==================== block 1
### Gate families picked out, block 1

(2 px per um)
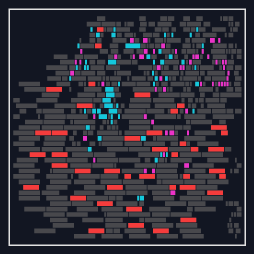

`src/rtl/uart_pkg.sv`:
```
// ---------------------------------------------------------------------------
// uart_pkg
// Shared constants for the UART receive FIFO slave:
//   - register indices decoded from adr_i[3:2]
//   - STATUS / CTRL bit positions
//   - the word returned by a DATA read of an empty FIFO
//   - sat8(): clamps a 9-bit fill level into the 8-bit STATUS count field
// ---------------------------------------------------------------------------
package uart_pkg;

    localparam logic [1:0] REG_DATA   = 2'd0;
    localparam logic [1:0] REG_STATUS = 2'd1;
    localparam logic [1:0] REG_CTRL   = 2'd2;

    localparam int ST_EMPTY   = 0;
    localparam int ST_FULL    = 1;
    localparam int ST_OVERRUN = 2;
    localparam int ST_TIMEOUT = 3;

    localparam int CTRL_FLUSH = 8;

    localparam logic [31:0] EMPTY_READ = 32'h0000_0100;

    // A 256-entry FIFO can hold 256 bytes, which does not fit in 8 bits.
    function automatic logic [7:0] sat8(input logic [8:0] value);
        return (value > 9'd255) ? 8'hFF : value[7:0];
    endfunction

endpackage

```
`src/rtl/sync_fifo.sv`:
```
// ---------------------------------------------------------------------------
// sync_fifo
// Single-clock FIFO with simultaneous push/pop and a synchronous flush.
//   clk      in   clock, rising edge
//   srst     in   synchronous active-high reset
//   flush    in   return pointers and count to 0; overrides push and pop
//   push     in   write wr_data (accepted when not full, or when popping)
//   pop      in   advance the read pointer (ignored when empty)
//   wr_data  in   WIDTH-bit write data
//   rd_data  out  head entry (combinational from the array)
//   count    out  fill level, AW+1 bits
//   full     out  count == DEPTH
//   empty    out  count == 0
// The head is read asynchronously; the consumer registers it on its side.
// ---------------------------------------------------------------------------
module sync_fifo
    import uart_pkg::*;
#(
    parameter int WIDTH = 8,
    parameter int DEPTH = 16
) (
    input  logic                       clk,
    input  logic                       srst,
    input  logic                       flush,
    input  logic                       push,
    input  logic                       pop,
    input  logic [WIDTH-1:0]           wr_data,
    output logic [WIDTH-1:0]           rd_data,
    output logic [$clog2(DEPTH):0]     count,
    output logic                       full,
    output logic                       empty
);

    localparam int AW = $clog2(DEPTH);
    localparam int CW = AW + 1;

    logic [WIDTH-1:0] mem [DEPTH];
    logic [AW-1:0]    wr_ptr_reg;
    logic [AW-1:0]    rd_ptr_reg;
    logic [CW-1:0]    count_reg;
    logic             push_ok;
    logic             pop_ok;

    assign full  = (count_reg == CW'(DEPTH));
    assign empty = (count_reg == '0);
    assign count = count_reg;

    // A pop on a full FIFO frees the slot the simultaneous push needs.
    assign pop_ok  = pop && !empty && !flush;
    assign push_ok = push && !flush && (!full || pop_ok);

    assign rd_data = mem[rd_ptr_reg];

    always_ff @(posedge clk) begin
        if (push_ok) begin
            mem[wr_ptr_reg] <= wr_data;
        end
    end

    always_ff @(posedge clk) begin
        if (srst || flush) begin
            wr_ptr_reg <= '0;
            rd_ptr_reg <= '0;
            count_reg  <= '0;
        end else begin
            if (push_ok) begin
                wr_ptr_reg <= wr_ptr_reg + AW'(1);
            end
            if (pop_ok) begin
                rd_ptr_reg <= rd_ptr_reg + AW'(1);
            end
            case ({push_ok, pop_ok})
                2'b10:   count_reg <= count_reg + CW'(1);
                2'b01:   count_reg <= count_reg - CW'(1);
                default: count_reg <= count_reg;
            endcase
        end
    end

endmodule

```
`src/rtl/uart_rx_fifo.sv`:
```
// ---------------------------------------------------------------------------
// uart_rx_fifo
// Receive buffer behind the UART deserialiser, drained over a single-cycle
// strobe/ack slave bus.
//   sys_clk  in   clock, rising edge
//   sys_rst  in   synchronous active-high reset
//   rx_data  in   received byte, valid while rx_done=1
//   rx_done  in   one-cycle strobe: push rx_data
//   dat_i    in   bus write data
//   adr_i    in   bus byte address, adr_i[3:2] selects DATA/STATUS/CTRL/rsvd
//   we_i     in   bus write enable
//   stb_i    in   bus strobe, held until ack_o
//   dat_o    out  bus read data, valid while ack_o=1
//   ack_o    out  one-cycle acknowledge
//   irq      out  level interrupt: threshold reached, overrun or timeout
// Optional feature macro: UART_RXFIFO_TIMEOUT_EN builds an idle counter that
// raises a sticky timeout flag after TIMEOUT_CYCLES idle cycles with data
// waiting in the FIFO.
// ---------------------------------------------------------------------------
module uart_rx_fifo
    import uart_pkg::*;
#(
    parameter int DEPTH          = 16,
    parameter int TIMEOUT_CYCLES = 4096
) (
    input  logic        sys_clk,
    input  logic        sys_rst,
    input  logic [7:0]  rx_data,
    input  logic        rx_done,
    input  logic [31:0] dat_i,
    input  logic [31:0] adr_i,
    input  logic        we_i,
    input  logic        stb_i,
    output logic [31:0] dat_o,
    output logic        ack_o,
    output logic        irq
);

    localparam int AW = $clog2(DEPTH);

    logic          ack_reg;
    logic [31:0]   dat_reg;
    logic [7:0]    thresh_reg;
    logic          overrun_reg;
    logic          timeout;

    logic          access;
    logic [1:0]    reg_idx;
    logic          pop;
    logic          flush;
    logic          ctrl_write;
    logic          status_w1c;
    logic          overrun_set;
    logic [7:0]    head;
    logic [AW:0]   count;
    logic [8:0]    count_ext;
    logic          full;
    logic          empty;
    logic [31:0]   status_word;
    logic [31:0]   rd_word;

    // While ack_o is high the held strobe belongs to the access just
    // acknowledged, so it must not be accepted a second time.
    assign access     = stb_i && !ack_reg;
    assign reg_idx    = adr_i[3:2];
    assign pop        = access && !we_i && (reg_idx == REG_DATA) && !empty;
    assign ctrl_write = access && we_i && (reg_idx == REG_CTRL);
    assign status_w1c = access && we_i && (reg_idx == REG_STATUS);
    assign flush      = ctrl_write && dat_i[CTRL_FLUSH];
    assign overrun_set = rx_done && full && !pop && !flush;
    assign count_ext  = 9'(count);

    sync_fifo #(
        .WIDTH (8),
        .DEPTH (DEPTH)
    ) u_fifo (
        .clk     (sys_clk),
        .srst    (sys_rst),
        .flush   (flush),
        .push    (rx_done),
        .pop     (pop),
        .wr_data (rx_data),
        .rd_data (head),
        .count   (count),
        .full    (full),
        .empty   (empty)
    );

    always_comb begin
        status_word             = '0;
        status_word[15:8]       = sat8(count_ext);
        status_word[ST_TIMEOUT] = timeout;
        status_word[ST_OVERRUN] = overrun_reg;
        status_word[ST_FULL]    = full;
        status_word[ST_EMPTY]   = empty;
    end

    always_comb begin
        rd_word = '0;
        case (reg_idx)
            REG_DATA:   rd_word = empty ? EMPTY_READ : {24'h0, head};
            REG_STATUS: rd_word = status_word;
            REG_CTRL:   rd_word = {24'h0, thresh_reg};
            default:    rd_word = '0;
        endcase
    end

    always_ff @(posedge sys_clk) begin
        if (sys_rst) begin
            ack_reg     <= 1'b0;
            dat_reg     <= '0;
            thresh_reg  <= 8'd1;
            overrun_reg <= 1'b0;
        end else begin
            ack_reg <= access;
            if (access) begin
                dat_reg <= rd_word;
            end
            if (ctrl_write) begin
                thresh_reg <= dat_i[7:0];
            end
            // A fresh overrun wins over a clear issued on the same edge.
            if (overrun_set) begin
                overrun_reg <= 1'b1;
            end else if (status_w1c && dat_i[ST_OVERRUN]) begin
                overrun_reg <= 1'b0;
            end
        end
    end

`ifdef UART_RXFIFO_TIMEOUT_EN
    localparam int IW = $clog2(TIMEOUT_CYCLES + 1);

    logic [IW-1:0] idle_reg;
    logic          timeout_reg;
    logic          idle_clear;

    assign idle_clear = rx_done || pop || (count == '0);

    // The counter saturates, and the flag is set only on the step that
    // reaches the limit, so clearing timeout does not immediately re-raise it.
    always_ff @(posedge sys_clk) begin
        if (sys_rst) begin
            idle_reg    <= '0;
            timeout_reg <= 1'b0;
        end else begin
            if (idle_clear) begin
                idle_reg <= '0;
            end else if (idle_reg != IW'(TIMEOUT_CYCLES)) begin
                idle_reg <= idle_reg + IW'(1);
            end
            if (!idle_clear && (idle_reg == IW'(TIMEOUT_CYCLES - 1))) begin
                timeout_reg <= 1'b1;
            end else if (status_w1c && dat_i[ST_TIMEOUT]) begin
                timeout_reg <= 1'b0;
            end
        end
    end

    assign timeout = timeout_reg;
`else
    logic unused_timeout_cfg;
    assign unused_timeout_cfg = ^TIMEOUT_CYCLES;
    assign timeout = 1'b0;
`endif

    logic unused_bus;
    assign unused_bus = ^{adr_i[31:4], adr_i[1:0], dat_i[31:9]};

    assign irq   = ((thresh_reg != 8'd0) && (count_ext >= {1'b0, thresh_reg}))
                   || overrun_reg || timeout;
    assign ack_o = ack_reg;
    assign dat_o = dat_reg;

endmodule

```
`config.mk`:
```
export PLATFORM = sky130hd
export DESIGN_NAME = uart_rx_fifo
export DESIGN_NICKNAME = d
export VERILOG_FILES = /design/src/rtl/uart_pkg.sv /design/src/rtl/sync_fifo.sv /design/src/rtl/uart_rx_fifo.sv
export SDC_FILE = /design/constraint.sdc
export NUM_CORES = 1
export LEC_CHECK = 0
export CAP_MARGIN = 20
export CORE_UTILIZATION = 54
export CTS_CLUSTER_DIAMETER = 60
export DETAILED_ROUTE_END_ITERATION = 10
export GPL_TIMING_DRIVEN = 0
export PLACE_DENSITY = 0.77
export SKIP_LAST_GASP = 1
export SLEW_MARGIN = 20
export SYNTH_ARGS = -nofsm -noshare
export SYNTH_HDL_FRONTEND = slang
export SYNTH_SLANG_ARGS = --single-unit
```
`constraint.sdc`:
```
create_clock -name sys_clk -period 7.1 [get_ports sys_clk]
set_input_delay 1.42 -clock sys_clk [delete_from_list [all_inputs] [get_ports sys_clk]]
set_output_delay 1.42 -clock sys_clk [all_outputs]
set_load 0.02 [all_outputs]
```
==================== block 2
File: src/rtl/led_waterfall_pkg.sv
// Shared mode codes and FSM state encoding for the waterfall LED sequencer.
package led_waterfall_pkg;

    localparam logic [1:0] MODE_DOT    = 2'b00;
    localparam logic [1:0] MODE_FILL   = 2'b01;
    localparam logic [1:0] MODE_BOUNCE = 2'b10;

    typedef enum logic [1:0] {
        ST_IDLE  = 2'd0,
        ST_RUN   = 2'd1,
        ST_PAUSE = 2'd2
    } state_e;

endpackage

File: src/rtl/step_prescaler.sv
// Divides the rate strobe by 1/2/4/8; adv is a same-cycle pulse on a qualifying strobe.
module step_prescaler (
    input  logic       clk,
    input  logic       rst_n,
    input  logic       clr,
    input  logic       en,
    input  logic       step_tick,
    input  logic [1:0] speed,
    output logic       adv
);

    logic [2:0] pre_cnt_q, pre_cnt_d;
    logic [3:0] thresh;

    // >= compare so a speed lowered below the current count advances on the next strobe
    assign thresh = (4'd1 << speed) - 4'd1;
    assign adv    = en && step_tick && ({1'b0, pre_cnt_q} >= thresh);

    always_comb begin
        pre_cnt_d = pre_cnt_q;
        if (clr) begin
            pre_cnt_d = '0;
        end else if (en && step_tick) begin
            pre_cnt_d = adv ? 3'd0 : pre_cnt_q + 3'd1;
        end
    end

    always_ff @(posedge clk or negedge rst_n) begin
        if (!rst_n) begin
            pre_cnt_q <= '0;
        end else begin
            pre_cnt_q <= pre_cnt_d;
        end
    end

endmodule

File: src/rtl/led_waterfall_seq.sv
// Waterfall LED sequencer: IDLE/RUN/PAUSE FSM, position update and registered LED decode.
// Define LED_WATERFALL_BOUNCE_EN to enable the bounce pattern on mode 10 (otherwise decoded as dot).
module led_waterfall_seq
    import led_waterfall_pkg::*;
#(
    parameter int LED_NUM = 8,
    parameter int POS_W   = 3
) (
    input  logic               clk,
    input  logic               rst_n,
    input  logic               step_tick,
    input  logic               run,
    input  logic               clr,
    input  logic               dir,
    input  logic [1:0]         mode,
    input  logic [1:0]         speed,
    output logic [LED_NUM-1:0] led,
    output logic               step,
    output logic               wrap
);

    localparam logic [POS_W-1:0] POS_LAST = POS_W'(LED_NUM - 1);

    state_e             state_q, state_d;
    logic [POS_W-1:0]   pos_q, pos_d;
    logic [LED_NUM-1:0] led_q, led_d;
    logic               step_q, step_d;
    logic               wrap_q, wrap_d;
    logic               adv, adv_en;
    logic               is_fill, mirror_en;
    logic [LED_NUM-1:0] dec;

    // A strobe only counts while RUN persists, so step/wrap never land outside RUN
    assign adv_en = (state_q == ST_RUN) && run && !clr;

    step_prescaler u_prescaler (
        .clk       (clk),
        .rst_n     (rst_n),
        .clr       (clr || (state_q == ST_IDLE)),
        .en        (adv_en),
        .step_tick (step_tick),
        .speed     (speed),
        .adv       (adv)
    );

`ifdef LED_WATERFALL_BOUNCE_EN
    logic up_q, up_d;

    always_ff @(posedge clk or negedge rst_n) begin
        if (!rst_n) begin
            up_q <= 1'b1;
        end else begin
            up_q <= up_d;
        end
    end
`endif

    always_comb begin
        state_d = state_q;
        pos_d   = pos_q;
        step_d  = 1'b0;
        wrap_d  = 1'b0;
`ifdef LED_WATERFALL_BOUNCE_EN
        up_d    = up_q;
`endif
        if (clr) begin
            state_d = ST_IDLE;
            pos_d   = '0;
`ifdef LED_WATERFALL_BOUNCE_EN
            up_d    = 1'b1;
`endif
        end else begin
            case (state_q)
                ST_IDLE: begin
                    if (run) begin
                        state_d = ST_RUN;
                        pos_d   = '0;
`ifdef LED_WATERFALL_BOUNCE_EN
                        up_d    = 1'b1;
`endif
                    end
                end
                ST_RUN: begin
                    if (!run) begin
                        state_d = ST_PAUSE;
                    end
                    if (adv) begin
                        step_d = 1'b1;
                        pos_d  = (pos_q >= POS_LAST) ? '0 : pos_q + 1'b1;
                        wrap_d = (pos_q >= POS_LAST);
`ifdef LED_WATERFALL_BOUNCE_EN
                        // Turn at either end without repeating it; also recovers from pos at the top with up set
                        if (mode == MODE_BOUNCE) begin
                            if ((up_q && pos_q < POS_LAST) || pos_q == '0) begin
                                pos_d  = pos_q + 1'b1;
                                up_d   = (pos_q + 1'b1) != POS_LAST;
                                wrap_d = 1'b0;
                            end else begin
                                pos_d  = pos_q - 1'b1;
                                up_d   = (pos_q == POS_W'(1));
                                wrap_d = (pos_q == POS_W'(1));
                            end
                        end
`endif
                    end
                end
                ST_PAUSE: begin
                    if (run) begin
                        state_d = ST_RUN;
                    end
                end
                default: state_d = ST_IDLE;
            endcase
        end
    end

    always_comb begin
        case (mode)
            MODE_FILL:             is_fill = 1'b1;
            MODE_DOT, MODE_BOUNCE: is_fill = 1'b0;
            default:               is_fill = 1'b0;
        endcase
`ifdef LED_WATERFALL_BOUNCE_EN
        mirror_en = dir && (mode != MODE_BOUNCE);
`else
        mirror_en = dir;
`endif
        dec = '0;
        for (int i = 0; i < LED_NUM; i++) begin
            dec[i] = is_fill ? (POS_W'(i) <= pos_q) : (POS_W'(i) == pos_q);
        end
        led_d = '0;
        if (!clr && state_q != ST_IDLE) begin
            for (int i = 0; i < LED_NUM; i++) begin
                led_d[i] = mirror_en ? dec[LED_NUM-1-i] : dec[i];
            end
        end
    end

    always_ff @(posedge clk or negedge rst_n) begin
        if (!rst_n) begin
            state_q <= ST_IDLE;
            pos_q   <= '0;
            led_q   <= '0;
            step_q  <= 1'b0;
            wrap_q  <= 1'b0;
        end else begin
            state_q <= state_d;
            pos_q   <= pos_d;
            led_q   <= led_d;
            step_q  <= step_d;
            wrap_q  <= wrap_d;
        end
    end

    assign led  = led_q;
    assign step = step_q;
    assign wrap = wrap_q;

endmodule

File: config.mk
export PLATFORM = sky130hd
export DESIGN_NAME = led_waterfall_seq
export DESIGN_NICKNAME = d
export VERILOG_FILES = /design/src/rtl/led_waterfall_pkg.sv /design/src/rtl/step_prescaler.sv /design/src/rtl/led_waterfall_seq.sv
export SDC_FILE = /design/constraint.sdc
export NUM_CORES = 1
export LEC_CHECK = 0
export ABC_AREA = 1
export CORE_MARGIN = 2
export CORE_UTILIZATION = 30
export CTS_CLUSTER_DIAMETER = 100
export DETAILED_ROUTE_END_ITERATION = 8
export GPL_ROUTABILITY_DRIVEN = 1
export PLACE_DENSITY = 0.58
export SLEW_MARGIN = 40
export SYNTH_ARGS = -nofsm -noshare
export SYNTH_HDL_FRONTEND = slang
export SYNTH_HIERARCHICAL = 1
export SYNTH_SLANG_ARGS = --single-unit
File: constraint.sdc
create_clock -name clk -period 2.8 [get_ports clk]
set_input_delay 0.7 -clock clk [delete_from_list [all_inputs] [get_ports clk]]
set_output_delay 0.7 -clock clk [all_outputs]
set_load 0.005 [all_outputs]
==================== block 3
$ cat src/rtl/uart_tx_arbiter_if.sv
// Requester/transmitter bundle for uart_tx_arbiter; the arbiter side uses the master modport.
// The timeout signal exists only when UART_TX_ARB_TIMEOUT_EN is defined.
interface uart_tx_arbiter_if #(
  parameter int NUM_REQ   = 4,
  parameter int DATA_BITS = 8
);
  localparam int ID_W = $clog2(NUM_REQ);

  logic [NUM_REQ-1:0]           req_valid;
  logic [NUM_REQ*DATA_BITS-1:0] req_data;
  logic [NUM_REQ-1:0]           req_last;
  logic [NUM_REQ-1:0]           req_ready;
  logic                         tx_send;
  logic [DATA_BITS-1:0]         tx_data;
  logic                         tx_busy;
  logic                         grant_active;
  logic [ID_W-1:0]              grant_id;
`ifdef UART_TX_ARB_TIMEOUT_EN
  logic                         timeout;
`endif

  modport master (
    input  req_valid, req_data, req_last, tx_busy,
    output req_ready, tx_send, tx_data, grant_active, grant_id
`ifdef UART_TX_ARB_TIMEOUT_EN
    , output timeout
`endif
  );

  modport slave (
    output req_valid, req_data, req_last, tx_busy,
    input  req_ready, tx_send, tx_data, grant_active, grant_id
`ifdef UART_TX_ARB_TIMEOUT_EN
    , input timeout
`endif
  );
endinterface

$ cat src/rtl/uart_tx_arbiter.sv
// Round-robin, packet-locked arbiter sharing one uart_tx among NUM_REQ byte streams.
// Define UART_TX_ARB_TIMEOUT_EN to release a stalled owner after TIMEOUT_CYCLES.
module uart_tx_arbiter #(
  parameter int NUM_REQ        = 4,
  parameter int DATA_BITS      = 8,
  parameter int TIMEOUT_CYCLES = 65536
) (
  input  logic            clk,
  input  logic            rst,
  uart_tx_arbiter_if.master bus
);
  localparam int ID_W = $clog2(NUM_REQ);

  localparam logic [1:0] ST_IDLE      = 2'd0;
  localparam logic [1:0] ST_SEND      = 2'd1;
  localparam logic [1:0] ST_WAIT_BUSY = 2'd2;
  localparam logic [1:0] ST_WAIT_DONE = 2'd3;

  logic [1:0]           state_reg;
  logic [ID_W-1:0]      grant_id_reg;
  logic                 grant_active_reg;
  logic                 last_flag_reg;
  logic [ID_W-1:0]      pick_id;
  logic                 owner_valid;
  logic                 send;
  logic [DATA_BITS-1:0] req_byte [NUM_REQ];

`ifdef UART_TX_ARB_TIMEOUT_EN
  localparam int STALL_W = $clog2(TIMEOUT_CYCLES + 1);
  logic [STALL_W-1:0] stall_cnt_reg;
  logic               timeout_reg;
  assign bus.timeout = timeout_reg;
`endif

  for (genvar gi = 0; gi < NUM_REQ; gi++) begin : g_slice
    assign req_byte[gi] = bus.req_data[gi*DATA_BITS +: DATA_BITS];
  end

  // Scan downward so the lowest offset past the pointer wins the final assignment.
  always_comb begin
    logic [ID_W-1:0] idx;
    pick_id = grant_id_reg;
    idx     = '0;
    for (int k = NUM_REQ; k >= 1; k--) begin
      idx = ID_W'((int'(grant_id_reg) + k) % NUM_REQ);
      if (bus.req_valid[idx]) pick_id = idx;
    end
  end

  assign owner_valid = bus.req_valid[grant_id_reg];
  assign send        = (state_reg == ST_SEND) && owner_valid && !bus.tx_busy;

  always_comb begin
    bus.tx_send   = 1'b0;
    bus.tx_data   = '0;
    bus.req_ready = '0;
    if (state_reg == ST_SEND) begin
      bus.tx_data               = req_byte[grant_id_reg];
      bus.tx_send               = send;
      bus.req_ready[grant_id_reg] = send;
    end
  end

  assign bus.grant_active = grant_active_reg;
  assign bus.grant_id     = grant_id_reg;

  always_ff @(posedge clk) begin
    if (rst) begin
      state_reg        <= ST_IDLE;
      grant_active_reg <= 1'b0;
      grant_id_reg     <= ID_W'(NUM_REQ - 1);
      last_flag_reg    <= 1'b0;
`ifdef UART_TX_ARB_TIMEOUT_EN
      stall_cnt_reg    <= '0;
      timeout_reg      <= 1'b0;
`endif
    end else begin
`ifdef UART_TX_ARB_TIMEOUT_EN
      timeout_reg <= 1'b0;
      if (state_reg != ST_SEND) stall_cnt_reg <= '0;
`endif
      case (state_reg)
        ST_IDLE: begin
          if (|bus.req_valid) begin
            grant_id_reg     <= pick_id;
            grant_active_reg <= 1'b1;
            state_reg        <= ST_SEND;
          end
        end
        ST_SEND: begin
          if (send) begin
            last_flag_reg <= bus.req_last[grant_id_reg];
            state_reg     <= ST_WAIT_BUSY;
`ifdef UART_TX_ARB_TIMEOUT_EN
            stall_cnt_reg <= '0;
          end else if (owner_valid) begin
            stall_cnt_reg <= '0;
          end else if (stall_cnt_reg == STALL_W'(TIMEOUT_CYCLES - 1)) begin
            // Pointer stays on the stalled owner, so it ranks last next round.
            grant_active_reg <= 1'b0;
            state_reg        <= ST_IDLE;
            timeout_reg      <= 1'b1;
            stall_cnt_reg    <= '0;
          end else begin
            stall_cnt_reg <= stall_cnt_reg + STALL_W'(1);
`endif
          end
        end
        ST_WAIT_BUSY: begin
          if (bus.tx_busy) state_reg <= ST_WAIT_DONE;
        end
        ST_WAIT_DONE: begin
          if (!bus.tx_busy) begin
            if (last_flag_reg) begin
              grant_active_reg <= 1'b0;
              state_reg        <= ST_IDLE;
            end else begin
              state_reg <= ST_SEND;
            end
          end
        end
        default: state_reg <= ST_IDLE;
      endcase
    end
  end
endmodule

$ cat src/flat_wrapper.sv
// flat-port wrapper written by rule: the top's interface ports become plain ports
module uart_tx_arbiter_flat 
#(
  parameter int NUM_REQ        = 4,
  parameter int DATA_BITS      = 8,
  parameter int TIMEOUT_CYCLES = 65536
)
  (clk, rst, bus_req_valid, bus_req_data, bus_req_last, bus_tx_busy, bus_req_ready, bus_tx_send, bus_tx_data, bus_grant_active, bus_grant_id);
  uart_tx_arbiter_if #(.NUM_REQ(NUM_REQ), .DATA_BITS(DATA_BITS)) bus_i ();
  input  logic clk;
  input  logic rst;
  input wire logic [$bits(bus_i.req_valid)-1:0] bus_req_valid;
  input wire logic [$bits(bus_i.req_data)-1:0] bus_req_data;
  input wire logic [$bits(bus_i.req_last)-1:0] bus_req_last;
  input wire logic [$bits(bus_i.tx_busy)-1:0] bus_tx_busy;
  output wire logic [$bits(bus_i.req_ready)-1:0] bus_req_ready;
  output wire logic [$bits(bus_i.tx_send)-1:0] bus_tx_send;
  output wire logic [$bits(bus_i.tx_data)-1:0] bus_tx_data;
  output wire logic [$bits(bus_i.grant_active)-1:0] bus_grant_active;
  output wire logic [$bits(bus_i.grant_id)-1:0] bus_grant_id;
  assign bus_i.req_valid = bus_req_valid;
  assign bus_i.req_data = bus_req_data;
  assign bus_i.req_last = bus_req_last;
  assign bus_i.tx_busy = bus_tx_busy;
  assign bus_req_ready = bus_i.req_ready;
  assign bus_tx_send = bus_i.tx_send;
  assign bus_tx_data = bus_i.tx_data;
  assign bus_grant_active = bus_i.grant_active;
  assign bus_grant_id = bus_i.grant_id;
  uart_tx_arbiter #(.NUM_REQ(NUM_REQ), .DATA_BITS(DATA_BITS), .TIMEOUT_CYCLES(TIMEOUT_CYCLES)) u_core (.clk(clk), .rst(rst), .bus(bus_i));
endmodule
$ cat config.mk
export PLATFORM = sky130hd
export DESIGN_NAME = uart_tx_arbiter_flat
export DESIGN_NICKNAME = d
export VERILOG_FILES = /design/src/rtl/uart_tx_arbiter_if.sv /design/src/rtl/uart_tx_arbiter.sv /design/src/flat_wrapper.sv
export SDC_FILE = /design/constraint.sdc
export NUM_CORES = 1
export LEC_CHECK = 0
export CELL_PAD_IN_SITES_DETAIL_PLACEMENT = 0
export CELL_PAD_IN_SITES_GLOBAL_PLACEMENT = 1
export CORE_MARGIN = 2
export CORE_UTILIZATION = 23
export CTS_CLUSTER_DIAMETER = 40
export CTS_CLUSTER_SIZE = 25
export DETAILED_ROUTE_END_ITERATION = 10
export GPL_TIMING_DRIVEN = 0
export HOLD_SLACK_MARGIN = 0.12
export PLACE_DENSITY = 0.77
export RECOVER_POWER = 100
export SLEW_MARGIN = 20
export SYNTH_ARGS = -nofsm -noshare
export SYNTH_HDL_FRONTEND = slang
export SYNTH_SLANG_ARGS = --single-unit
$ cat constraint.sdc
create_clock -name clk -period 2.05 [get_ports clk]
set_input_delay 0.41 -clock clk [delete_from_list [all_inputs] [get_ports clk]]
set_output_delay 0.41 -clock clk [all_outputs]
set_load 0.02 [all_outputs]

## Gallery

Track usage over the die.
shot_01.png
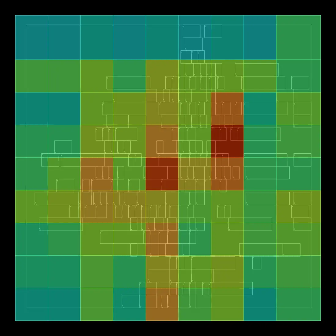
shot_02.png
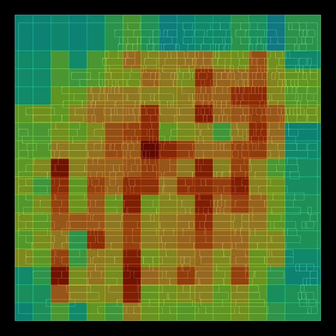
shot_03.png
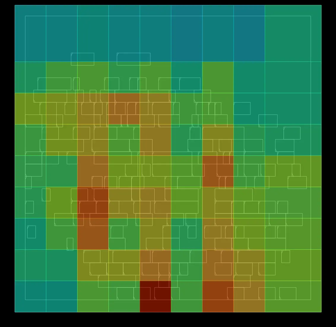
For block 1, see shot_02.png.
For block 2, see shot_01.png.
For block 3, see shot_03.png.
The one with the least wire per cell is shot_01.png.
The one with the lowest track usage is shot_01.png.

### Layout detail, block 1

Region (46, 23) to (71, 48) um. Cells in grey, sequential cells in the stronger grey; small squares are vias.
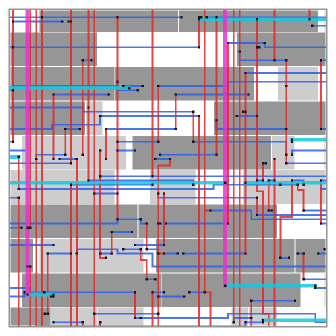
magenta -> metal 4
cyan -> metal 3
red -> metal 2
blue -> metal 1
netlist names of flops here include = `u_fifo.mem` (14)
sequential cells in the window = 14
cells with their middle in the window = 26
most frequent = edfxtp_1 (14), mux4_2 (3), clkdlybuf4s50_1 (2)

About 'Gate families picked out' of block 1:
magenta -> NAND gates  # cells 53, most used nand2_1
cyan -> NOR gates  # cells 53, most used nor2_1
red -> multiplexers  # cells 41, most used mux4_2
multi-input logic portion of the cell area: 27.5%
most used logic cell in the final layout: sky130_fd_sc_hd__edfxtp_1

==> Changelog: implementation, block 1 <==
## Implementation

- HPWL after detailed placement: 10.4 mm
- Number of buffers inserted during clock tree synthesis: 17
- Routed length on met3: between 1 and 1.5 mm
- Post-CTS Hold Fix Bufs: 0
- Final core utilization: 66.3%
- Number of cells after detailed placement: 720
- Met1 usage in global routing: between 30% and 40%
- Path depth of the worst reg2reg path: 8
- Run status: finished clean
- Count of warning messages emitted by the tools: 82
- Most popular library cell in the synthesized design by count: sky130_fd_sc_hd__edfxtp_1
- Residual overflow from global routing: 0
- Design internal power: 0.00169 W
- Power density over cell area: between 200 and 300 nW/um^2
- Count of pins over their slew limit: 0
- Seq/total area: 54.8%
- Filler instances: 878
- Worst endpoint required time: 7390 ps
- Power drawn by the combinational cells: approximately 0.00016 W
- I/O Buffers: 38
- Area taken by flip-flops and latches: 4640 um^2
- Count of instantiated cells in the yosys netlist: 488
- Overall power after layout: 0.00217 W
- Leakage power total: 2.81 nW
- Startpoint-to-endpoint class of the critical path: input port to flop
- CTS sink count: about 170
- Number of logic gates: around 280
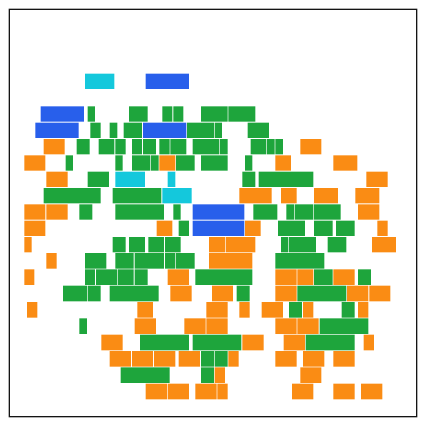
*Placed cells, one colour a class, block 3*
(6 px per um)
cyan -> clock drivers and dummy loads  # cells 4
blue -> flops  # cells 6
orange -> other buffers and delay cells  # cells 68
green -> combinational and other logic  # cells 83

==> Changelog: implementation, block 3 <==
## Implementation

- Run status: finished clean
- Die Y: around 68 um
- Overall power after layout: 0.00172 W
- I/O Buffers: 58
- Number of flops mapped to enable cells by yosys: 0
- Yosys top cell by area: sky130_fd_sc_hd__mux4_2
- Worst Max-Slew Pin Slew: between 600 and 700 ps
- Endpoint type of the worst setup path: output pin
- Most used logic cell in the final layout: sky130_fd_sc_hd__clkdlybuf4s50_1
- Met3 usage in global routing: 2.50%
- Final number of hold-violating endpoints: 0
- Routed wire length on met2: 1.50 mm
- Resized cells post-CTS: 82
- Dominant comb cell: multiplexers
- Max-cap violations: 0
- Synthesized area per cell: approximately 10 um^2
- Cell area after technology mapping: a little over 900 um^2
- Power Clock: 0.000186 W
- Post-CTS clock slew at the launch and capture registers of the worst setup and hold paths: 40 ps
- Design internal power: 0.00102 W
- Final core utilization: ~42%
- Type of the tightest min-delay check: flop to flop
- Multi-input logic portion of the cell area: 46.9%
- Power of the sequential group: 0.000228 W
- Dpl cell area: around 1600 um^2
### Layout detail, block 2

Region (20, 7) to (45, 32) um. Cells in grey, sequential cells in the stronger grey; small squares are vias.
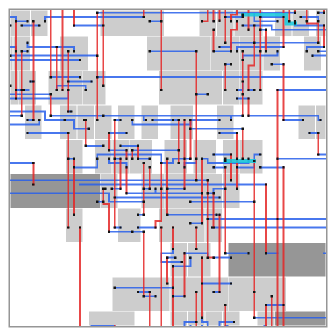
red -> metal 2
cyan -> metal 3
blue -> metal 1
netlist names of flops here include = `u_prescaler/pre_cnt_q` (2)
most frequent = nand2_1 (13), inv_1 (9)
sequential cells in the window = 2
cells with their middle in the window = 56

### Sequential cells coloured by netlist name, block 2

(4 px per um)
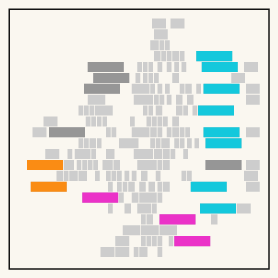
magenta -> `u_prescaler/pre_cnt_q`  # flops 3
cyan -> `led`  # flops 8
orange -> `state_q`  # flops 2
not coloured = 5

==> Changelog: implementation, block 2 <==
## Implementation

- Worst Setup Slack, final: about 550 ps
- Residual overflow from global routing: 0
- Share of cells above drive strength 1: 11.5%
- Power drawn by the combinational cells: 0.0000691 W
- Sum Neg Setup Slack: 0 ps
- Resized cells post-CTS: 0
- Global-route total usage across every layer: approximately 12%
- Router iterations before antenna repair: 4
- Share of the synthesized area in the top cell type: 40.9%
- Aoi/oai-family share of the synthesized area: 5.23%
- TritonCTS clock tree: built
- Critical Path End: pos_q[1]
- Startpoint-to-endpoint class of the critical path: input port to flop
- Simple-Gate Area Share: ~36%
- Share of total power in combinational logic: 12.5%
- Routed wire length on met2: 990 um
- Run status: finished clean
- Met3 usage in global routing: 1.74%
- Pin count of the biggest net entering global routing: 19
- Final core utilization: 38.5%
- Synth flops: 18
- Number of DRC markers after the initial detailed-route iteration: 14
- FMAX: 0.444 GHz

==================== block 4
### Gate families picked out, block 4

(8 px per um)
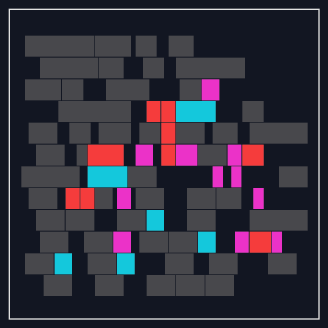

File: config.mk
export PLATFORM = sky130hd
export DESIGN_NAME = flag_unit
export DESIGN_NICKNAME = d
export VERILOG_FILES = /design/src/rtl/flag_unit.sv
export SDC_FILE = /design/constraint.sdc
export NUM_CORES = 1
export LEC_CHECK = 0
export CAP_MARGIN = 20
export CORE_UTILIZATION = 24
export CTS_CLUSTER_DIAMETER = 50
export DETAILED_ROUTE_END_ITERATION = 10
export PLACE_DENSITY = 0.72
export SETUP_SLACK_MARGIN = 0.05
export SYNTH_ARGS = -nofsm -noshare
export SYNTH_HDL_FRONTEND = slang
export SYNTH_SLANG_ARGS = --single-unit
File: constraint.sdc
create_clock -name clk -period 1.5 [get_ports clk]
set_input_delay 0.225 -clock clk [delete_from_list [all_inputs] [get_ports clk]]
set_output_delay 0.225 -clock clk [all_outputs]
set_load 0.02 [all_outputs]
File: src/rtl/flag_unit.sv
// flag_unit: architectural NVZ flag register with in-flight flag-writer tracking
// and a decode stall for conditional branches that read F before it is final.
// Optional feature: define FLAG_FWD_EN to forward a same-cycle flag write to a
// waiting branch when it is the last writer in flight.
module flag_unit #(
   parameter int unsigned DEPTH = 3,
   parameter int unsigned CNT_W = 2
) (
   input  logic             clk,
   input  logic             rst_n,
   input  logic             issue,
   input  logic             br_need,
   input  logic             flush,
   input  logic             wr_en,
   input  logic [2:0]       wr_mask,
   input  logic [15:0]      result,
   input  logic             ovfl,
   output logic [2:0]       F,
   output logic             stall,
   output logic [CNT_W-1:0] inflight,
   output logic             err
);

   localparam logic [CNT_W-1:0] CNT_MAX  = CNT_W'(DEPTH);
   localparam logic [CNT_W-1:0] CNT_ZERO = CNT_W'(0);
   localparam logic [CNT_W-1:0] CNT_ONE  = CNT_W'(1);

   logic [2:0]       f_q;
   logic [2:0]       new_f;
   logic [2:0]       wr_f;
   logic [2:0]       f_d;
   logic [CNT_W-1:0] cnt_q;
   logic [CNT_W-1:0] cnt_d;
   logic             err_q;
   logic             err_d;
   logic             issue_acc;

   // Candidate flags from the writing instruction, merged with held flags by mask
   always_comb begin
      new_f = {result[15], ovfl, (result == 16'h0000)};
      wr_f  = (new_f & wr_mask) | (f_q & ~wr_mask);
      f_d   = wr_en ? wr_f : f_q;
   end

`ifdef FLAG_FWD_EN
   logic fwd_hit;

   // Last in-flight writer retiring now: hand its flags straight to the branch
   always_comb begin
      fwd_hit = br_need & wr_en & (cnt_q == CNT_ONE);
      stall   = br_need & (cnt_q != CNT_ZERO) & ~fwd_hit;
      F       = fwd_hit ? wr_f : f_q;
   end
`else
   // Branch waits until every in-flight writer has updated the register
   always_comb begin
      stall = br_need & (cnt_q != CNT_ZERO);
      F     = f_q;
   end
`endif

   // In-flight counter next state; saturates at both ends and flags the error
   always_comb begin
      cnt_d     = cnt_q;
      err_d     = err_q;
      issue_acc = issue & ~stall;
      if (flush) begin
         cnt_d = CNT_ZERO;
      end else if (issue_acc && !wr_en) begin
         if (cnt_q == CNT_MAX) begin
            err_d = 1'b1;
         end else begin
            cnt_d = cnt_q + CNT_ONE;
         end
      end else if (wr_en && !issue_acc) begin
         if (cnt_q == CNT_ZERO) begin
            err_d = 1'b1;
         end else begin
            cnt_d = cnt_q - CNT_ONE;
         end
      end
   end

   // State registers with synchronous active-low reset
   always_ff @(posedge clk) begin
      if (!rst_n) begin
         f_q   <= 3'b000;
         cnt_q <= CNT_ZERO;
         err_q <= 1'b0;
      end else begin
         f_q   <= f_d;
         cnt_q <= cnt_d;
         err_q <= err_d;
      end
   end

   assign inflight = cnt_q;
   assign err      = err_q;

endmodule

==================== block 5
[config.mk]
export PLATFORM = sky130hd
export DESIGN_NAME = msdap_out_serializer
export DESIGN_NICKNAME = d
export VERILOG_FILES = /design/src/rtl/msdap_pkg.sv /design/src/rtl/msdap_p2s_chan.sv /design/src/rtl/msdap_out_serializer.sv
export SDC_FILE = /design/constraint.sdc
export NUM_CORES = 1
export LEC_CHECK = 0
export CELL_PAD_IN_SITES_DETAIL_PLACEMENT = 0
export CELL_PAD_IN_SITES_GLOBAL_PLACEMENT = 1
export CORE_UTILIZATION = 40
export CTS_BUF_LIST = sky130_fd_sc_hd__clkbuf_4
export CTS_CLUSTER_SIZE = 24
export DETAILED_ROUTE_END_ITERATION = 6
export GPL_TIMING_DRIVEN = 1
export PLACE_DENSITY_LB_ADDON = 0.1
export SYNTH_ARGS = -nofsm -noshare
export SYNTH_HDL_FRONTEND = slang
export SYNTH_HIERARCHICAL = 1
export SYNTH_SLANG_ARGS = --single-unit
[constraint.sdc]
create_clock -name Sclk -period 2.7 [get_ports Sclk]
set_clock_uncertainty 0.05 [all_clocks]
set_input_delay 0.27 -clock Sclk [delete_from_list [all_inputs] [get_ports Sclk]]
set_output_delay 0.27 -clock Sclk [all_outputs]
set_load 0.03 [all_outputs]
[src/rtl/msdap_pkg.sv]
// Shared types and constants for the MSDAP output serializer.
// Build option OUT_PARITY_EN appends an even-parity bit to every serial frame.
package msdap_pkg;

  localparam int DATA_W_DEF = 40;
  localparam int CNT_W_DEF  = 6;

`ifdef OUT_PARITY_EN
  localparam int PAR_W = 1;
`else
  localparam int PAR_W = 0;
`endif

  typedef enum logic {
    IDLE  = 1'b0,
    SHIFT = 1'b1
  } state_t;

endpackage

[src/rtl/msdap_p2s_chan.sv]
// One serializer channel: one-deep pending buffer, sticky overrun flag, output shift register.
// With OUT_PARITY_EN defined the shift register carries the word's even parity as its final bit.
module msdap_p2s_chan
  import msdap_pkg::*;
#(
  parameter int DATA_W = DATA_W_DEF
) (
  input  logic              clk,
  input  logic              rst,
  input  logic              wr_en,
  input  logic [DATA_W-1:0] acc,
  input  logic              load,
  input  logic              shift,
  input  logic              ovr_clr,
  output logic              pend_vld,
  output logic              ser_out,
  output logic              ovr
);

  localparam int SR_W = DATA_W + PAR_W;

  logic [DATA_W-1:0] pend_data_r;
  logic              pend_vld_r;
  logic              ovr_r;
  logic [SR_W-1:0]   shreg_r;
  logic [SR_W-1:0]   load_word_s;

`ifdef OUT_PARITY_EN
  function automatic logic even_parity(input logic [DATA_W-1:0] word);
    return ^word;
  endfunction

  // Word presented to the shift register on a load: data followed by its parity bit
  always_comb load_word_s = {pend_data_r, even_parity(pend_data_r)};
`else
  // Word presented to the shift register on a load
  always_comb load_word_s = pend_data_r;
`endif

  // Pending buffer, overrun flag and shift register
  always_ff @(posedge clk or posedge rst) begin
    if (rst) begin
      pend_data_r <= '0;
      pend_vld_r  <= 1'b0;
      ovr_r       <= 1'b0;
      shreg_r     <= '0;
    end else begin
      if (wr_en) begin
        pend_data_r <= acc;
      end
      // A write wins over consumption, so a same-cycle load+write keeps the buffer full
      if (wr_en) begin
        pend_vld_r <= 1'b1;
      end else if (load) begin
        pend_vld_r <= 1'b0;
      end
      // Set has priority over the synchronous clear
      if (wr_en && pend_vld_r && !load) begin
        ovr_r <= 1'b1;
      end else if (ovr_clr) begin
        ovr_r <= 1'b0;
      end
      if (load) begin
        shreg_r <= load_word_s;
      end else if (shift) begin
        shreg_r <= {shreg_r[SR_W-2:0], 1'b0};
      end
    end
  end

  assign pend_vld = pend_vld_r;
  assign ser_out  = shreg_r[SR_W-1];
  assign ovr      = ovr_r;

endmodule

[src/rtl/msdap_out_serializer.sv]
// Dual-channel parallel-to-serial output stage: shared frame FSM and bit counter over two channels.
// Frame length is DATA_W bits, or DATA_W+1 when OUT_PARITY_EN is defined.
module msdap_out_serializer
  import msdap_pkg::*;
#(
  parameter int DATA_W = DATA_W_DEF,
  parameter int CNT_W  = CNT_W_DEF
) (
  input  logic              Sclk,
  input  logic              Clear,
  input  logic              p2sL_en,
  input  logic              p2sR_en,
  input  logic [DATA_W-1:0] accL,
  input  logic [DATA_W-1:0] accR,
  input  logic              ovr_clr,
  output logic              OutputL,
  output logic              OutputR,
  output logic              OutReady,
  output logic              ovrL,
  output logic              ovrR
);

  localparam logic [CNT_W-1:0] LAST_CNT = CNT_W'(DATA_W + PAR_W - 1);

  state_t           state_r;
  state_t           state_s;
  logic [CNT_W-1:0] bitcnt_r;
  logic [CNT_W-1:0] bitcnt_s;
  logic             load_s;
  logic             shift_s;
  logic             pend_l_vld_s;
  logic             pend_r_vld_s;
  logic             both_vld_s;

  assign both_vld_s = pend_l_vld_s & pend_r_vld_s;

  // Next-state, bit counter and shift-register control
  always_comb begin
    state_s  = state_r;
    bitcnt_s = bitcnt_r;
    load_s   = 1'b0;
    shift_s  = 1'b0;
    case (state_r)
      IDLE: begin
        if (both_vld_s) begin
          load_s   = 1'b1;
          state_s  = SHIFT;
          bitcnt_s = LAST_CNT;
        end else begin
          state_s  = IDLE;
        end
      end
      SHIFT: begin
        if (bitcnt_r == '0) begin
          if (both_vld_s) begin
            load_s   = 1'b1;
            bitcnt_s = LAST_CNT;
          end else begin
            // One more shift empties the registers so both lines idle at 0
            shift_s  = 1'b1;
            state_s  = IDLE;
          end
        end else begin
          shift_s  = 1'b1;
          bitcnt_s = bitcnt_r - 1'b1;
        end
      end
      default: begin
        state_s  = IDLE;
        bitcnt_s = '0;
      end
    endcase
  end

  // FSM state and bit counter registers
  always_ff @(posedge Sclk or posedge Clear) begin
    if (Clear) begin
      state_r  <= IDLE;
      bitcnt_r <= '0;
    end else begin
      state_r  <= state_s;
      bitcnt_r <= bitcnt_s;
    end
  end

  assign OutReady = (state_r == SHIFT);

  msdap_p2s_chan #(.DATA_W(DATA_W)) u_chan_l (
    .clk      (Sclk),
    .rst      (Clear),
    .wr_en    (p2sL_en),
    .acc      (accL),
    .load     (load_s),
    .shift    (shift_s),
    .ovr_clr  (ovr_clr),
    .pend_vld (pend_l_vld_s),
    .ser_out  (OutputL),
    .ovr      (ovrL)
  );

  msdap_p2s_chan #(.DATA_W(DATA_W)) u_chan_r (
    .clk      (Sclk),
    .rst      (Clear),
    .wr_en    (p2sR_en),
    .acc      (accR),
    .load     (load_s),
    .shift    (shift_s),
    .ovr_clr  (ovr_clr),
    .pend_vld (pend_r_vld_s),
    .ser_out  (OutputR),
    .ovr      (ovrR)
  );

endmodule
==================== block 6
$ cat src/rtl/cordic_arbiter.sv
// cordic_arbiter: round-robin sharing of one fixed-latency cordic core between two requesters
// Ports:
//   clock, reset           rising-edge clock, asynchronous active-low reset
//   reqN_valid/ready       request handshake (ready is combinational on valid)
//   reqN_mode/x/y/angle    operation mode and Q7.8 sign-magnitude operands
//   cdc_*                  operands to the cordic core, results back from it
//   rspN_valid/ready/a/b   first-word-fall-through result FIFO heads
//   busy                   any operation in flight or any result waiting
module cordic_arbiter #(
  parameter int LATENCY    = 10,
  parameter int FIFO_DEPTH = 16
) (
  input  logic        clock,
  input  logic        reset,
  input  logic        req0_valid,
  output logic        req0_ready,
  input  logic        req0_mode,
  input  logic [15:0] req0_x,
  input  logic [15:0] req0_y,
  input  logic [15:0] req0_angle,
  input  logic        req1_valid,
  output logic        req1_ready,
  input  logic        req1_mode,
  input  logic [15:0] req1_x,
  input  logic [15:0] req1_y,
  input  logic [15:0] req1_angle,
  output logic        cdc_op_mode,
  output logic [15:0] cdc_x,
  output logic [15:0] cdc_y,
  output logic [15:0] cdc_angle,
  input  logic [15:0] cdc_x_or_phase,
  input  logic [15:0] cdc_y_or_size,
  output logic        rsp0_valid,
  input  logic        rsp0_ready,
  output logic [15:0] rsp0_a,
  output logic [15:0] rsp0_b,
  output logic        rsp1_valid,
  input  logic        rsp1_ready,
  output logic [15:0] rsp1_a,
  output logic [15:0] rsp1_b,
  output logic        busy
);
  localparam int AW = $clog2(FIFO_DEPTH);
  localparam int CW = AW + 1;
  logic [1:0] valid, eligible, issue, push, pop, rsp_ready, nonempty, active;
  logic [31:0] head [2];
  logic [LATENCY-1:0] tag_v, tag_id;
  logic last, grant, winner;
  assign valid     = {req1_valid, req0_valid};
  assign rsp_ready = {rsp1_ready, rsp0_ready};
  // On a tie the requester that did not win last time gets the core.
  assign grant  = |eligible;
  assign winner = &eligible ? ~last : eligible[1];
  assign issue  = {grant & winner, grant & ~winner};
  assign req0_ready = issue[0];
  assign req1_ready = issue[1];
  // Bubbles present all-zero operands so the core sees a defined input.
  assign cdc_op_mode = grant & (winner ? req1_mode : req0_mode);
  assign cdc_x       = !grant ? '0 : winner ? req1_x : req0_x;
  assign cdc_y       = !grant ? '0 : winner ? req1_y : req0_y;
  assign cdc_angle   = !grant ? '0 : winner ? req1_angle : req0_angle;
  // The tag tail lines up with the core output of the operation it describes.
  always_ff @(posedge clock or negedge reset) begin
    if (!reset) begin
      last   <= 1'b1;
      tag_v  <= '0;
      tag_id <= '0;
    end else begin
      if (grant) last <= winner;
      tag_v  <= {tag_v[LATENCY-2:0], grant};
      tag_id <= {tag_id[LATENCY-2:0], winner};
    end
  end
  genvar r;
  generate
    for (r = 0; r < 2; r++) begin : g_fifo
      logic [CW-1:0] count, inflight, credit;
      logic [AW-1:0] wr, rd;
      logic [31:0] mem [FIFO_DEPTH];
      // Credit reserves a FIFO slot for every operation already in the core.
      assign credit      = CW'(FIFO_DEPTH) - count - inflight;
      assign eligible[r] = valid[r] && credit != '0;
      assign push[r]     = tag_v[LATENCY-1] && tag_id[LATENCY-1] == 1'(r);
      assign nonempty[r] = count != '0;
      assign pop[r]      = nonempty[r] && rsp_ready[r];
      assign active[r]   = nonempty[r] || inflight != '0;
      assign head[r]     = nonempty[r] ? mem[rd] : '0;
      always_ff @(posedge clock or negedge reset) begin
        if (!reset) begin
          wr       <= '0;
          rd       <= '0;
          count    <= '0;
          inflight <= '0;
        end else begin
          if (push[r]) wr <= wr + 1'b1;
          if (pop[r]) rd <= rd + 1'b1;
          count    <= count + CW'(push[r]) - CW'(pop[r]);
          inflight <= inflight + CW'(issue[r]) - CW'(push[r]);
        end
      end
      always_ff @(posedge clock)
        if (push[r]) mem[wr] <= {cdc_x_or_phase, cdc_y_or_size};
    end
  endgenerate
  assign rsp0_valid = nonempty[0];
  assign rsp1_valid = nonempty[1];
  assign {rsp0_a, rsp0_b} = head[0];
  assign {rsp1_a, rsp1_b} = head[1];
  assign busy = |active;
endmodule

$ cat config.mk
export PLATFORM = sky130hd
export DESIGN_NAME = cordic_arbiter
export DESIGN_NICKNAME = d
export VERILOG_FILES = /design/src/rtl/cordic_arbiter.sv
export SDC_FILE = /design/constraint.sdc
export NUM_CORES = 1
export LEC_CHECK = 0
export CORE_AREA = 4 4 294 238
export DETAILED_ROUTE_END_ITERATION = 10
export DIE_AREA = 0 0 298 242
export PLACE_DENSITY = 0.84
export SYNTH_ARGS = -nofsm -noshare
export SYNTH_HDL_FRONTEND = slang
export SYNTH_SLANG_ARGS = --single-unit
$ cat constraint.sdc
create_clock -name clock -period 8.7 [get_ports clock]
set_clock_uncertainty 0.15 [all_clocks]
set_input_delay 0.87 -clock clock [delete_from_list [all_inputs] [get_ports clock]]
set_output_delay 0.87 -clock clock [all_outputs]
set_load 0.02 [all_outputs]
==================== block 7
File: src/rtl/ifetch_pkg.sv
// ifetch_pkg
// Shared types for the instruction fetch unit: default address/instruction
// widths, the fetch state enum and the prefetch buffer entry layout.
package ifetch_pkg;

  localparam int AW_DEF = 8;   // program address width
  localparam int DW_DEF = 17;  // instruction width

  typedef enum logic {
    IDLE = 1'b0,
    RUN  = 1'b1
  } state_e;

  // One prefetch buffer slot: the fetch address travels with its word so the
  // decoder always knows where the head instruction came from.
  typedef struct packed {
    logic [AW_DEF-1:0] pc;
    logic [DW_DEF-1:0] instr;
  } entry_t;

endpackage

File: src/rtl/fetch_fifo.sv
// fetch_fifo
// Two-entry synchronous FIFO holding prefetched instruction entries.
// Ports:
//   clk, rst     - clock, asynchronous active-high reset
//   push, din    - write din at the tail (accepted when not full, or when a
//                  pop frees the head slot in the same cycle)
//   pop          - drop the head (ignored when empty)
//   flush        - empty the FIFO; overrides push and pop
//   full, count  - occupancy
//   head         - entry at the head (only meaningful when count != 0)
module fetch_fifo
  import ifetch_pkg::*;
#(
  parameter type T = entry_t
) (
  input  logic       clk,
  input  logic       rst,
  input  logic       push,
  input  logic       pop,
  input  logic       flush,
  input  T           din,
  output logic       full,
  output logic [1:0] count,
  output T           head
);

  T           mem_q [2];
  logic       rd_ptr_q, rd_ptr_d;
  logic       wr_ptr_q, wr_ptr_d;
  logic [1:0] count_q, count_d;
  logic       do_pop, do_push, wr_en;

  always_comb begin
    // NOTE: every signal assigned here gets a default first, so no path can
    // leave one unassigned and infer a latch.
    count_d  = count_q;
    rd_ptr_d = rd_ptr_q;
    wr_ptr_d = wr_ptr_q;
    do_pop   = pop && (count_q != 2'd0);
    // A full FIFO can still accept a push when the head leaves this cycle.
    do_push  = push && ((count_q != 2'd2) || do_pop);
    wr_en    = do_push && !flush;
    if (flush) begin
      count_d  = 2'd0;
      rd_ptr_d = 1'b0;
      wr_ptr_d = 1'b0;
    end else begin
      if (do_pop)  rd_ptr_d = ~rd_ptr_q;
      if (do_push) wr_ptr_d = ~wr_ptr_q;
      count_d = count_q + {1'b0, do_push} - {1'b0, do_pop};
    end
  end

  // NOTE: sequential state is updated with non-blocking assignments so every
  // flop samples the pre-edge values regardless of block ordering.
  always_ff @(posedge clk or posedge rst) begin
    if (rst) begin
      count_q  <= 2'd0;
      rd_ptr_q <= 1'b0;
      wr_ptr_q <= 1'b0;
    end else begin
      count_q  <= count_d;
      rd_ptr_q <= rd_ptr_d;
      wr_ptr_q <= wr_ptr_d;
    end
  end

  // NOTE: the storage array has no reset; it is only observed through count,
  // and the top zeroes its outputs whenever the FIFO is empty.
  always_ff @(posedge clk) begin
    if (wr_en) mem_q[wr_ptr_q] <= din;
  end

  assign full  = (count_q == 2'd2);
  assign count = count_q;
  assign head  = mem_q[rd_ptr_q];

endmodule

File: src/rtl/instr_fetch.sv
// instr_fetch
// Instruction fetch unit: owns the program counter, drives the program
// memory read port and streams fetched words to the decoder through a
// two-entry prefetch buffer with a valid/ready handshake.
// Ports:
//   clk, rst            - clock, asynchronous active-high reset
//   en                  - run enable; no new fetches while low
//   jmp_valid, jmp_addr - single-cycle redirect (flushes buffer in RUN)
//   addr, cs            - program memory read port (addr is the PC)
//   instr               - program memory data, combinational from addr/cs
//   instr_valid/_out/_pc, instr_ready - decoder handshake
// Optional feature macro IFETCH_PERF_EN adds:
//   perf_fetch_cnt      - 16-bit count of captures
//   perf_stall_cnt      - 16-bit count of RUN cycles with no fetch and no jump
module instr_fetch
  import ifetch_pkg::*;
#(
  parameter int            AW        = AW_DEF,
  parameter int            DW        = DW_DEF,
  parameter logic [AW-1:0] BOOT_ADDR = 8'h00,
  parameter logic [AW-1:0] END_ADDR  = 8'h21
) (
  input  logic          clk,
  input  logic          rst,
  input  logic          en,
  input  logic          jmp_valid,
  input  logic [AW-1:0] jmp_addr,
  output logic [AW-1:0] addr,
  output logic          cs,
  input  logic [DW-1:0] instr,
  output logic          instr_valid,
  output logic [DW-1:0] instr_out,
  output logic [AW-1:0] instr_pc,
  input  logic          instr_ready
`ifdef IFETCH_PERF_EN
  ,
  output logic [15:0]   perf_fetch_cnt,
  output logic [15:0]   perf_stall_cnt
`endif
);

  typedef struct packed {
    logic [AW-1:0] pc;
    logic [DW-1:0] instr;
  } fetch_entry_t;

  state_e        state_q, state_d;
  logic [AW-1:0] pc_q, pc_d;

  logic          fifo_full;
  logic [1:0]    fifo_count;
  fetch_entry_t  fifo_head, fifo_din;
  logic          pop, flush, running;

  assign running     = (state_q == RUN);
  assign instr_valid = (fifo_count != 2'd0);
  assign pop         = instr_valid && instr_ready;
  // A jump in IDLE only retargets the PC; buffered words stay drainable.
  assign flush       = jmp_valid && running;
  assign cs          = running && !jmp_valid && (!fifo_full || pop);

  // Memory data is forced to zero when not selected so nothing stale is stored.
  assign fifo_din.pc    = pc_q;
  assign fifo_din.instr = instr & {DW{cs}};

  always_comb begin
    state_d = en ? RUN : IDLE;
    pc_d    = pc_q;
    if (jmp_valid) begin
      pc_d = jmp_addr;
    end else if (cs) begin
      pc_d = (pc_q == END_ADDR) ? BOOT_ADDR : pc_q + AW'(1);
    end
  end

  always_ff @(posedge clk or posedge rst) begin
    if (rst) begin
      state_q <= IDLE;
      pc_q    <= BOOT_ADDR;
    end else begin
      state_q <= state_d;
      pc_q    <= pc_d;
    end
  end

  fetch_fifo #(
    .T(fetch_entry_t)
  ) u_fifo (
    .clk   (clk),
    .rst   (rst),
    .push  (cs),
    .pop   (pop),
    .flush (flush),
    .din   (fifo_din),
    .full  (fifo_full),
    .count (fifo_count),
    .head  (fifo_head)
  );

  assign addr      = pc_q;
  assign instr_out = instr_valid ? fifo_head.instr : '0;
  assign instr_pc  = instr_valid ? fifo_head.pc    : '0;

`ifdef IFETCH_PERF_EN
  logic [15:0] fetch_cnt_q, fetch_cnt_d;
  logic [15:0] stall_cnt_q, stall_cnt_d;

  always_comb begin
    fetch_cnt_d = fetch_cnt_q;
    stall_cnt_d = stall_cnt_q;
    if (cs) fetch_cnt_d = fetch_cnt_q + 16'd1;
    if (running && !cs && !jmp_valid) stall_cnt_d = stall_cnt_q + 16'd1;
  end

  always_ff @(posedge clk or posedge rst) begin
    if (rst) begin
      fetch_cnt_q <= 16'd0;
      stall_cnt_q <= 16'd0;
    end else begin
      fetch_cnt_q <= fetch_cnt_d;
      stall_cnt_q <= stall_cnt_d;
    end
  end

  assign perf_fetch_cnt = fetch_cnt_q;
  assign perf_stall_cnt = stall_cnt_q;
`endif

endmodule

File: config.mk
export PLATFORM = sky130hd
export DESIGN_NAME = instr_fetch
export DESIGN_NICKNAME = d
export VERILOG_FILES = /design/src/rtl/ifetch_pkg.sv /design/src/rtl/fetch_fifo.sv /design/src/rtl/instr_fetch.sv
export SDC_FILE = /design/constraint.sdc
export NUM_CORES = 1
export LEC_CHECK = 0
export ABC_CLOCK_PERIOD_IN_PS = 3700
export CORE_ASPECT_RATIO = 0.6
export CORE_MARGIN = 2
export CORE_UTILIZATION = 45
export CTS_BUF_LIST = sky130_fd_sc_hd__clkbuf_4 sky130_fd_sc_hd__clkbuf_8
export CTS_CLUSTER_SIZE = 28
export DETAILED_ROUTE_END_ITERATION = 16
export HOLD_SLACK_MARGIN = 0.1
export MAX_ROUTING_LAYER = met4
export PLACE_DENSITY = 0.74
export SLEW_MARGIN = 20
export SYNTH_ARGS = -nofsm -noshare
export SYNTH_HDL_FRONTEND = slang
export SYNTH_SLANG_ARGS = --single-unit
export TNS_END_PERCENT = 1
File: constraint.sdc
create_clock -name clk -period 3.7 [get_ports clk]
set_clock_uncertainty 0.15 [all_clocks]
set_input_delay 0.37 -clock clk [delete_from_list [all_inputs] [get_ports clk]]
set_output_delay 0.37 -clock clk [all_outputs]
set_load 0.005 [all_outputs]
==================== block 8
==> config.mk <==
export PLATFORM = sky130hd
export DESIGN_NAME = joystick_move_cmd
export DESIGN_NICKNAME = d
export VERILOG_FILES = /design/src/rtl/joystick_move_cmd.sv
export SDC_FILE = /design/constraint.sdc
export NUM_CORES = 1
export LEC_CHECK = 0
export CAP_MARGIN = 20
export CORE_MARGIN = 2
export CORE_UTILIZATION = 45
export CTS_CLUSTER_DIAMETER = 100
export DETAILED_ROUTE_END_ITERATION = 6
export HOLD_SLACK_MARGIN = 0.12
export PLACE_DENSITY_LB_ADDON = 0.08
export SETUP_SLACK_MARGIN = 0.5
export SYNTH_ARGS = -nofsm -noshare
export SYNTH_HDL_FRONTEND = slang
export SYNTH_SLANG_ARGS = --single-unit
==> constraint.sdc <==
create_clock -name clk -period 2.03 [get_ports clk]
set_clock_uncertainty 0.1 [all_clocks]
set_input_delay 0.406 -clock clk [delete_from_list [all_inputs] [get_ports clk]]
set_output_delay 0.406 -clock clk [all_outputs]
set_load 0.02 [all_outputs]
==> src/rtl/joystick_move_cmd.sv <==
// Debounced single-direction move commands with valid/ready handshake, driven by the joystick direction vector.
// Optional macro JOYSTICK_AUTO_REPEAT_EN adds DELAY/REPEAT auto-repeat; otherwise one command per press (HOLD).
module joystick_move_cmd #(
  parameter int INPUT_FREQ      = 100_000_000,
  parameter int DEBOUNCE_MS     = 20,
  parameter int REPEAT_DELAY_MS = 400,
  parameter int REPEAT_MS       = 150
) (
  input  logic       clk,
  input  logic       reset_n,
  input  logic [3:0] dir_in,
  output logic       cmd_valid,
  input  logic       cmd_ready,
  output logic [1:0] cmd_dir,
  output logic       held,
  output logic [1:0] state_dbg
);
  // Handshake: a command is transferred in every cycle where cmd_valid && cmd_ready;
  // once raised, cmd_valid stays high and cmd_dir stays constant until that transfer.

  localparam int CLKS_PER_MS = INPUT_FREQ / 1000;
  localparam int MS_W        = $clog2(CLKS_PER_MS);
  localparam int MAX_AB      = (DEBOUNCE_MS > REPEAT_DELAY_MS) ? DEBOUNCE_MS : REPEAT_DELAY_MS;
  localparam int MAX_MS      = (MAX_AB > REPEAT_MS) ? MAX_AB : REPEAT_MS;
  localparam int CNT_W       = $clog2(MAX_MS + 1);

  localparam logic [MS_W-1:0]  MS_LAST   = MS_W'(CLKS_PER_MS - 1);
  localparam logic [CNT_W-1:0] DB_TARGET = CNT_W'(DEBOUNCE_MS);

  typedef enum logic [1:0] {IDLE = 2'd0, DELAY = 2'd1, REPEAT = 2'd2, HOLD = 2'd3} state_t;

`ifdef JOYSTICK_AUTO_REPEAT_EN
  localparam state_t           FIRST      = DELAY;
  localparam logic [CNT_W-1:0] REP_DELAY  = CNT_W'(REPEAT_DELAY_MS);
  localparam logic [CNT_W-1:0] REP_PERIOD = CNT_W'(REPEAT_MS);
  localparam logic [CNT_W-1:0] REP_SAT    = CNT_W'(MAX_MS);
  logic [CNT_W-1:0] rep_cnt;
`else
  localparam state_t FIRST = HOLD;
`endif

  logic [MS_W-1:0]  ms_cnt;
  logic             ms_tick;
  logic [3:0]       sync1, sync2;
  logic [2:0]       res;       // {valid, dir}; 3'b000 means NONE
  logic [2:0]       cand, stable;
  logic [CNT_W-1:0] db_cnt;
  state_t           state_q, state_d;
  logic             enter, issue;
  logic [1:0]       act_dir;

  assign ms_tick = (ms_cnt == MS_LAST);

  always_ff @(posedge clk or negedge reset_n) begin
    if (!reset_n) begin
      ms_cnt <= '0;
      sync1  <= '0;
      sync2  <= '0;
    end else begin
      ms_cnt <= ms_tick ? '0 : ms_cnt + 1'b1;
      sync1  <= dir_in;
      sync2  <= sync1;
    end
  end

  always_comb begin
    res = 3'b000;
    case (sync2)
      4'b0001: res = 3'b100;
      4'b0010: res = 3'b101;
      4'b0100: res = 3'b110;
      4'b1000: res = 3'b111;
      default: res = 3'b000;
    endcase
  end

  // Any change of the resolved value restarts the debounce window.
  always_ff @(posedge clk or negedge reset_n) begin
    if (!reset_n) begin
      cand   <= 3'b000;
      db_cnt <= '0;
      stable <= 3'b000;
      held   <= 1'b0;
    end else begin
      held <= stable[2];
      if (res != cand) begin
        cand   <= res;
        db_cnt <= '0;
      end else begin
        if (ms_tick && db_cnt != DB_TARGET) db_cnt <= db_cnt + 1'b1;
        if (db_cnt == DB_TARGET) stable <= cand;
      end
    end
  end

  always_ff @(posedge clk or negedge reset_n) begin
    if (!reset_n) begin
      state_q <= IDLE;
      act_dir <= 2'b00;
`ifdef JOYSTICK_AUTO_REPEAT_EN
      rep_cnt <= '0;
`endif
    end else begin
      state_q <= state_d;
      if (issue) act_dir <= stable[1:0];
`ifdef JOYSTICK_AUTO_REPEAT_EN
      if (enter) rep_cnt <= '0;
      else if (ms_tick && rep_cnt != REP_SAT) rep_cnt <= rep_cnt + 1'b1;
`endif
    end
  end

  // enter marks every state entry, including re-entry of REPEAT.
  always_comb begin
    state_d = state_q;
    enter   = 1'b0;
    if (state_q == IDLE) begin
      if (stable[2]) begin
        state_d = FIRST;
        enter   = 1'b1;
      end
    end else if (!stable[2]) begin
      state_d = IDLE;
      enter   = 1'b1;
    end else if (stable[1:0] != act_dir) begin
      state_d = FIRST;
      enter   = 1'b1;
    end
`ifdef JOYSTICK_AUTO_REPEAT_EN
    else if (state_q == DELAY && rep_cnt == REP_DELAY) begin
      state_d = REPEAT;
      enter   = 1'b1;
    end else if (state_q == REPEAT && rep_cnt == REP_PERIOD) begin
      state_d = REPEAT;
      enter   = 1'b1;
    end
`endif
  end

  always_comb begin
    issue     = enter && (state_d != IDLE);
    state_dbg = state_q;
  end

  // An issue that meets a stalled command is dropped; the pending one is untouched.
  always_ff @(posedge clk or negedge reset_n) begin
    if (!reset_n) begin
      cmd_valid <= 1'b0;
      cmd_dir   <= 2'b00;
    end else if (issue && (!cmd_valid || cmd_ready)) begin
      cmd_valid <= 1'b1;
      cmd_dir   <= stable[1:0];
    end else if (cmd_ready) begin
      cmd_valid <= 1'b0;
    end
  end

endmodule


==> gallery <==
Track usage over the die.
picture 1
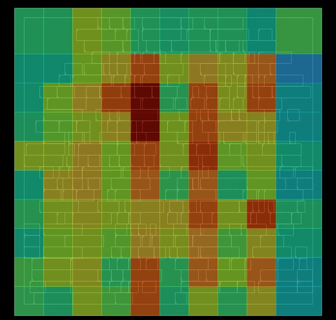
picture 2
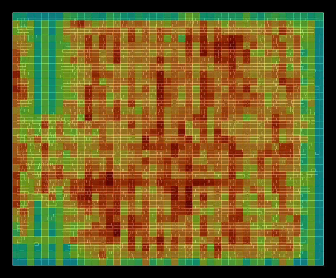
picture 3
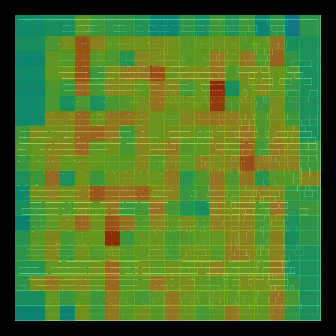
picture 4
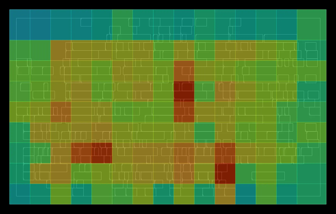
picture 5
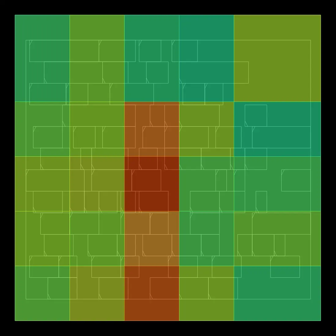
Picture 2 comes from block 6.
Picture 3 comes from block 5.
Picture 5 comes from block 4.
Picture 1 comes from block 8.
Picture 4 comes from block 7.
Of these, most wire per cell: picture 2

### Layout detail, block 4

Region (7, 0) to (32, 25) um. Cells in grey, sequential cells in the stronger grey; small squares are vias.
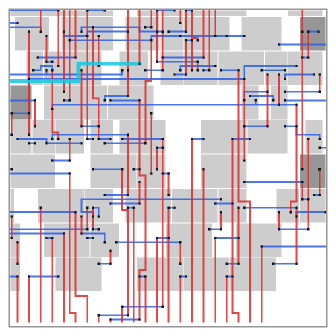
blue -> metal 1
red -> metal 2
cyan -> metal 3
cells with their middle in the window = 45
sequential cells in the window = 0
most frequent = clkdlybuf4s50_1 (17)

### Pin map, block 4

(12 px per um) Pins as bars across the die edge, other pins in grey.
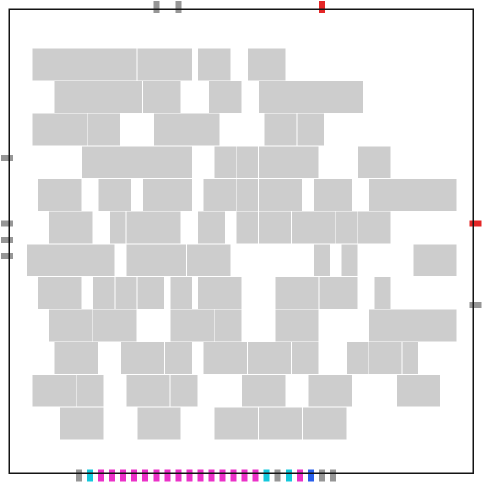
cyan -> `wr_mask`  # pins 3, direction input, edge south
magenta -> `result`  # pins 16, direction input, edge south
red -> `inflight`  # pins 2, direction output, edge 1 east, 1 north
blue -> `wr_en`  # pins 1, direction input, edge south
Die X: 38.5 um
I/O Buffers: 32
Die Y: 38.5 um

About 'Gate families picked out' of block 4:
cyan -> NOR gates  # cells 6, most used nor4_1
magenta -> NAND gates  # cells 11, most used nand2_1
red -> inverting AOI/OAI gates  # cells 9

==> Changelog: implementation, block 4 <==
## Implementation

- Run status: finished clean
- Average wire per cell in the routed design: 11.8 um
- Synth flops: 6
- Cell area after technology mapping: 320 um^2
- Worst hold margin: 460 ps
- Register-to-register setup slack: 100 ps
- Top area cell types: sky130_fd_sc_hd__dfxtp_1 (38%), sky130_fd_sc_hd__nor4_1 (7.8%), sky130_fd_sc_hd__a21oi_1 (4.7%)
- FMAX: 0.714 GHz
- Number of clock buffer instances in the layout: 3
- RD Place Congestion: about 0.68
- Total core area: 1170 um^2
- Clock-cell share: 2.98%
- Setup violators final: 0
- Startpoint type of the worst setup path: flop
- Final design area excluding fillers: 756 um^2
- Reg-to-reg endpoint: err
- Gate Area: roughly 240 um^2
- Synthesized chip area reported by yosys: 320 um^2
- Post-Route Skew: 0.448 ps
- Number of cells after detailed placement: 88
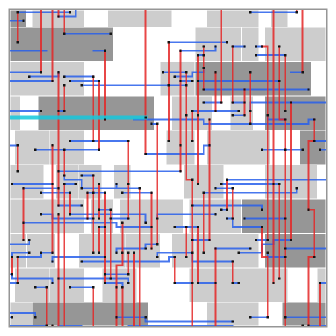
*Layout detail, block 8*
Region (24, 9) to (49, 34) um. Cells in grey, sequential cells in the stronger grey; small squares are vias.
cyan -> metal 3
blue -> metal 1
red -> metal 2
most frequent = dfrtp_1 (7), buf_4 (5)
cells with their middle in the window = 39
sequential cells in the window = 7
netlist names of flops here include = `cand` (3), `stable` (2)

==> Changelog: implementation, block 8 <==
## Implementation

- Run status: finished clean
- Number of flip-flops in the largest register: 17
- Endpoint type of the worst setup path: flop
- R2R Path Start: sync2[3]
- Non-filler cells in the finished layout: 303
- Area fraction in full adders, half adders and majority gates: 1.75%
- I/O Pins: 13
- Clock-cell share: 3.66%
- Most used logic cell in the final layout: sky130_fd_sc_hd__dfrtp_1
- Clock root buffer: sky130_fd_sc_hd__clkbuf_8
- Gate Area: 1170 um^2
- Floorplan row count: 25
- Type of the tightest min-delay check: flop to flop
- Worst Setup Slack, final: 14.8 ps
- Final net count: 258
- Synthesized area per cell: 11.2 um^2
- Sum Neg Setup Slack: 0 ps
- Post-CTS setup-driven buffer insertion count: 13
- Resized cells post-CTS: 28
- Number of DRC markers after the initial detailed-route iteration: 71
- Register-to-register setup slack: 10 ps
- Synthesized chip area reported by yosys: 2140 um^2
- Flop Count: 48
- Number of global-route vias before repair: 1,629
- List of cells traversed by the critical path: or2_1 -> or4b_4 -> a31oi_4 -> o21ai_2 -> mux2_1
- Setup repair after global routing missed its margin: yes
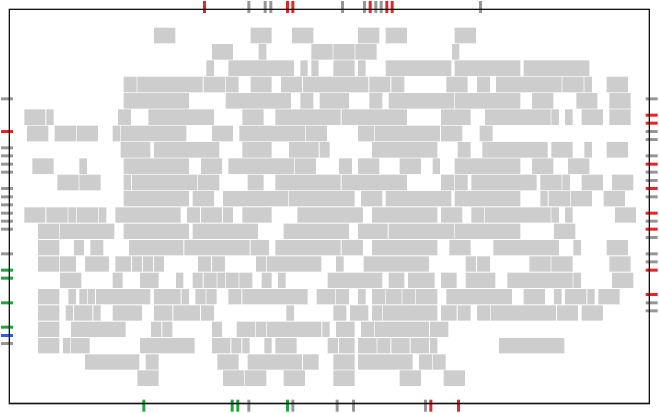
*Pin map, block 7*
(6 px per um) Pins as bars across the die edge, other pins in grey.
red -> `instr`  # pins 17, direction input, edge 8 east, 6 north, 2 south, 1 west
blue -> `en`  # pins 1, direction input, edge west
green -> `jmp_addr`  # pins 8, direction input, edge 4 west, 4 south
all pins by edge = 21 east, 19 west, 14 north, 11 south
Die Y: 65.5 um
Die X: 106 um
I/O Buffers: 64

==> Changelog: implementation, block 7 <==
## Implementation

- Run status: finished clean
- Top Usage Layer GRT: met1
- Multiplexer share of the synthesized area: 8.83%
- Part of the total power dissipated in the clock network: between 20% and 30%
- Most used logic cell in the final layout: sky130_fd_sc_hd__clkdlybuf4s50_1
- Multi-input logic portion of the cell area: 23.3%
- Number of clock buffer instances in the layout: 9
- Number of DRC markers after the initial detailed-route iteration: 72
- Met3 usage in global routing: 7.54%
- R2R Path Start: u_fifo.count[1]
- Design internal power: 0.00168 W
- Proportion of power drawn by flip-flops and latches: 38.9%
- Post-CTS setup-driven buffer insertion count: 0
- CP max FO: 14
- Dominant comb cell: simple AND/OR/NAND/NOR gates
- Sum Neg Setup Slack: 0 ps
- Non-filler cells in the finished layout: 371
- Number of flip-flops in the largest register: 50
- Highest-count cells in the layout ignoring fill and taps: sky130_fd_sc_hd__clkdlybuf4s50_1 (64), sky130_fd_sc_hd__edfxtp_1 (50), sky130_fd_sc_hd__nor2_1 (26)
- Worst Setup Slack, final: 1020 ps
- Residual overflow from global routing: 0
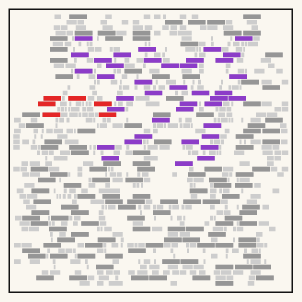
*Sequential cells coloured by netlist name, block 5*
(2 px per um)
purple -> `u_chan_l/shreg_r`  # flops 40
red -> `bitcnt_r`  # flops 6
not coloured = 125
Seq/total area: 48.0%
area taken by flip-flops and latches: 4280 um^2

### Layout detail, block 5

Region (58, 30) to (83, 55) um. Cells in grey, sequential cells in the stronger grey; small squares are vias.
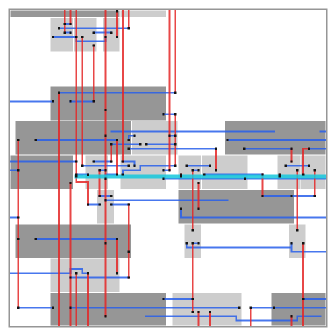
blue -> metal 1
red -> metal 2
cyan -> metal 3
cells with their middle in the window = 22
netlist names of flops here include = `u_chan_r/shreg_r` (5), `u_chan_r/load_word_s` (2)
sequential cells in the window = 7
most frequent = dfrtp_1 (7), o21ai_1 (5)

==> Changelog: implementation, block 5 <==
## Implementation

- Synthesized chip area reported by yosys: between 7000 and 8000 um^2
- Clock-cell share: under 10%
- Residual overflow from global routing: 0
- Deepest clock path buffer count: 2
- Top class by area: registers
- Met2 usage in global routing: between 20% and 30%
- Fin crit period: around 2200 ps
- Clock root buffer: sky130_fd_sc_hd__clkbuf_4
- Number of flops mapped to enable cells by yosys: 0
- Setup repair after global routing missed its margin: no
- Router iterations before antenna repair: 4
- Number of inverters outside the clock class in the layout: 12
- Number of DRC markers after the initial detailed-route iteration: ~200
- Top area cell types: sky130_fd_sc_hd__dfrtp_1 (56%), sky130_fd_sc_hd__mux2_4 (15%), sky130_fd_sc_hd__mux2i_1 (10%)
- I/O Pins: 90
- Final design area excluding fillers: 8910 um^2
- Worst setup path startpoint: bitcnt_r[0]
- Run status: finished clean
- Worst hold margin: 268 ps
- Data buffer area share: about an eighth
- Average wire per cell in the routed design: between 15 and 20 um
### Sequential cells coloured by netlist name, block 6

(1 px per um)
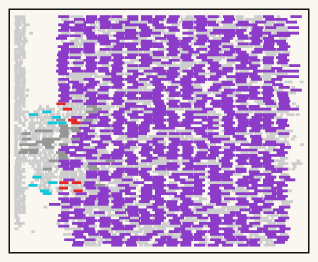
red -> `g_fifo.wr`  # flops 8
purple -> `g_fifo.mem`  # flops 1,024, where widely spread
cyan -> `g_fifo.count`  # flops 10
not coloured = 39

### Layout detail, block 6

Region (136, 60) to (161, 85) um. Cells in grey, sequential cells in the stronger grey; small squares are vias.
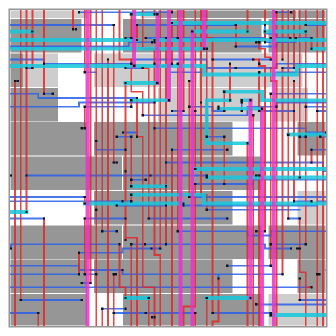
cyan -> metal 3
magenta -> metal 4
blue -> metal 1
red -> metal 2
sequential cells in the window = 13
most frequent = edfxtp_1 (13), mux4_2 (3), buf_4 (2)
cells with their middle in the window = 18
netlist names of flops here include = `g_fifo.mem` (13)

==> Changelog: implementation, block 6 <==
## Implementation

- Cell count after synthesis: 1,853
- Floorplan Nets: ~2,000
- Average wire per cell in the routed design: 35.7 um
- Area fraction in full adders, half adders and majority gates: between 1.5 and 2%
- ANT cells: 5
- Top Usage Layer GRT: met2
- XOR/XNOR Fraction of Synth Area: 0.723%
- Final routed wirelength across all metal layers: 111 mm
- Setup repair after global routing missed its margin: no
- Final design area excluding fillers: 49,300 um^2
- Slowest-stage cell, CP: sky130_fd_sc_hd__o311a_2
- Highest ir drop seen on vdd: 285 uV
- I/O Buffers: ~250
- Run status: finished clean
- Proportion of power drawn by flip-flops and latches: 39.6%
- Total core area: approximately 67,000 um^2
- Count of cells along the worst hold path: 0
- Share of cells above drive strength 1: 25.1%
- Part of the total power dissipated in the clock network: 24.4%
- Filler instances: 3,437
- Number of vias in the routed layout: roughly 22,000
- Most used cell along the critical path: sky130_fd_sc_hd__ha_1
- Post-CTS clock slew at the launch and capture registers of the worst setup and hold paths: ~70 ps
- Max-cap violations: 0
- Pin count of the biggest net entering global routing: ~110
- Deepest clock path buffer count: 3
- Tapcells: roughly 870

==================== block 9
**src/rtl/fetch_unit.sv**
```systemverilog
// Instruction-fetch stage with IF/ID pipeline register: PC, req/ack imem port, hold buffer for stalled acks.
// Latency 1 cycle ack->idInstr; stall holds PC and IF/ID, branch/jump redirects flush and override stall.
module fetch_unit #(
  parameter logic [31:0] RESET_PC = 32'h0000_0000
) (
  input  logic        clk,
  input  logic        rstN,
  input  logic        stall,
  input  logic        branchTaken,
  input  logic [31:0] branchTarget,
  input  logic        jump,
  output logic [31:0] imemAddr,
  output logic        imemReq,
  input  logic        imemAck,
  input  logic [31:0] imemData,
  output logic [31:0] idInstr,
  output logic [31:0] idPcPlus4,
  output logic        idValid,
  output logic [5:0]  opCode
);

  typedef enum logic {FETCH = 1'b0, HELD = 1'b1} state_t;

  state_t      state_q;
  logic [31:0] pc_q;
  logic [31:0] hold_q;
  logic [31:0] instr_q;
  logic [31:0] pcp4_q;
  logic        valid_q;
  logic        req_q;

  logic [31:0] pc_plus4_d;
  logic [31:0] redir_pc_d;
  logic        redir_d;
  logic        ack_d;

  always_comb begin
    pc_plus4_d = pc_q + 32'd4;
    redir_d    = branchTaken | (jump & valid_q);
    redir_pc_d = branchTaken ? branchTarget : {pcp4_q[31:28], instr_q[25:0], 2'b00};
    // An ack is only meaningful while a request is actually outstanding.
    ack_d      = imemAck & req_q;
  end

  always_ff @(posedge clk or negedge rstN) begin
    if (!rstN) begin
      state_q <= FETCH;
      pc_q    <= RESET_PC;
      hold_q  <= 32'd0;
      instr_q <= 32'd0;
      pcp4_q  <= 32'd0;
      valid_q <= 1'b0;
      req_q   <= 1'b0;
    end else if (redir_d) begin
      state_q <= FETCH;
      pc_q    <= redir_pc_d;
      hold_q  <= 32'd0;
      instr_q <= 32'd0;
      valid_q <= 1'b0;
      req_q   <= 1'b1;
    end else begin
      case (state_q)
        FETCH: begin
          req_q <= 1'b1;
          if (ack_d && !stall) begin
            instr_q <= imemData;
            pcp4_q  <= pc_plus4_d;
            valid_q <= 1'b1;
            pc_q    <= pc_plus4_d;
          end else if (ack_d && stall) begin
            hold_q  <= imemData;
            pc_q    <= pc_plus4_d;
            state_q <= HELD;
            req_q   <= 1'b0;
          end else if (!stall) begin
            instr_q <= 32'd0;
            valid_q <= 1'b0;
          end
        end
        HELD: begin
          // PC already points past the held word, so it is the word's PC+4.
          if (!stall) begin
            instr_q <= hold_q;
            pcp4_q  <= pc_q;
            valid_q <= 1'b1;
            state_q <= FETCH;
            req_q   <= 1'b1;
          end
        end
        default: begin
          state_q <= FETCH;
          req_q   <= 1'b1;
        end
      endcase
    end
  end

  assign imemAddr  = pc_q;
  assign imemReq   = req_q;
  assign idInstr   = instr_q;
  assign idPcPlus4 = pcp4_q;
  assign idValid   = valid_q;
  assign opCode    = instr_q[31:26];

endmodule

```
**config.mk**
```make
export PLATFORM = sky130hd
export DESIGN_NAME = fetch_unit
export DESIGN_NICKNAME = d
export VERILOG_FILES = /design/src/rtl/fetch_unit.sv
export SDC_FILE = /design/constraint.sdc
export NUM_CORES = 1
export LEC_CHECK = 0
export CAP_MARGIN = 5
export CELL_PAD_IN_SITES_DETAIL_PLACEMENT = 0
export CELL_PAD_IN_SITES_GLOBAL_PLACEMENT = 2
export CORE_MARGIN = 2
export CORE_UTILIZATION = 31
export DETAILED_ROUTE_END_ITERATION = 16
export MAX_ROUTING_LAYER = met4
export PLACE_DENSITY_LB_ADDON = 0.1
export SYNTH_ARGS = -nofsm -noshare
export SYNTH_HDL_FRONTEND = slang
export SYNTH_SLANG_ARGS = --single-unit
```
**constraint.sdc**
```tcl
create_clock -name clk -period 4.7 [get_ports clk]
set_input_delay 0.705 -clock clk [delete_from_list [all_inputs] [get_ports clk]]
set_output_delay 0.705 -clock clk [all_outputs]
set_load 0.05 [all_outputs]
```
==================== block 10
--- config.mk ---
export PLATFORM = sky130hd
export DESIGN_NAME = reg_dump_unit
export DESIGN_NICKNAME = d
export VERILOG_FILES = /design/src/rtl/reg_dump_unit.sv
export SDC_FILE = /design/constraint.sdc
export NUM_CORES = 1
export LEC_CHECK = 0
export CELL_PAD_IN_SITES_DETAIL_PLACEMENT = 1
export CELL_PAD_IN_SITES_GLOBAL_PLACEMENT = 2
export CORE_UTILIZATION = 24
export DETAILED_ROUTE_END_ITERATION = 8
export MAX_ROUTING_LAYER = met4
export PLACE_DENSITY_LB_ADDON = 0.3
export REMOVE_ABC_BUFFERS = 1
export SLEW_MARGIN = 20
export SYNTH_ARGS = -nofsm -noshare
export SYNTH_HDL_FRONTEND = slang
export SYNTH_SLANG_ARGS = --single-unit
--- constraint.sdc ---
create_clock -name clk -period 1.4 [get_ports clk]
set_clock_uncertainty 0.15 [all_clocks]
set_input_delay 0.28 -clock clk [delete_from_list [all_inputs] [get_ports clk]]
set_output_delay 0.28 -clock clk [all_outputs]
set_load 0.01 [all_outputs]
--- src/rtl/reg_dump_unit.sv ---
// Streams register-file entries FIRST_REG..LAST_REG over a valid/ready port.
// Optional trailing XOR checksum word when REG_DUMP_CHECKSUM_EN is defined.
module reg_dump_unit #(
  parameter int unsigned FIRST_REG = 1,
  parameter int unsigned LAST_REG  = 6
) (
  input  logic        clk,
  input  logic        rst,
  input  logic        start,
  output logic [2:0]  rf_addr,
  input  logic [31:0] rf_data,
  output logic [31:0] out_data,
  output logic [2:0]  out_index,
  output logic        out_valid,
  input  logic        out_ready,
  output logic        out_last,
  output logic        busy,
  output logic        done
);

  localparam int unsigned IDX_W  = 3;
  localparam int unsigned DATA_W = 32;
  localparam logic [IDX_W-1:0] FIRST_IDX = IDX_W'(FIRST_REG);
  localparam logic [IDX_W-1:0] LAST_IDX  = IDX_W'(LAST_REG);

`ifdef REG_DUMP_CHECKSUM_EN
  typedef enum logic [2:0] {IDLE, LOAD, SEND, DONE, CSUM} state_e;
  localparam logic REG_LAST_FLAG = 1'b0;
`else
  typedef enum logic [1:0] {IDLE, LOAD, SEND, DONE} state_e;
  localparam logic REG_LAST_FLAG = 1'b1;
`endif

  state_e state_q, state_d;

  logic [IDX_W-1:0]  idx_q, idx_d;
  logic [DATA_W-1:0] out_data_q, out_data_d;
  logic [IDX_W-1:0]  out_index_q, out_index_d;
  logic              out_valid_q, out_valid_d;
  logic              out_last_q, out_last_d;
  logic              busy_q, busy_d;
  logic              done_q, done_d;
`ifdef REG_DUMP_CHECKSUM_EN
  logic [DATA_W-1:0] csum_q, csum_d;
`endif

  logic accept;
  assign accept = out_valid_q & out_ready;

  // State register
  always_ff @(posedge clk or posedge rst) begin
    if (rst) state_q <= IDLE;
    else     state_q <= state_d;
  end

  // Next-state logic
  always_comb begin
    state_d = state_q;
    case (state_q)
      IDLE: if (start) state_d = LOAD;
      LOAD: state_d = SEND;
      SEND: begin
        if (accept) begin
          if (idx_q < LAST_IDX) state_d = LOAD;
`ifdef REG_DUMP_CHECKSUM_EN
          else                  state_d = CSUM;
`else
          else                  state_d = DONE;
`endif
        end
      end
`ifdef REG_DUMP_CHECKSUM_EN
      CSUM: if (accept) state_d = DONE;
`endif
      DONE:    state_d = IDLE;
      default: state_d = IDLE;
    endcase
  end

  // Datapath and output next values
  always_comb begin
    idx_d       = idx_q;
    out_data_d  = out_data_q;
    out_index_d = out_index_q;
    out_valid_d = out_valid_q;
    out_last_d  = out_last_q;
`ifdef REG_DUMP_CHECKSUM_EN
    csum_d      = csum_q;
`endif
    busy_d      = (state_d != IDLE);
    done_d      = (state_d == DONE);
    case (state_q)
      IDLE: begin
        if (start) begin
          idx_d = FIRST_IDX;
`ifdef REG_DUMP_CHECKSUM_EN
          csum_d = '0;
`endif
        end
      end
      LOAD: begin
        out_data_d  = rf_data;
        out_index_d = idx_q;
        out_valid_d = 1'b1;
        out_last_d  = REG_LAST_FLAG & (idx_q == LAST_IDX);
      end
      SEND: begin
        if (accept) begin
`ifdef REG_DUMP_CHECKSUM_EN
          csum_d = csum_q ^ out_data_q;
`endif
          if (idx_q < LAST_IDX) begin
            idx_d       = idx_q + IDX_W'(1);
            out_valid_d = 1'b0;
            out_last_d  = 1'b0;
          end else begin
`ifdef REG_DUMP_CHECKSUM_EN
            // Present the checksum including the word just accepted
            out_data_d  = csum_q ^ out_data_q;
            out_index_d = '0;
            out_last_d  = 1'b1;
            out_valid_d = 1'b1;
`else
            out_valid_d = 1'b0;
            out_last_d  = 1'b0;
`endif
          end
        end
      end
`ifdef REG_DUMP_CHECKSUM_EN
      CSUM: begin
        if (accept) begin
          out_valid_d = 1'b0;
          out_last_d  = 1'b0;
        end
      end
`endif
      DONE: begin
        idx_d       = '0;
        out_valid_d = 1'b0;
        out_last_d  = 1'b0;
      end
      default: ;
    endcase
  end

  // Datapath and output registers
  always_ff @(posedge clk or posedge rst) begin
    if (rst) begin
      idx_q       <= '0;
      out_data_q  <= '0;
      out_index_q <= '0;
      out_valid_q <= 1'b0;
      out_last_q  <= 1'b0;
      busy_q      <= 1'b0;
      done_q      <= 1'b0;
`ifdef REG_DUMP_CHECKSUM_EN
      csum_q      <= '0;
`endif
    end else begin
      idx_q       <= idx_d;
      out_data_q  <= out_data_d;
      out_index_q <= out_index_d;
      out_valid_q <= out_valid_d;
      out_last_q  <= out_last_d;
      busy_q      <= busy_d;
      done_q      <= done_d;
`ifdef REG_DUMP_CHECKSUM_EN
      csum_q      <= csum_d;
`endif
    end
  end

  assign rf_addr   = idx_q;
  assign out_data  = out_data_q;
  assign out_index = out_index_q;
  assign out_valid = out_valid_q;
  assign out_last  = out_last_q;
  assign busy      = busy_q;
  assign done      = done_q;

endmodule

==================== block 11
File: src/rtl/hazard_sb_unit_pkg.sv
// Shared encodings for the decode-side hazard controller: forward-select
// values and the latencies the long-latency units report at issue.
package hazard_sb_unit_pkg;

    localparam int FWD_RF      = 0;
    localparam int MUL_LAT     = 4;
    localparam int DIV_LAT     = 0;
    localparam int LAT_UNKNOWN = 0;

    // Forward-select value for forwarding stage k (0 = youngest).
    function automatic int unsigned fwd_sel_of(input int unsigned stage);
        return stage + 1;
    endfunction

endpackage

File: src/rtl/hazard_sb_unit_if.sv
// Decode/pipeline <-> hazard controller bundle. master = pipeline side,
// slave = hazard controller.
interface hazard_sb_unit_if #(
    parameter int REG_ADDR_W = 5,
    parameter int FWD_STAGES = 3,
    parameter int MAX_LAT    = 34
);
    localparam int CNT_W  = $clog2(MAX_LAT + 1);
    localparam int FSEL_W = $clog2(FWD_STAGES + 1);

    logic [REG_ADDR_W-1:0]                 rs1D_i;
    logic [REG_ADDR_W-1:0]                 rs2D_i;
    logic                                  rs1_used_i;
    logic                                  rs2_used_i;
    logic [REG_ADDR_W-1:0]                 rdD_i;
    logic                                  rdD_wr_ena_i;
    logic                                  issue_i;
    logic                                  issue_long_i;
    logic [CNT_W-1:0]                      issue_lat_i;
    logic                                  long_done_i;
    logic [REG_ADDR_W-1:0]                 long_done_rd_i;
    logic [FWD_STAGES-1:0][REG_ADDR_W-1:0] fwd_rd_i;
    logic [FWD_STAGES-1:0]                 fwd_wr_ena_i;
    logic [FWD_STAGES-1:0]                 fwd_valid_i;
    logic                                  branch_tkn_i;
    logic                                  pc_en_o;
    logic                                  stallD_o;
    logic                                  bubbleE_o;
    logic                                  flush_o;
    logic [FSEL_W-1:0]                     forwardA_o;
    logic [FSEL_W-1:0]                     forwardB_o;

    modport master (
        output rs1D_i, rs2D_i, rs1_used_i, rs2_used_i, rdD_i, rdD_wr_ena_i,
        output issue_i, issue_long_i, issue_lat_i, long_done_i, long_done_rd_i,
        output fwd_rd_i, fwd_wr_ena_i, fwd_valid_i, branch_tkn_i,
        input  pc_en_o, stallD_o, bubbleE_o, flush_o, forwardA_o, forwardB_o
    );

    modport slave (
        input  rs1D_i, rs2D_i, rs1_used_i, rs2_used_i, rdD_i, rdD_wr_ena_i,
        input  issue_i, issue_long_i, issue_lat_i, long_done_i, long_done_rd_i,
        input  fwd_rd_i, fwd_wr_ena_i, fwd_valid_i, branch_tkn_i,
        output pc_en_o, stallD_o, bubbleE_o, flush_o, forwardA_o, forwardB_o
    );

endinterface

File: src/rtl/hazard_sb_unit_scoreboard.sv
// Per-register scoreboard: fixed-latency countdown plus an unknown-latency wait bit.
// Latency: pending reflects a set from the next cycle; backpressure: none, always accepts.
// Reset: synchronous active-high.
module hazard_scoreboard #(
    parameter int REG_ADDR_W = 5,
    parameter int CNT_W      = 6,
    localparam int NREGS     = 2 ** REG_ADDR_W
) (
    input  logic                  clk_i,
    input  logic                  rst_i,
    input  logic                  set_vld_i,
    input  logic [REG_ADDR_W-1:0] set_rd_i,
    input  logic [CNT_W-1:0]      set_lat_i,
    input  logic                  clr_vld_i,
    input  logic [REG_ADDR_W-1:0] clr_rd_i,
    output logic [NREGS-1:0]      pending_o,
    output logic                  any_wait_o
);

    logic [CNT_W-1:0] cnt_q [NREGS];
    logic [CNT_W-1:0] cnt_d [NREGS];
    logic [NREGS-1:0] wait_q;
    logic [NREGS-1:0] wait_d;

    always_comb begin
        for (int r = 0; r < NREGS; r++) begin
            cnt_d[r] = (cnt_q[r] != '0) ? cnt_q[r] - CNT_W'(1) : '0;
        end
        wait_d = wait_q;
        if (clr_vld_i) begin
            wait_d[clr_rd_i] = 1'b0;
        end
        // Load L-1: the producer's own issue cycle already counts as one of
        // its L cycles, so a consumer may issue exactly L cycles later.
        if (set_vld_i) begin
            if (set_lat_i == '0) begin
                wait_d[set_rd_i] = 1'b1;
            end else begin
                cnt_d[set_rd_i] = set_lat_i - CNT_W'(1);
            end
        end
    end

    always_ff @(posedge clk_i) begin
        if (rst_i) begin
            for (int r = 0; r < NREGS; r++) begin
                cnt_q[r] <= '0;
            end
            wait_q <= '0;
        end else begin
            for (int r = 0; r < NREGS; r++) begin
                cnt_q[r] <= cnt_d[r];
            end
            wait_q <= wait_d;
        end
    end

    always_comb begin
        for (int r = 0; r < NREGS; r++) begin
            pending_o[r] = (cnt_q[r] != '0) || wait_q[r];
        end
        any_wait_o = |wait_q;
    end

endmodule

File: src/rtl/hazard_sb_unit.sv
// Decode-side hazard controller: N-stage forwarding, load-use/RAW/WAW/structural stalls, flush window.
// Latency: all outputs combinational from decode inputs; scoreboard updates at the clock edge.
// Backpressure: stallD_o/bubbleE_o hold decode; flush overrides stall. HAZARD_PERF_EN adds perf counters.
module hazard_sb_unit
    import hazard_sb_unit_pkg::*;
#(
    parameter int REG_ADDR_W   = 5,
    parameter int FWD_STAGES   = 3,
    parameter int MAX_LAT      = 34,
    parameter int FLUSH_CYCLES = 1
) (
    input  logic              clk_i,
    input  logic              rst_i,
    hazard_sb_unit_if.slave   hz
`ifdef HAZARD_PERF_EN
    ,
    output logic [31:0]       stall_cnt_o,
    output logic [31:0]       flush_cnt_o
`endif
);

    localparam int NREGS  = 2 ** REG_ADDR_W;
    localparam int CNT_W  = $clog2(MAX_LAT + 1);
    localparam int FSEL_W = $clog2(FWD_STAGES + 1);
    localparam int FW_W   = $clog2(FLUSH_CYCLES + 1);

    logic [NREGS-1:0]  pending;
    logic              any_wait;
    logic [FSEL_W-1:0] sel_a;
    logic [FSEL_W-1:0] sel_b;
    logic              hit_a;
    logic              hit_b;
    logic              hit_a_vld;
    logic              hit_b_vld;
    logic              load_use;
    logic              raw_haz;
    logic              waw_haz;
    logic              struct_haz;
    logic              hazard;
    logic              flush;
    logic              stall;
    logic              sb_set;
    logic [FW_W-1:0]   flush_win_q;
    logic [FW_W-1:0]   flush_win_d;

    // Walk oldest to youngest so the youngest matching stage wins.
    always_comb begin
        sel_a     = FSEL_W'(FWD_RF);
        sel_b     = FSEL_W'(FWD_RF);
        hit_a     = 1'b0;
        hit_b     = 1'b0;
        hit_a_vld = 1'b0;
        hit_b_vld = 1'b0;
        for (int k = FWD_STAGES - 1; k >= 0; k--) begin
            if (hz.fwd_wr_ena_i[k] && (hz.fwd_rd_i[k] == hz.rs1D_i) && (hz.rs1D_i != '0)) begin
                sel_a     = FSEL_W'(fwd_sel_of(k));
                hit_a     = 1'b1;
                hit_a_vld = hz.fwd_valid_i[k];
            end
            if (hz.fwd_wr_ena_i[k] && (hz.fwd_rd_i[k] == hz.rs2D_i) && (hz.rs2D_i != '0)) begin
                sel_b     = FSEL_W'(fwd_sel_of(k));
                hit_b     = 1'b1;
                hit_b_vld = hz.fwd_valid_i[k];
            end
        end
    end

    always_comb begin
        load_use   = (hz.rs1_used_i && hit_a && !hit_a_vld)
                   || (hz.rs2_used_i && hit_b && !hit_b_vld);
        raw_haz    = (hz.rs1_used_i && (hz.rs1D_i != '0) && pending[hz.rs1D_i] && !(hit_a && hit_a_vld))
                   || (hz.rs2_used_i && (hz.rs2D_i != '0) && pending[hz.rs2D_i] && !(hit_b && hit_b_vld));
        waw_haz    = hz.rdD_wr_ena_i && (hz.rdD_i != '0) && pending[hz.rdD_i];
        // Only one unknown-latency unit exists, so a second one must wait.
        struct_haz = hz.issue_long_i && (hz.issue_lat_i == '0) && any_wait;
        hazard     = load_use || raw_haz || waw_haz || struct_haz;
        flush      = !rst_i && (hz.branch_tkn_i || (flush_win_q != '0));
        stall      = !rst_i && hazard && !flush;
        sb_set     = hz.issue_i && !hazard && !flush && hz.issue_long_i
                   && hz.rdD_wr_ena_i && (hz.rdD_i != '0);
    end

    always_comb begin
        hz.stallD_o   = stall;
        hz.bubbleE_o  = stall;
        hz.pc_en_o    = !stall;
        hz.flush_o    = flush;
        hz.forwardA_o = rst_i ? FSEL_W'(FWD_RF) : sel_a;
        hz.forwardB_o = rst_i ? FSEL_W'(FWD_RF) : sel_b;
    end

    always_comb begin
        flush_win_d = flush_win_q;
        if (hz.branch_tkn_i) begin
            flush_win_d = FW_W'(FLUSH_CYCLES - 1);
        end else if (flush_win_q != '0) begin
            flush_win_d = flush_win_q - FW_W'(1);
        end
    end

    always_ff @(posedge clk_i) begin
        if (rst_i) begin
            flush_win_q <= '0;
        end else begin
            flush_win_q <= flush_win_d;
        end
    end

    hazard_scoreboard #(
        .REG_ADDR_W (REG_ADDR_W),
        .CNT_W      (CNT_W)
    ) u_sb (
        .clk_i      (clk_i),
        .rst_i      (rst_i),
        .set_vld_i  (sb_set),
        .set_rd_i   (hz.rdD_i),
        .set_lat_i  (hz.issue_lat_i),
        .clr_vld_i  (hz.long_done_i),
        .clr_rd_i   (hz.long_done_rd_i),
        .pending_o  (pending),
        .any_wait_o (any_wait)
    );

`ifdef HAZARD_PERF_EN
    logic [31:0] stall_cnt_q;
    logic [31:0] stall_cnt_d;
    logic [31:0] flush_cnt_q;
    logic [31:0] flush_cnt_d;

    always_comb begin
        stall_cnt_d = stall_cnt_q;
        flush_cnt_d = flush_cnt_q;
        if (stall && (stall_cnt_q != 32'hFFFF_FFFF)) begin
            stall_cnt_d = stall_cnt_q + 32'd1;
        end
        if (flush && (flush_cnt_q != 32'hFFFF_FFFF)) begin
            flush_cnt_d = flush_cnt_q + 32'd1;
        end
    end

    always_ff @(posedge clk_i) begin
        if (rst_i) begin
            stall_cnt_q <= '0;
            flush_cnt_q <= '0;
        end else begin
            stall_cnt_q <= stall_cnt_d;
            flush_cnt_q <= flush_cnt_d;
        end
    end

    assign stall_cnt_o = stall_cnt_q;
    assign flush_cnt_o = flush_cnt_q;
`endif

endmodule

File: src/flat_wrapper.sv
// flat-port wrapper written by rule: the top's interface ports become plain ports
module hazard_sb_unit_flat import hazard_sb_unit_pkg::*;
#(
    parameter int REG_ADDR_W   = 5,
    parameter int FWD_STAGES   = 3,
    parameter int MAX_LAT      = 34,
    parameter int FLUSH_CYCLES = 1
)
  (clk_i, rst_i, hz_rs1D_i, hz_rs2D_i, hz_rs1_used_i, hz_rs2_used_i, hz_rdD_i, hz_rdD_wr_ena_i, hz_issue_i, hz_issue_long_i, hz_issue_lat_i, hz_long_done_i, hz_long_done_rd_i, hz_fwd_rd_i, hz_fwd_wr_ena_i, hz_fwd_valid_i, hz_branch_tkn_i, hz_pc_en_o, hz_stallD_o, hz_bubbleE_o, hz_flush_o, hz_forwardA_o, hz_forwardB_o);
  hazard_sb_unit_if #(.REG_ADDR_W(REG_ADDR_W), .FWD_STAGES(FWD_STAGES), .MAX_LAT(MAX_LAT)) hz_i ();
  input  logic clk_i;
  input  logic rst_i;
  input wire logic [$bits(hz_i.rs1D_i)-1:0] hz_rs1D_i;
  input wire logic [$bits(hz_i.rs2D_i)-1:0] hz_rs2D_i;
  input wire logic [$bits(hz_i.rs1_used_i)-1:0] hz_rs1_used_i;
  input wire logic [$bits(hz_i.rs2_used_i)-1:0] hz_rs2_used_i;
  input wire logic [$bits(hz_i.rdD_i)-1:0] hz_rdD_i;
  input wire logic [$bits(hz_i.rdD_wr_ena_i)-1:0] hz_rdD_wr_ena_i;
  input wire logic [$bits(hz_i.issue_i)-1:0] hz_issue_i;
  input wire logic [$bits(hz_i.issue_long_i)-1:0] hz_issue_long_i;
  input wire logic [$bits(hz_i.issue_lat_i)-1:0] hz_issue_lat_i;
  input wire logic [$bits(hz_i.long_done_i)-1:0] hz_long_done_i;
  input wire logic [$bits(hz_i.long_done_rd_i)-1:0] hz_long_done_rd_i;
  input wire logic [$bits(hz_i.fwd_rd_i)-1:0] hz_fwd_rd_i;
  input wire logic [$bits(hz_i.fwd_wr_ena_i)-1:0] hz_fwd_wr_ena_i;
  input wire logic [$bits(hz_i.fwd_valid_i)-1:0] hz_fwd_valid_i;
  input wire logic [$bits(hz_i.branch_tkn_i)-1:0] hz_branch_tkn_i;
  output wire logic [$bits(hz_i.pc_en_o)-1:0] hz_pc_en_o;
  output wire logic [$bits(hz_i.stallD_o)-1:0] hz_stallD_o;
  output wire logic [$bits(hz_i.bubbleE_o)-1:0] hz_bubbleE_o;
  output wire logic [$bits(hz_i.flush_o)-1:0] hz_flush_o;
  output wire logic [$bits(hz_i.forwardA_o)-1:0] hz_forwardA_o;
  output wire logic [$bits(hz_i.forwardB_o)-1:0] hz_forwardB_o;
  assign hz_i.rs1D_i = hz_rs1D_i;
  assign hz_i.rs2D_i = hz_rs2D_i;
  assign hz_i.rs1_used_i = hz_rs1_used_i;
  assign hz_i.rs2_used_i = hz_rs2_used_i;
  assign hz_i.rdD_i = hz_rdD_i;
  assign hz_i.rdD_wr_ena_i = hz_rdD_wr_ena_i;
  assign hz_i.issue_i = hz_issue_i;
  assign hz_i.issue_long_i = hz_issue_long_i;
  assign hz_i.issue_lat_i = hz_issue_lat_i;
  assign hz_i.long_done_i = hz_long_done_i;
  assign hz_i.long_done_rd_i = hz_long_done_rd_i;
  assign hz_i.fwd_rd_i = hz_fwd_rd_i;
  assign hz_i.fwd_wr_ena_i = hz_fwd_wr_ena_i;
  assign hz_i.fwd_valid_i = hz_fwd_valid_i;
  assign hz_i.branch_tkn_i = hz_branch_tkn_i;
  assign hz_pc_en_o = hz_i.pc_en_o;
  assign hz_stallD_o = hz_i.stallD_o;
  assign hz_bubbleE_o = hz_i.bubbleE_o;
  assign hz_flush_o = hz_i.flush_o;
  assign hz_forwardA_o = hz_i.forwardA_o;
  assign hz_forwardB_o = hz_i.forwardB_o;
  hazard_sb_unit #(.REG_ADDR_W(REG_ADDR_W), .FWD_STAGES(FWD_STAGES), .MAX_LAT(MAX_LAT), .FLUSH_CYCLES(FLUSH_CYCLES)) u_core (.clk_i(clk_i), .rst_i(rst_i), .hz(hz_i));
endmodule
File: config.mk
export PLATFORM = sky130hd
export DESIGN_NAME = hazard_sb_unit_flat
export DESIGN_NICKNAME = d
export VERILOG_FILES = /design/src/rtl/hazard_sb_unit_pkg.sv /design/src/rtl/hazard_sb_unit_if.sv /design/src/rtl/hazard_sb_unit_scoreboard.sv /design/src/rtl/hazard_sb_unit.sv /design/src/flat_wrapper.sv
export SDC_FILE = /design/constraint.sdc
export NUM_CORES = 1
export LEC_CHECK = 0
export ABC_CLOCK_PERIOD_IN_PS = 4850
export CORE_UTILIZATION = 45
export CTS_BUF_LIST = sky130_fd_sc_hd__clkbuf_16
export CTS_CLUSTER_DIAMETER = 50
export DETAILED_ROUTE_END_ITERATION = 16
export PLACE_DENSITY = 0.62
export SLEW_MARGIN = 20
export SYNTH_ARGS = -nofsm -noshare
export SYNTH_HDL_FRONTEND = slang
export SYNTH_HIERARCHICAL = 1
export SYNTH_SLANG_ARGS = --single-unit
File: constraint.sdc
create_clock -name clk_i -period 4.85 [get_ports clk_i]
set_input_delay 0.97 -clock clk_i [delete_from_list [all_inputs] [get_ports clk_i]]
set_output_delay 0.97 -clock clk_i [all_outputs]
set_load 0.03 [all_outputs]
==================== block 12
**src/rtl/blink_pkg.sv**
```systemverilog
// rtl/blink_pkg.sv - shared state encoding and clock constants for the blink channels
package blink_pkg;

  typedef enum logic [1:0] {
    IDLE    = 2'd0,
    RUN     = 2'd1,
    ONESHOT = 2'd2
  } blink_state_t;

  localparam int CLK_HZ       = 25_000_000;
  localparam int MS_TO_CYCLES = CLK_HZ / 1000;

endpackage

```
**src/rtl/blink_channel.sv**
```systemverilog
// rtl/blink_channel.sv - one blink channel: IDLE/RUN FSM, half-period counter, HP shadow
// Optional one-shot mode (start input, ONESHOT state) under BLINK_MULTI_ONESHOT_EN.
module blink_channel
  import blink_pkg::*;
#(
  parameter int CNT_W = 24
) (
  input  logic             clk,
  input  logic             rst,
  input  logic             en,
`ifdef BLINK_MULTI_ONESHOT_EN
  input  logic             start,
`endif
  input  logic [CNT_W-1:0] half_period,
  output logic             led,
  output logic             tick
);

  localparam logic [CNT_W-1:0] ONE = {{(CNT_W-1){1'b0}}, 1'b1};

  blink_state_t     state, state_n;
  logic [CNT_W-1:0] cnt, cnt_n;
  logic [CNT_W-1:0] hp, hp_n;
  logic             led_n, tick_n;
  logic [CNT_W-1:0] hp_eff;
  logic             term;

  // A latched HP of zero behaves as one, so the terminal compare never underflows.
  assign hp_eff = (hp == '0) ? ONE : hp;
  assign term   = (cnt == hp_eff - ONE);

  always_ff @(posedge clk) begin
    if (rst) begin
      state <= IDLE;
      cnt   <= '0;
      hp    <= '0;
      led   <= 1'b0;
      tick  <= 1'b0;
    end else begin
      state <= state_n;
      cnt   <= cnt_n;
      hp    <= hp_n;
      led   <= led_n;
      tick  <= tick_n;
    end
  end

  always_comb begin
    state_n = state;
    cnt_n   = cnt;
    hp_n    = hp;
    led_n   = led;
    tick_n  = 1'b0;
    case (state)
      IDLE: begin
        led_n = 1'b0;
        cnt_n = '0;
        if (en) begin
          state_n = RUN;
          hp_n    = half_period;
        end
`ifdef BLINK_MULTI_ONESHOT_EN
        else if (start) begin
          state_n = ONESHOT;
          hp_n    = half_period;
          led_n   = 1'b1;
        end
`endif
      end
      RUN: begin
        // Losing enable wins over a coincident toggle: silent return to IDLE.
        if (!en) begin
          state_n = IDLE;
          led_n   = 1'b0;
          cnt_n   = '0;
        end else if (term) begin
          led_n  = ~led;
          tick_n = 1'b1;
          cnt_n  = '0;
          hp_n   = half_period;
        end else begin
          cnt_n = cnt + ONE;
        end
      end
`ifdef BLINK_MULTI_ONESHOT_EN
      ONESHOT: begin
        if (term) begin
          state_n = IDLE;
          led_n   = 1'b0;
          tick_n  = 1'b1;
          cnt_n   = '0;
        end else begin
          cnt_n = cnt + ONE;
        end
      end
`endif
      default: begin
        state_n = IDLE;
        led_n   = 1'b0;
        cnt_n   = '0;
      end
    endcase
  end

endmodule

```
**src/rtl/blink_multi.sv**
```systemverilog
// rtl/blink_multi.sv - array of independent LED blink channels
// Optional per-channel one-shot (start port) under BLINK_MULTI_ONESHOT_EN.
module blink_multi
  import blink_pkg::*;
#(
  parameter int CHANNELS = 4,
  parameter int CNT_W    = 24
) (
  input  logic                      clk,
  input  logic                      rst,
  input  logic [CHANNELS-1:0]       en,
`ifdef BLINK_MULTI_ONESHOT_EN
  input  logic [CHANNELS-1:0]       start,
`endif
  input  logic [CHANNELS*CNT_W-1:0] half_period,
  output logic [CHANNELS-1:0]       led,
  output logic [CHANNELS-1:0]       tick
);

  for (genvar i = 0; i < CHANNELS; i++) begin : g_ch
    blink_channel #(
      .CNT_W(CNT_W)
    ) u_ch (
      .clk        (clk),
      .rst        (rst),
      .en         (en[i]),
`ifdef BLINK_MULTI_ONESHOT_EN
      .start      (start[i]),
`endif
      .half_period(half_period[i*CNT_W +: CNT_W]),
      .led        (led[i]),
      .tick       (tick[i])
    );
  end

endmodule

```
**config.mk**
```make
export PLATFORM = sky130hd
export DESIGN_NAME = blink_multi
export DESIGN_NICKNAME = d
export VERILOG_FILES = /design/src/rtl/blink_pkg.sv /design/src/rtl/blink_channel.sv /design/src/rtl/blink_multi.sv
export SDC_FILE = /design/constraint.sdc
export NUM_CORES = 1
export LEC_CHECK = 0
export ABC_CLOCK_PERIOD_IN_PS = 3900
export CAP_MARGIN = 0
export CORE_MARGIN = 4
export CORE_UTILIZATION = 50
export CTS_CLUSTER_SIZE = 40
export DETAILED_ROUTE_END_ITERATION = 6
export PLACE_DENSITY = 0.73
export SKIP_LAST_GASP = 1
export SLEW_MARGIN = 20
export SYNTH_ARGS = -nofsm -noshare
export SYNTH_HDL_FRONTEND = slang
export SYNTH_HIERARCHICAL = 1
export SYNTH_SLANG_ARGS = --single-unit
```
**constraint.sdc**
```tcl
create_clock -name clk -period 3.9 [get_ports clk]
set_input_delay 0.39 -clock clk [delete_from_list [all_inputs] [get_ports clk]]
set_output_delay 0.39 -clock clk [all_outputs]
set_load 0.02 [all_outputs]
```
### Layout detail, block 10

Region (32, 14) to (57, 39) um. Cells in grey, sequential cells in the stronger grey; small squares are vias.
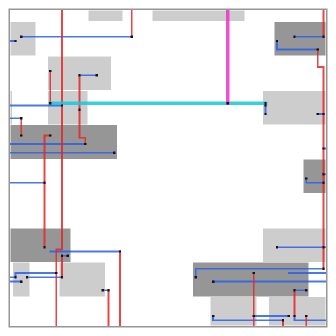
red -> metal 2
magenta -> metal 4
cyan -> metal 3
blue -> metal 1
cells with their middle in the window = 10
sequential cells in the window = 3
most frequent = dfrtp_1 (3), clkbuf_8 (2)

==> Changelog: implementation, block 10 <==
## Implementation

- Run status: finished clean
- Synthesized area per cell: 14.8 um^2
- Number of buffers inserted during clock tree synthesis: 5
- Flop Count: between 40 and 50
- Highest-count cells in the layout ignoring fill and taps: sky130_fd_sc_hd__dfrtp_1 (43), sky130_fd_sc_hd__clkdlybuf4s50_1 (35), sky130_fd_sc_hd__clkdlybuf4s15_1 (27)
- Overall power after layout: between 0.006 and 0.007 W
- Count of instantiated cells in the yosys netlist: between 100 and 150
- Proportion of power drawn by flip-flops and latches: 34.8%
- Top area cell types: sky130_fd_sc_hd__dfrtp_1 (60%), sky130_fd_sc_hd__mux2_4 (13%), sky130_fd_sc_hd__mux2_2 (11%)
- Arrival time worst endpoint: 1410 ps
- Gate Area: 692 um^2
- XOR/XNOR Fraction of Synth Area: 0%
- Starting utilization of the core area: around 25%
- Count of warning messages emitted by the tools: 27
- Die Y: 89.5 um
- Share of the synthesized area in the top cell type: between 50% and 60%
- Startpoint type of the worst setup path: flop
- Worst Max-Slew Pin Slew: about 300 ps
- Cell count after synthesis: 124
- Deepest clock path buffer count: 2
- Endpoint type of the worst setup path: flop
- CP max stage delay: about 460 ps
- Met1 usage in global routing: 15.7%
- Most used logic cell in the final layout: sky130_fd_sc_hd__dfrtp_1
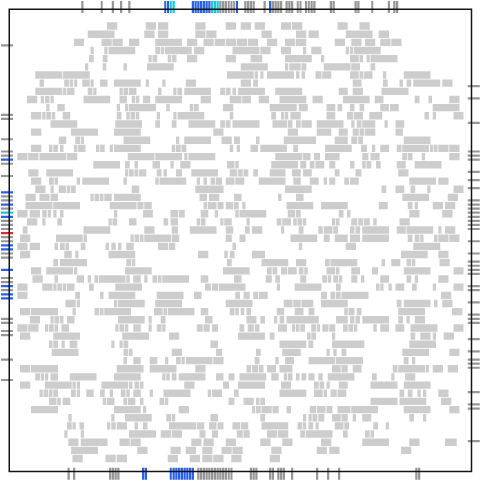
*Pin map, block 9*
(3 px per um) Pins as bars across the die edge, other pins in grey.
red -> `stall`  # pins 1, direction input, edge west
cyan -> `opCode`  # pins 6, direction output, edge 5 north, 1 west
blue -> `idInstr`  # pins 32, direction output, edge 11 north, 11 south, 10 west
all pins by edge = 53 north, 44 south, 39 west, 38 east
Die Y: 154 um
I/O Buffers: 173
Die X: 154 um

### Layout detail, block 9

Region (64, 34) to (89, 59) um. Cells in grey, sequential cells in the stronger grey; small squares are vias.
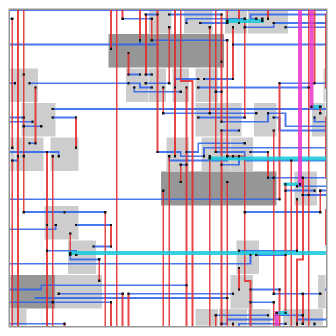
red -> metal 2
cyan -> metal 3
magenta -> metal 4
blue -> metal 1
cells with their middle in the window = 30
netlist names of flops here include = `imemAddr` (2)
sequential cells in the window = 2
most frequent = o21ai_0 (7)

==> Changelog: implementation, block 9 <==
## Implementation

- Run status: finished clean
- Residual overflow from global routing: 0
- CP max FO: 33
- FMAX: 0.345 GHz
- Final number of hold-violating endpoints: 0
- Insertion delay at the late pin of the worst-skew pair: 420 ps
- Post-CTS Hold Fix Bufs: 0
- Number of inverters outside the clock class in the layout: 3
- Leakage power total: 3.61 nW
- Sum Neg Setup Slack: 0 ps
- Count of pins over their slew limit: 0
- Growth of design area from synthesis to finish: 35.0%
- Crit. path cell count: 6
- Highest-count cells in the layout ignoring fill and taps: sky130_fd_sc_hd__clkdlybuf4s50_1 (170), sky130_fd_sc_hd__nor2_1 (130), sky130_fd_sc_hd__dfrtp_1 (130)
- Post-CTS clock slew at the launch and capture registers of the worst setup and hold paths: 60 ps
- Fin crit period: 2900 ps
- Power density over cell area: 420 nW/um^2
- Design internal power: ~0.0025 W
- Synthesized area per cell: 8.50 um^2
- Slowest-stage cell, CP: sky130_fd_sc_hd__nand2_1
- Router iterations before antenna repair: 5
- Tapcells: 280
- Most used cell along the critical path: sky130_fd_sc_hd__nand2_1
- Filler instances: between 2,000 and 2,500
- Pin count of the biggest net entering global routing: 100
- Top class by area: combinational gates
- Residual antenna-violating net count after detailed routing: 0
- Area taken by flip-flops and latches: 3280 um^2
- Non-clock buffers: 182
- Register area share after synthesis: about 47%
### Pin map, block 11

(3 px per um) Pins as bars across the die edge, other pins in grey.
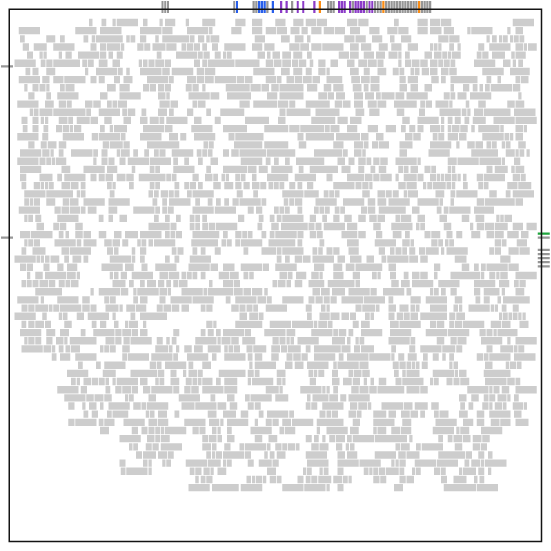
green -> `hz_issue_long_i`  # pins 1, direction input, edge east
orange -> `hz_fwd_wr_ena_i`  # pins 3, direction input, edge north
purple -> `hz_fwd_rd_i`  # pins 15, direction input, edge north
blue -> `hz_rs1D_i`  # pins 5, direction input, edge north
all pins by edge = 55 north, 7 east, 2 west
Die Y: 177 um
Die X: 177 um
I/O Buffers: 63

==> Changelog: implementation, block 11 <==
## Implementation

- Run status: finished clean
- Top area cell types: sky130_fd_sc_hd__dfxtp_1 (33%), sky130_fd_sc_hd__xnor2_1 (5.0%), sky130_fd_sc_hd__a21oi_1 (4.8%)
- Seq/total area: 27.0%
- Share of the synthesized area in the top cell type: 32.7%
- Power of the sequential group: approximately 0.0030 W
- Arrival time worst endpoint: 3760 ps
- Growth of design area from synthesis to finish: 21.2%
- Global-route total usage across every layer: 26.3%
- Average wire per cell in the routed design: 18.9 um
- Synth flops: 225
- Clock-cell share: 6.21%
- Final number of hold-violating endpoints: 0
- Wire length on met1: between 15 and 20 mm
- CP max stage delay: 710 ps
- Cell count after synthesis: between 1,500 and 2,000
- FMAX: about 0.21 GHz
- Met3 usage in global routing: under 10%
- Endpoint type of the worst setup path: output pin
- Hold Crit Endpoint: u_core/u_sb/cnt_q[0][45]
- Final net count: 1,864
- Most popular library cell in the synthesized design by count: sky130_fd_sc_hd__dfxtp_1
- Area fraction in full adders, half adders and majority gates: 3.09%
- Power density over cell area: 619 nW/um^2
- Routed length on met3: 2.85 mm
- Path depth of the worst reg2reg path: 18
### Track usage over the die, block 12

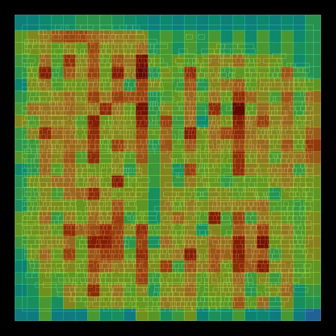
average wire per cell in the routed design: 16.3 um
met2 usage in global routing: 37.6%
final core utilization: 64.7%

### Sequential cells coloured by netlist name, block 12

(1.5 px per um)
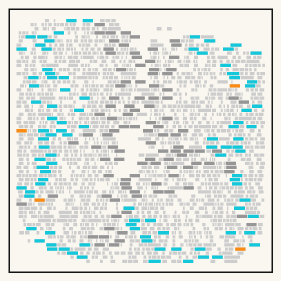
orange -> `g_ch.u_ch/state`  # flops 4
cyan -> `g_ch.u_ch/hp`  # flops 96, where widely spread
not coloured = 104

==> Changelog: implementation, block 12 <==
## Implementation

- Number of cells after detailed placement: around 2,200
- Clock root buffer: sky130_fd_sc_hd__clkbuf_16
- Tapcells: 372
- Top class by area: combinational gates
- Distinct lib cells used: 70
- Buf/Inv on CP: 1
- Run status: finished, violations left
- Routed length on met3: 2.29 mm
- Clock-cell share: 4.90%
- Flop Count: 204
- Setup violators final: 62
- Max-cap violations: 0
- Met1 usage in global routing: 32.5%
- Residual overflow from global routing: 0
- Type of the tightest min-delay check: input port to flop
- Drt drc: 0
- Reg-to-reg endpoint: g_ch[0].u_ch/cnt[10]
- XOR/XNOR Fraction of Synth Area: 12.0%
- Failing checks: setup timing
- Cell area after technology mapping: 13,800 um^2
- Resized cells post-CTS: 17
- Worst Setup Slack, final: -159 ps
- RD Place Congestion: slightly above 0.9

==================== block 13
### Track usage over the die, block 13

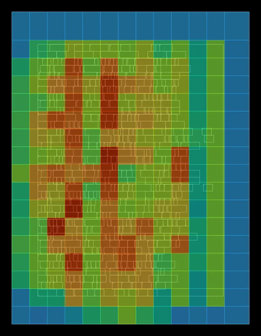
### Sequential cells coloured by netlist name, block 13

(2 px per um)
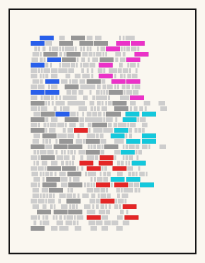
$ cat config.mk
export PLATFORM = sky130hd
export DESIGN_NAME = fast_frame_sched
export DESIGN_NICKNAME = d
export VERILOG_FILES = /design/src/rtl/fast_frame_sched.sv
export SDC_FILE = /design/constraint.sdc
export NUM_CORES = 1
export LEC_CHECK = 0
export CORE_ASPECT_RATIO = 1.4
export CORE_MARGIN = 10
export CORE_UTILIZATION = 47
export DETAILED_ROUTE_END_ITERATION = 12
export HOLD_SLACK_MARGIN = 0.02
export MAX_ROUTING_LAYER = met4
export PLACE_DENSITY = 0.83
export REMOVE_ABC_BUFFERS = 1
export SLEW_MARGIN = 25
export SYNTH_ARGS = -nofsm -noshare
export SYNTH_HDL_FRONTEND = slang
export SYNTH_SLANG_ARGS = --single-unit
$ cat constraint.sdc
create_clock -name clk -period 2.4 [get_ports clk]
set_clock_uncertainty 0.1 [all_clocks]
set_input_delay 0.24 -clock clk [delete_from_list [all_inputs] [get_ports clk]]
set_output_delay 0.24 -clock clk [all_outputs]
set_load 0.03 [all_outputs]
$ cat src/rtl/fast_frame_sched.sv
// Frame-level sequencer for FAST_with_NMS: feeds one raster frame from a
// valid/ready source into the core and forwards its corners until end of frame.
module fast_frame_sched #(
  parameter int COL_NUM       = 640,
  parameter int ROW_NUM       = 480,
  parameter int PIXEL_WIDTH   = 8,
  parameter int COORD_W       = 10,
  parameter int MAX_CORNERS   = 2048,
  parameter int CNT_W         = 12,
  parameter int DRAIN_TIMEOUT = 8192
) (
  input  logic                   clk,
  input  logic                   rst,
  input  logic                   start,
  input  logic                   abort,
  input  logic                   src_vld,
  input  logic [PIXEL_WIDTH-1:0] src_data,
  output logic                   src_rdy,
  output logic                   core_ce,
  output logic [PIXEL_WIDTH-1:0] core_data,
  input  logic                   core_iscorner,
  input  logic [COORD_W-1:0]     core_x,
  input  logic [COORD_W-1:0]     core_y,
  input  logic                   core_resize_eof,
  output logic                   corner_vld,
  output logic [COORD_W-1:0]     corner_x,
  output logic [COORD_W-1:0]     corner_y,
  output logic [CNT_W-1:0]       corner_cnt,
  output logic                   busy,
  output logic                   frame_done,
  output logic                   timeout_err,
  output logic                   overflow
);

  localparam int DW = (DRAIN_TIMEOUT > 1) ? $clog2(DRAIN_TIMEOUT) : 1;
  localparam logic [COORD_W-1:0] COL_LAST  = COORD_W'(COL_NUM - 1);
  localparam logic [COORD_W-1:0] ROW_LAST  = COORD_W'(ROW_NUM - 1);
  localparam logic [CNT_W-1:0]   CAP       = CNT_W'(MAX_CORNERS);
  localparam logic [DW-1:0]      DRAIN_MAX = DW'(DRAIN_TIMEOUT - 1);

  typedef enum logic [1:0] {IDLE, FEED, DRAIN, DONE} state_t;

  state_t             state, state_next;
  logic [COORD_W-1:0] col, row;
  logic [DW-1:0]      drain_cnt;
  logic               eof_seen, last_seen;
  logic               active, accept, last_px, last_hit, ended, timeout_hit;
  logic               frame_start, take_corner, drop_corner, set_timeout;

  always_comb begin
    active      = (state == FEED) || (state == DRAIN);
    accept      = (state == FEED) && src_vld && !abort;
    last_px     = (col == COL_LAST) && (row == ROW_LAST);
    last_hit    = (core_x == COL_LAST) && (core_y == ROW_LAST);
    // Same-cycle eof / last coordinate count toward completion.
    ended       = (eof_seen || core_resize_eof) && (last_seen || last_hit);
    timeout_hit = (drain_cnt == DRAIN_MAX);
    frame_start = (state == IDLE) && start && !abort;
    take_corner = active && !abort && core_iscorner && (corner_cnt < CAP);
    drop_corner = active && !abort && core_iscorner && (corner_cnt >= CAP);
    set_timeout = (state == DRAIN) && !abort && !ended && timeout_hit;

    state_next = state;
    case (state)
      IDLE:    if (frame_start) state_next = FEED;
      FEED: begin
        if (abort)                  state_next = IDLE;
        else if (accept && last_px) state_next = DRAIN;
      end
      DRAIN: begin
        if (abort)                      state_next = IDLE;
        else if (ended || timeout_hit)  state_next = DONE;
      end
      DONE:    state_next = IDLE;
      default: state_next = IDLE;
    endcase
  end

  always_ff @(posedge clk) begin
    if (rst) begin
      state       <= IDLE;
      busy        <= 1'b0;
      src_rdy     <= 1'b0;
      frame_done  <= 1'b0;
      core_ce     <= 1'b0;
      core_data   <= '0;
      corner_vld  <= 1'b0;
      corner_x    <= '0;
      corner_y    <= '0;
      corner_cnt  <= '0;
      timeout_err <= 1'b0;
      overflow    <= 1'b0;
      col         <= '0;
      row         <= '0;
      drain_cnt   <= '0;
      eof_seen    <= 1'b0;
      last_seen   <= 1'b0;
    end else begin
      // Status outputs are registered from the next state so they align with it.
      state      <= state_next;
      busy       <= (state_next != IDLE);
      src_rdy    <= (state_next == FEED);
      frame_done <= (state_next == DONE);

      core_ce <= accept;
      if (accept) core_data <= src_data;

      corner_vld <= take_corner;
      if (take_corner) begin
        corner_x   <= core_x;
        corner_y   <= core_y;
        corner_cnt <= corner_cnt + 1'b1;
      end
      if (drop_corner) overflow    <= 1'b1;
      if (set_timeout) timeout_err <= 1'b1;

      drain_cnt <= (state == DRAIN) ? drain_cnt + 1'b1 : '0;

      if (frame_start) begin
        col         <= '0;
        row         <= '0;
        corner_cnt  <= '0;
        timeout_err <= 1'b0;
        overflow    <= 1'b0;
        eof_seen    <= 1'b0;
        last_seen   <= 1'b0;
      end else begin
        if (accept) begin
          if (col == COL_LAST) begin
            col <= '0;
            row <= (row == ROW_LAST) ? '0 : row + 1'b1;
          end else begin
            col <= col + 1'b1;
          end
        end
        if (active && core_resize_eof) eof_seen  <= 1'b1;
        if (active && last_hit)        last_seen <= 1'b1;
      end
    end
  end

endmodule

==> Changelog: implementation <==
## Implementation

- Worst setup path startpoint: state[0]
- HPWL after detailed placement: 6.54 mm
- Cell area after technology mapping: between 3000 and 4000 um^2
- Slowest-stage cell, CP: sky130_fd_sc_hd__dfxtp_2
- Deepest clock path buffer count: 2
- Leakage power total: 1.63 nW
- Number of buffers inserted during clock tree synthesis: 9
- Global-route total usage across every layer: 16.2%
- Power drawn by the combinational cells: 0.000219 W
- Run status: finished clean
- Die X: between 90 and 100 um
- Count of cells along the worst hold path: 3
- DP Worst Slack: roughly 46 ps
- CTS H-tree depth: 3
- Non-filler cells in the finished layout: 597
- Multiplexer share of the synthesized area: 0%
- Worst slew slack as a fraction of its limit: between 70% and 80%
- Most used flip-flop cell after synthesis: sky130_fd_sc_hd__dfxtp_1
- R2R Path Start: state[0]
- Buf/Inv on CP: 1
- Most popular library cell in the synthesized design by count: sky130_fd_sc_hd__dfxtp_1
- Most instantiated cells after synthesis: sky130_fd_sc_hd__dfxtp_1 (84), sky130_fd_sc_hd__nand2_1 (83), sky130_fd_sc_hd__nor2_1 (58), sky130_fd_sc_hd__a21oi_1 (37), sky130_fd_sc_hd__xor2_1 (23)
- Yosys top cell by area: sky130_fd_sc_hd__dfxtp_1
Notes on 'Track usage over the die' of block 13 above:
met2 usage in global routing: 26.0%
met1 usage in global routing: 15.8%
met3 usage in global routing: 8.42%
Top Usage Layer GRT: met2
final core utilization: 65.3%

Notes on 'Sequential cells coloured by netlist name' of block 13 above:
magenta -> `row`  # flops 10
cyan -> `drain_cnt`  # flops 13
blue -> `core_data`  # flops 8, where north-west
red -> `corner_cnt`  # flops 12
not coloured = 41
Seq/total area: 36.5%
area taken by flip-flops and latches: 1680 um^2



## Gallery

Gate families picked out.
(a)
(4 px per um)
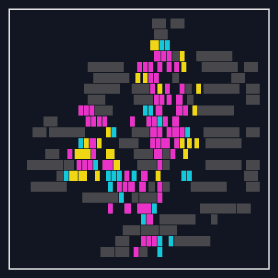
(b)
(2 px per um)
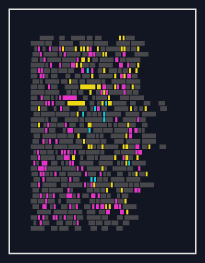
(c)
(1.5 px per um)
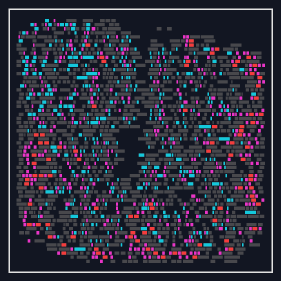
(d)
(3 px per um)
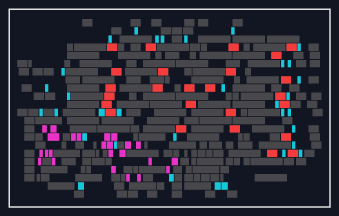
(e)
(4 px per um)
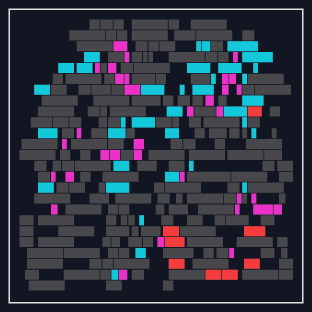
(f)
(4 px per um)
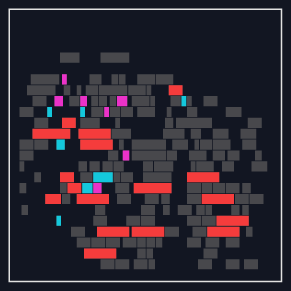
| picture | from |
|---|---|
| (c) | block 12 |
| (e) | block 8 |
| (d) | block 7 |
| (a) | block 2 |
| (f) | block 3 |
| (b) | block 13 |
Of these, largest die: (c)
Of these, most cells: (c)


==> notes/layouts.md <==
Pictures saved along the way, in no particular order.

Sequential cells coloured by netlist name.
panel A
(2 px per um)
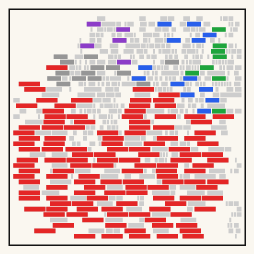
panel B
(1.5 px per um)
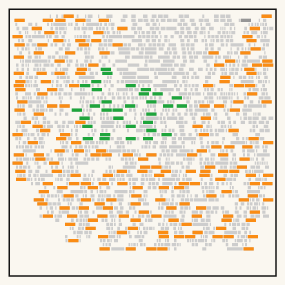
panel C
(4 px per um)
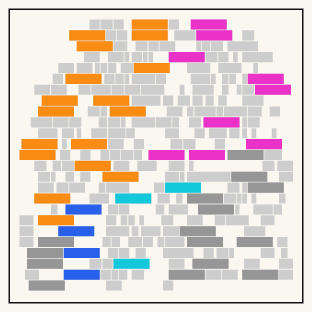
panel D
(3 px per um)
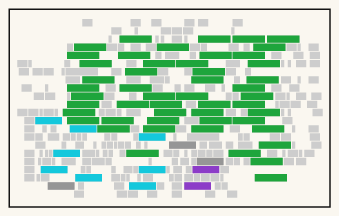
panel E
(3 px per um)
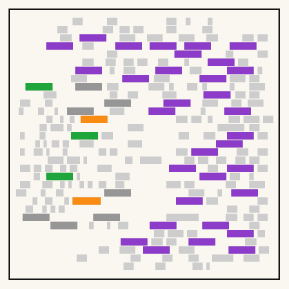
Panel B is block 11.
Panel D is block 7.
Panel A is block 1.
Panel C is block 8.
Panel E is block 10.
Of these, smallest die: panel C

Power and IR drop assume default switching activity.
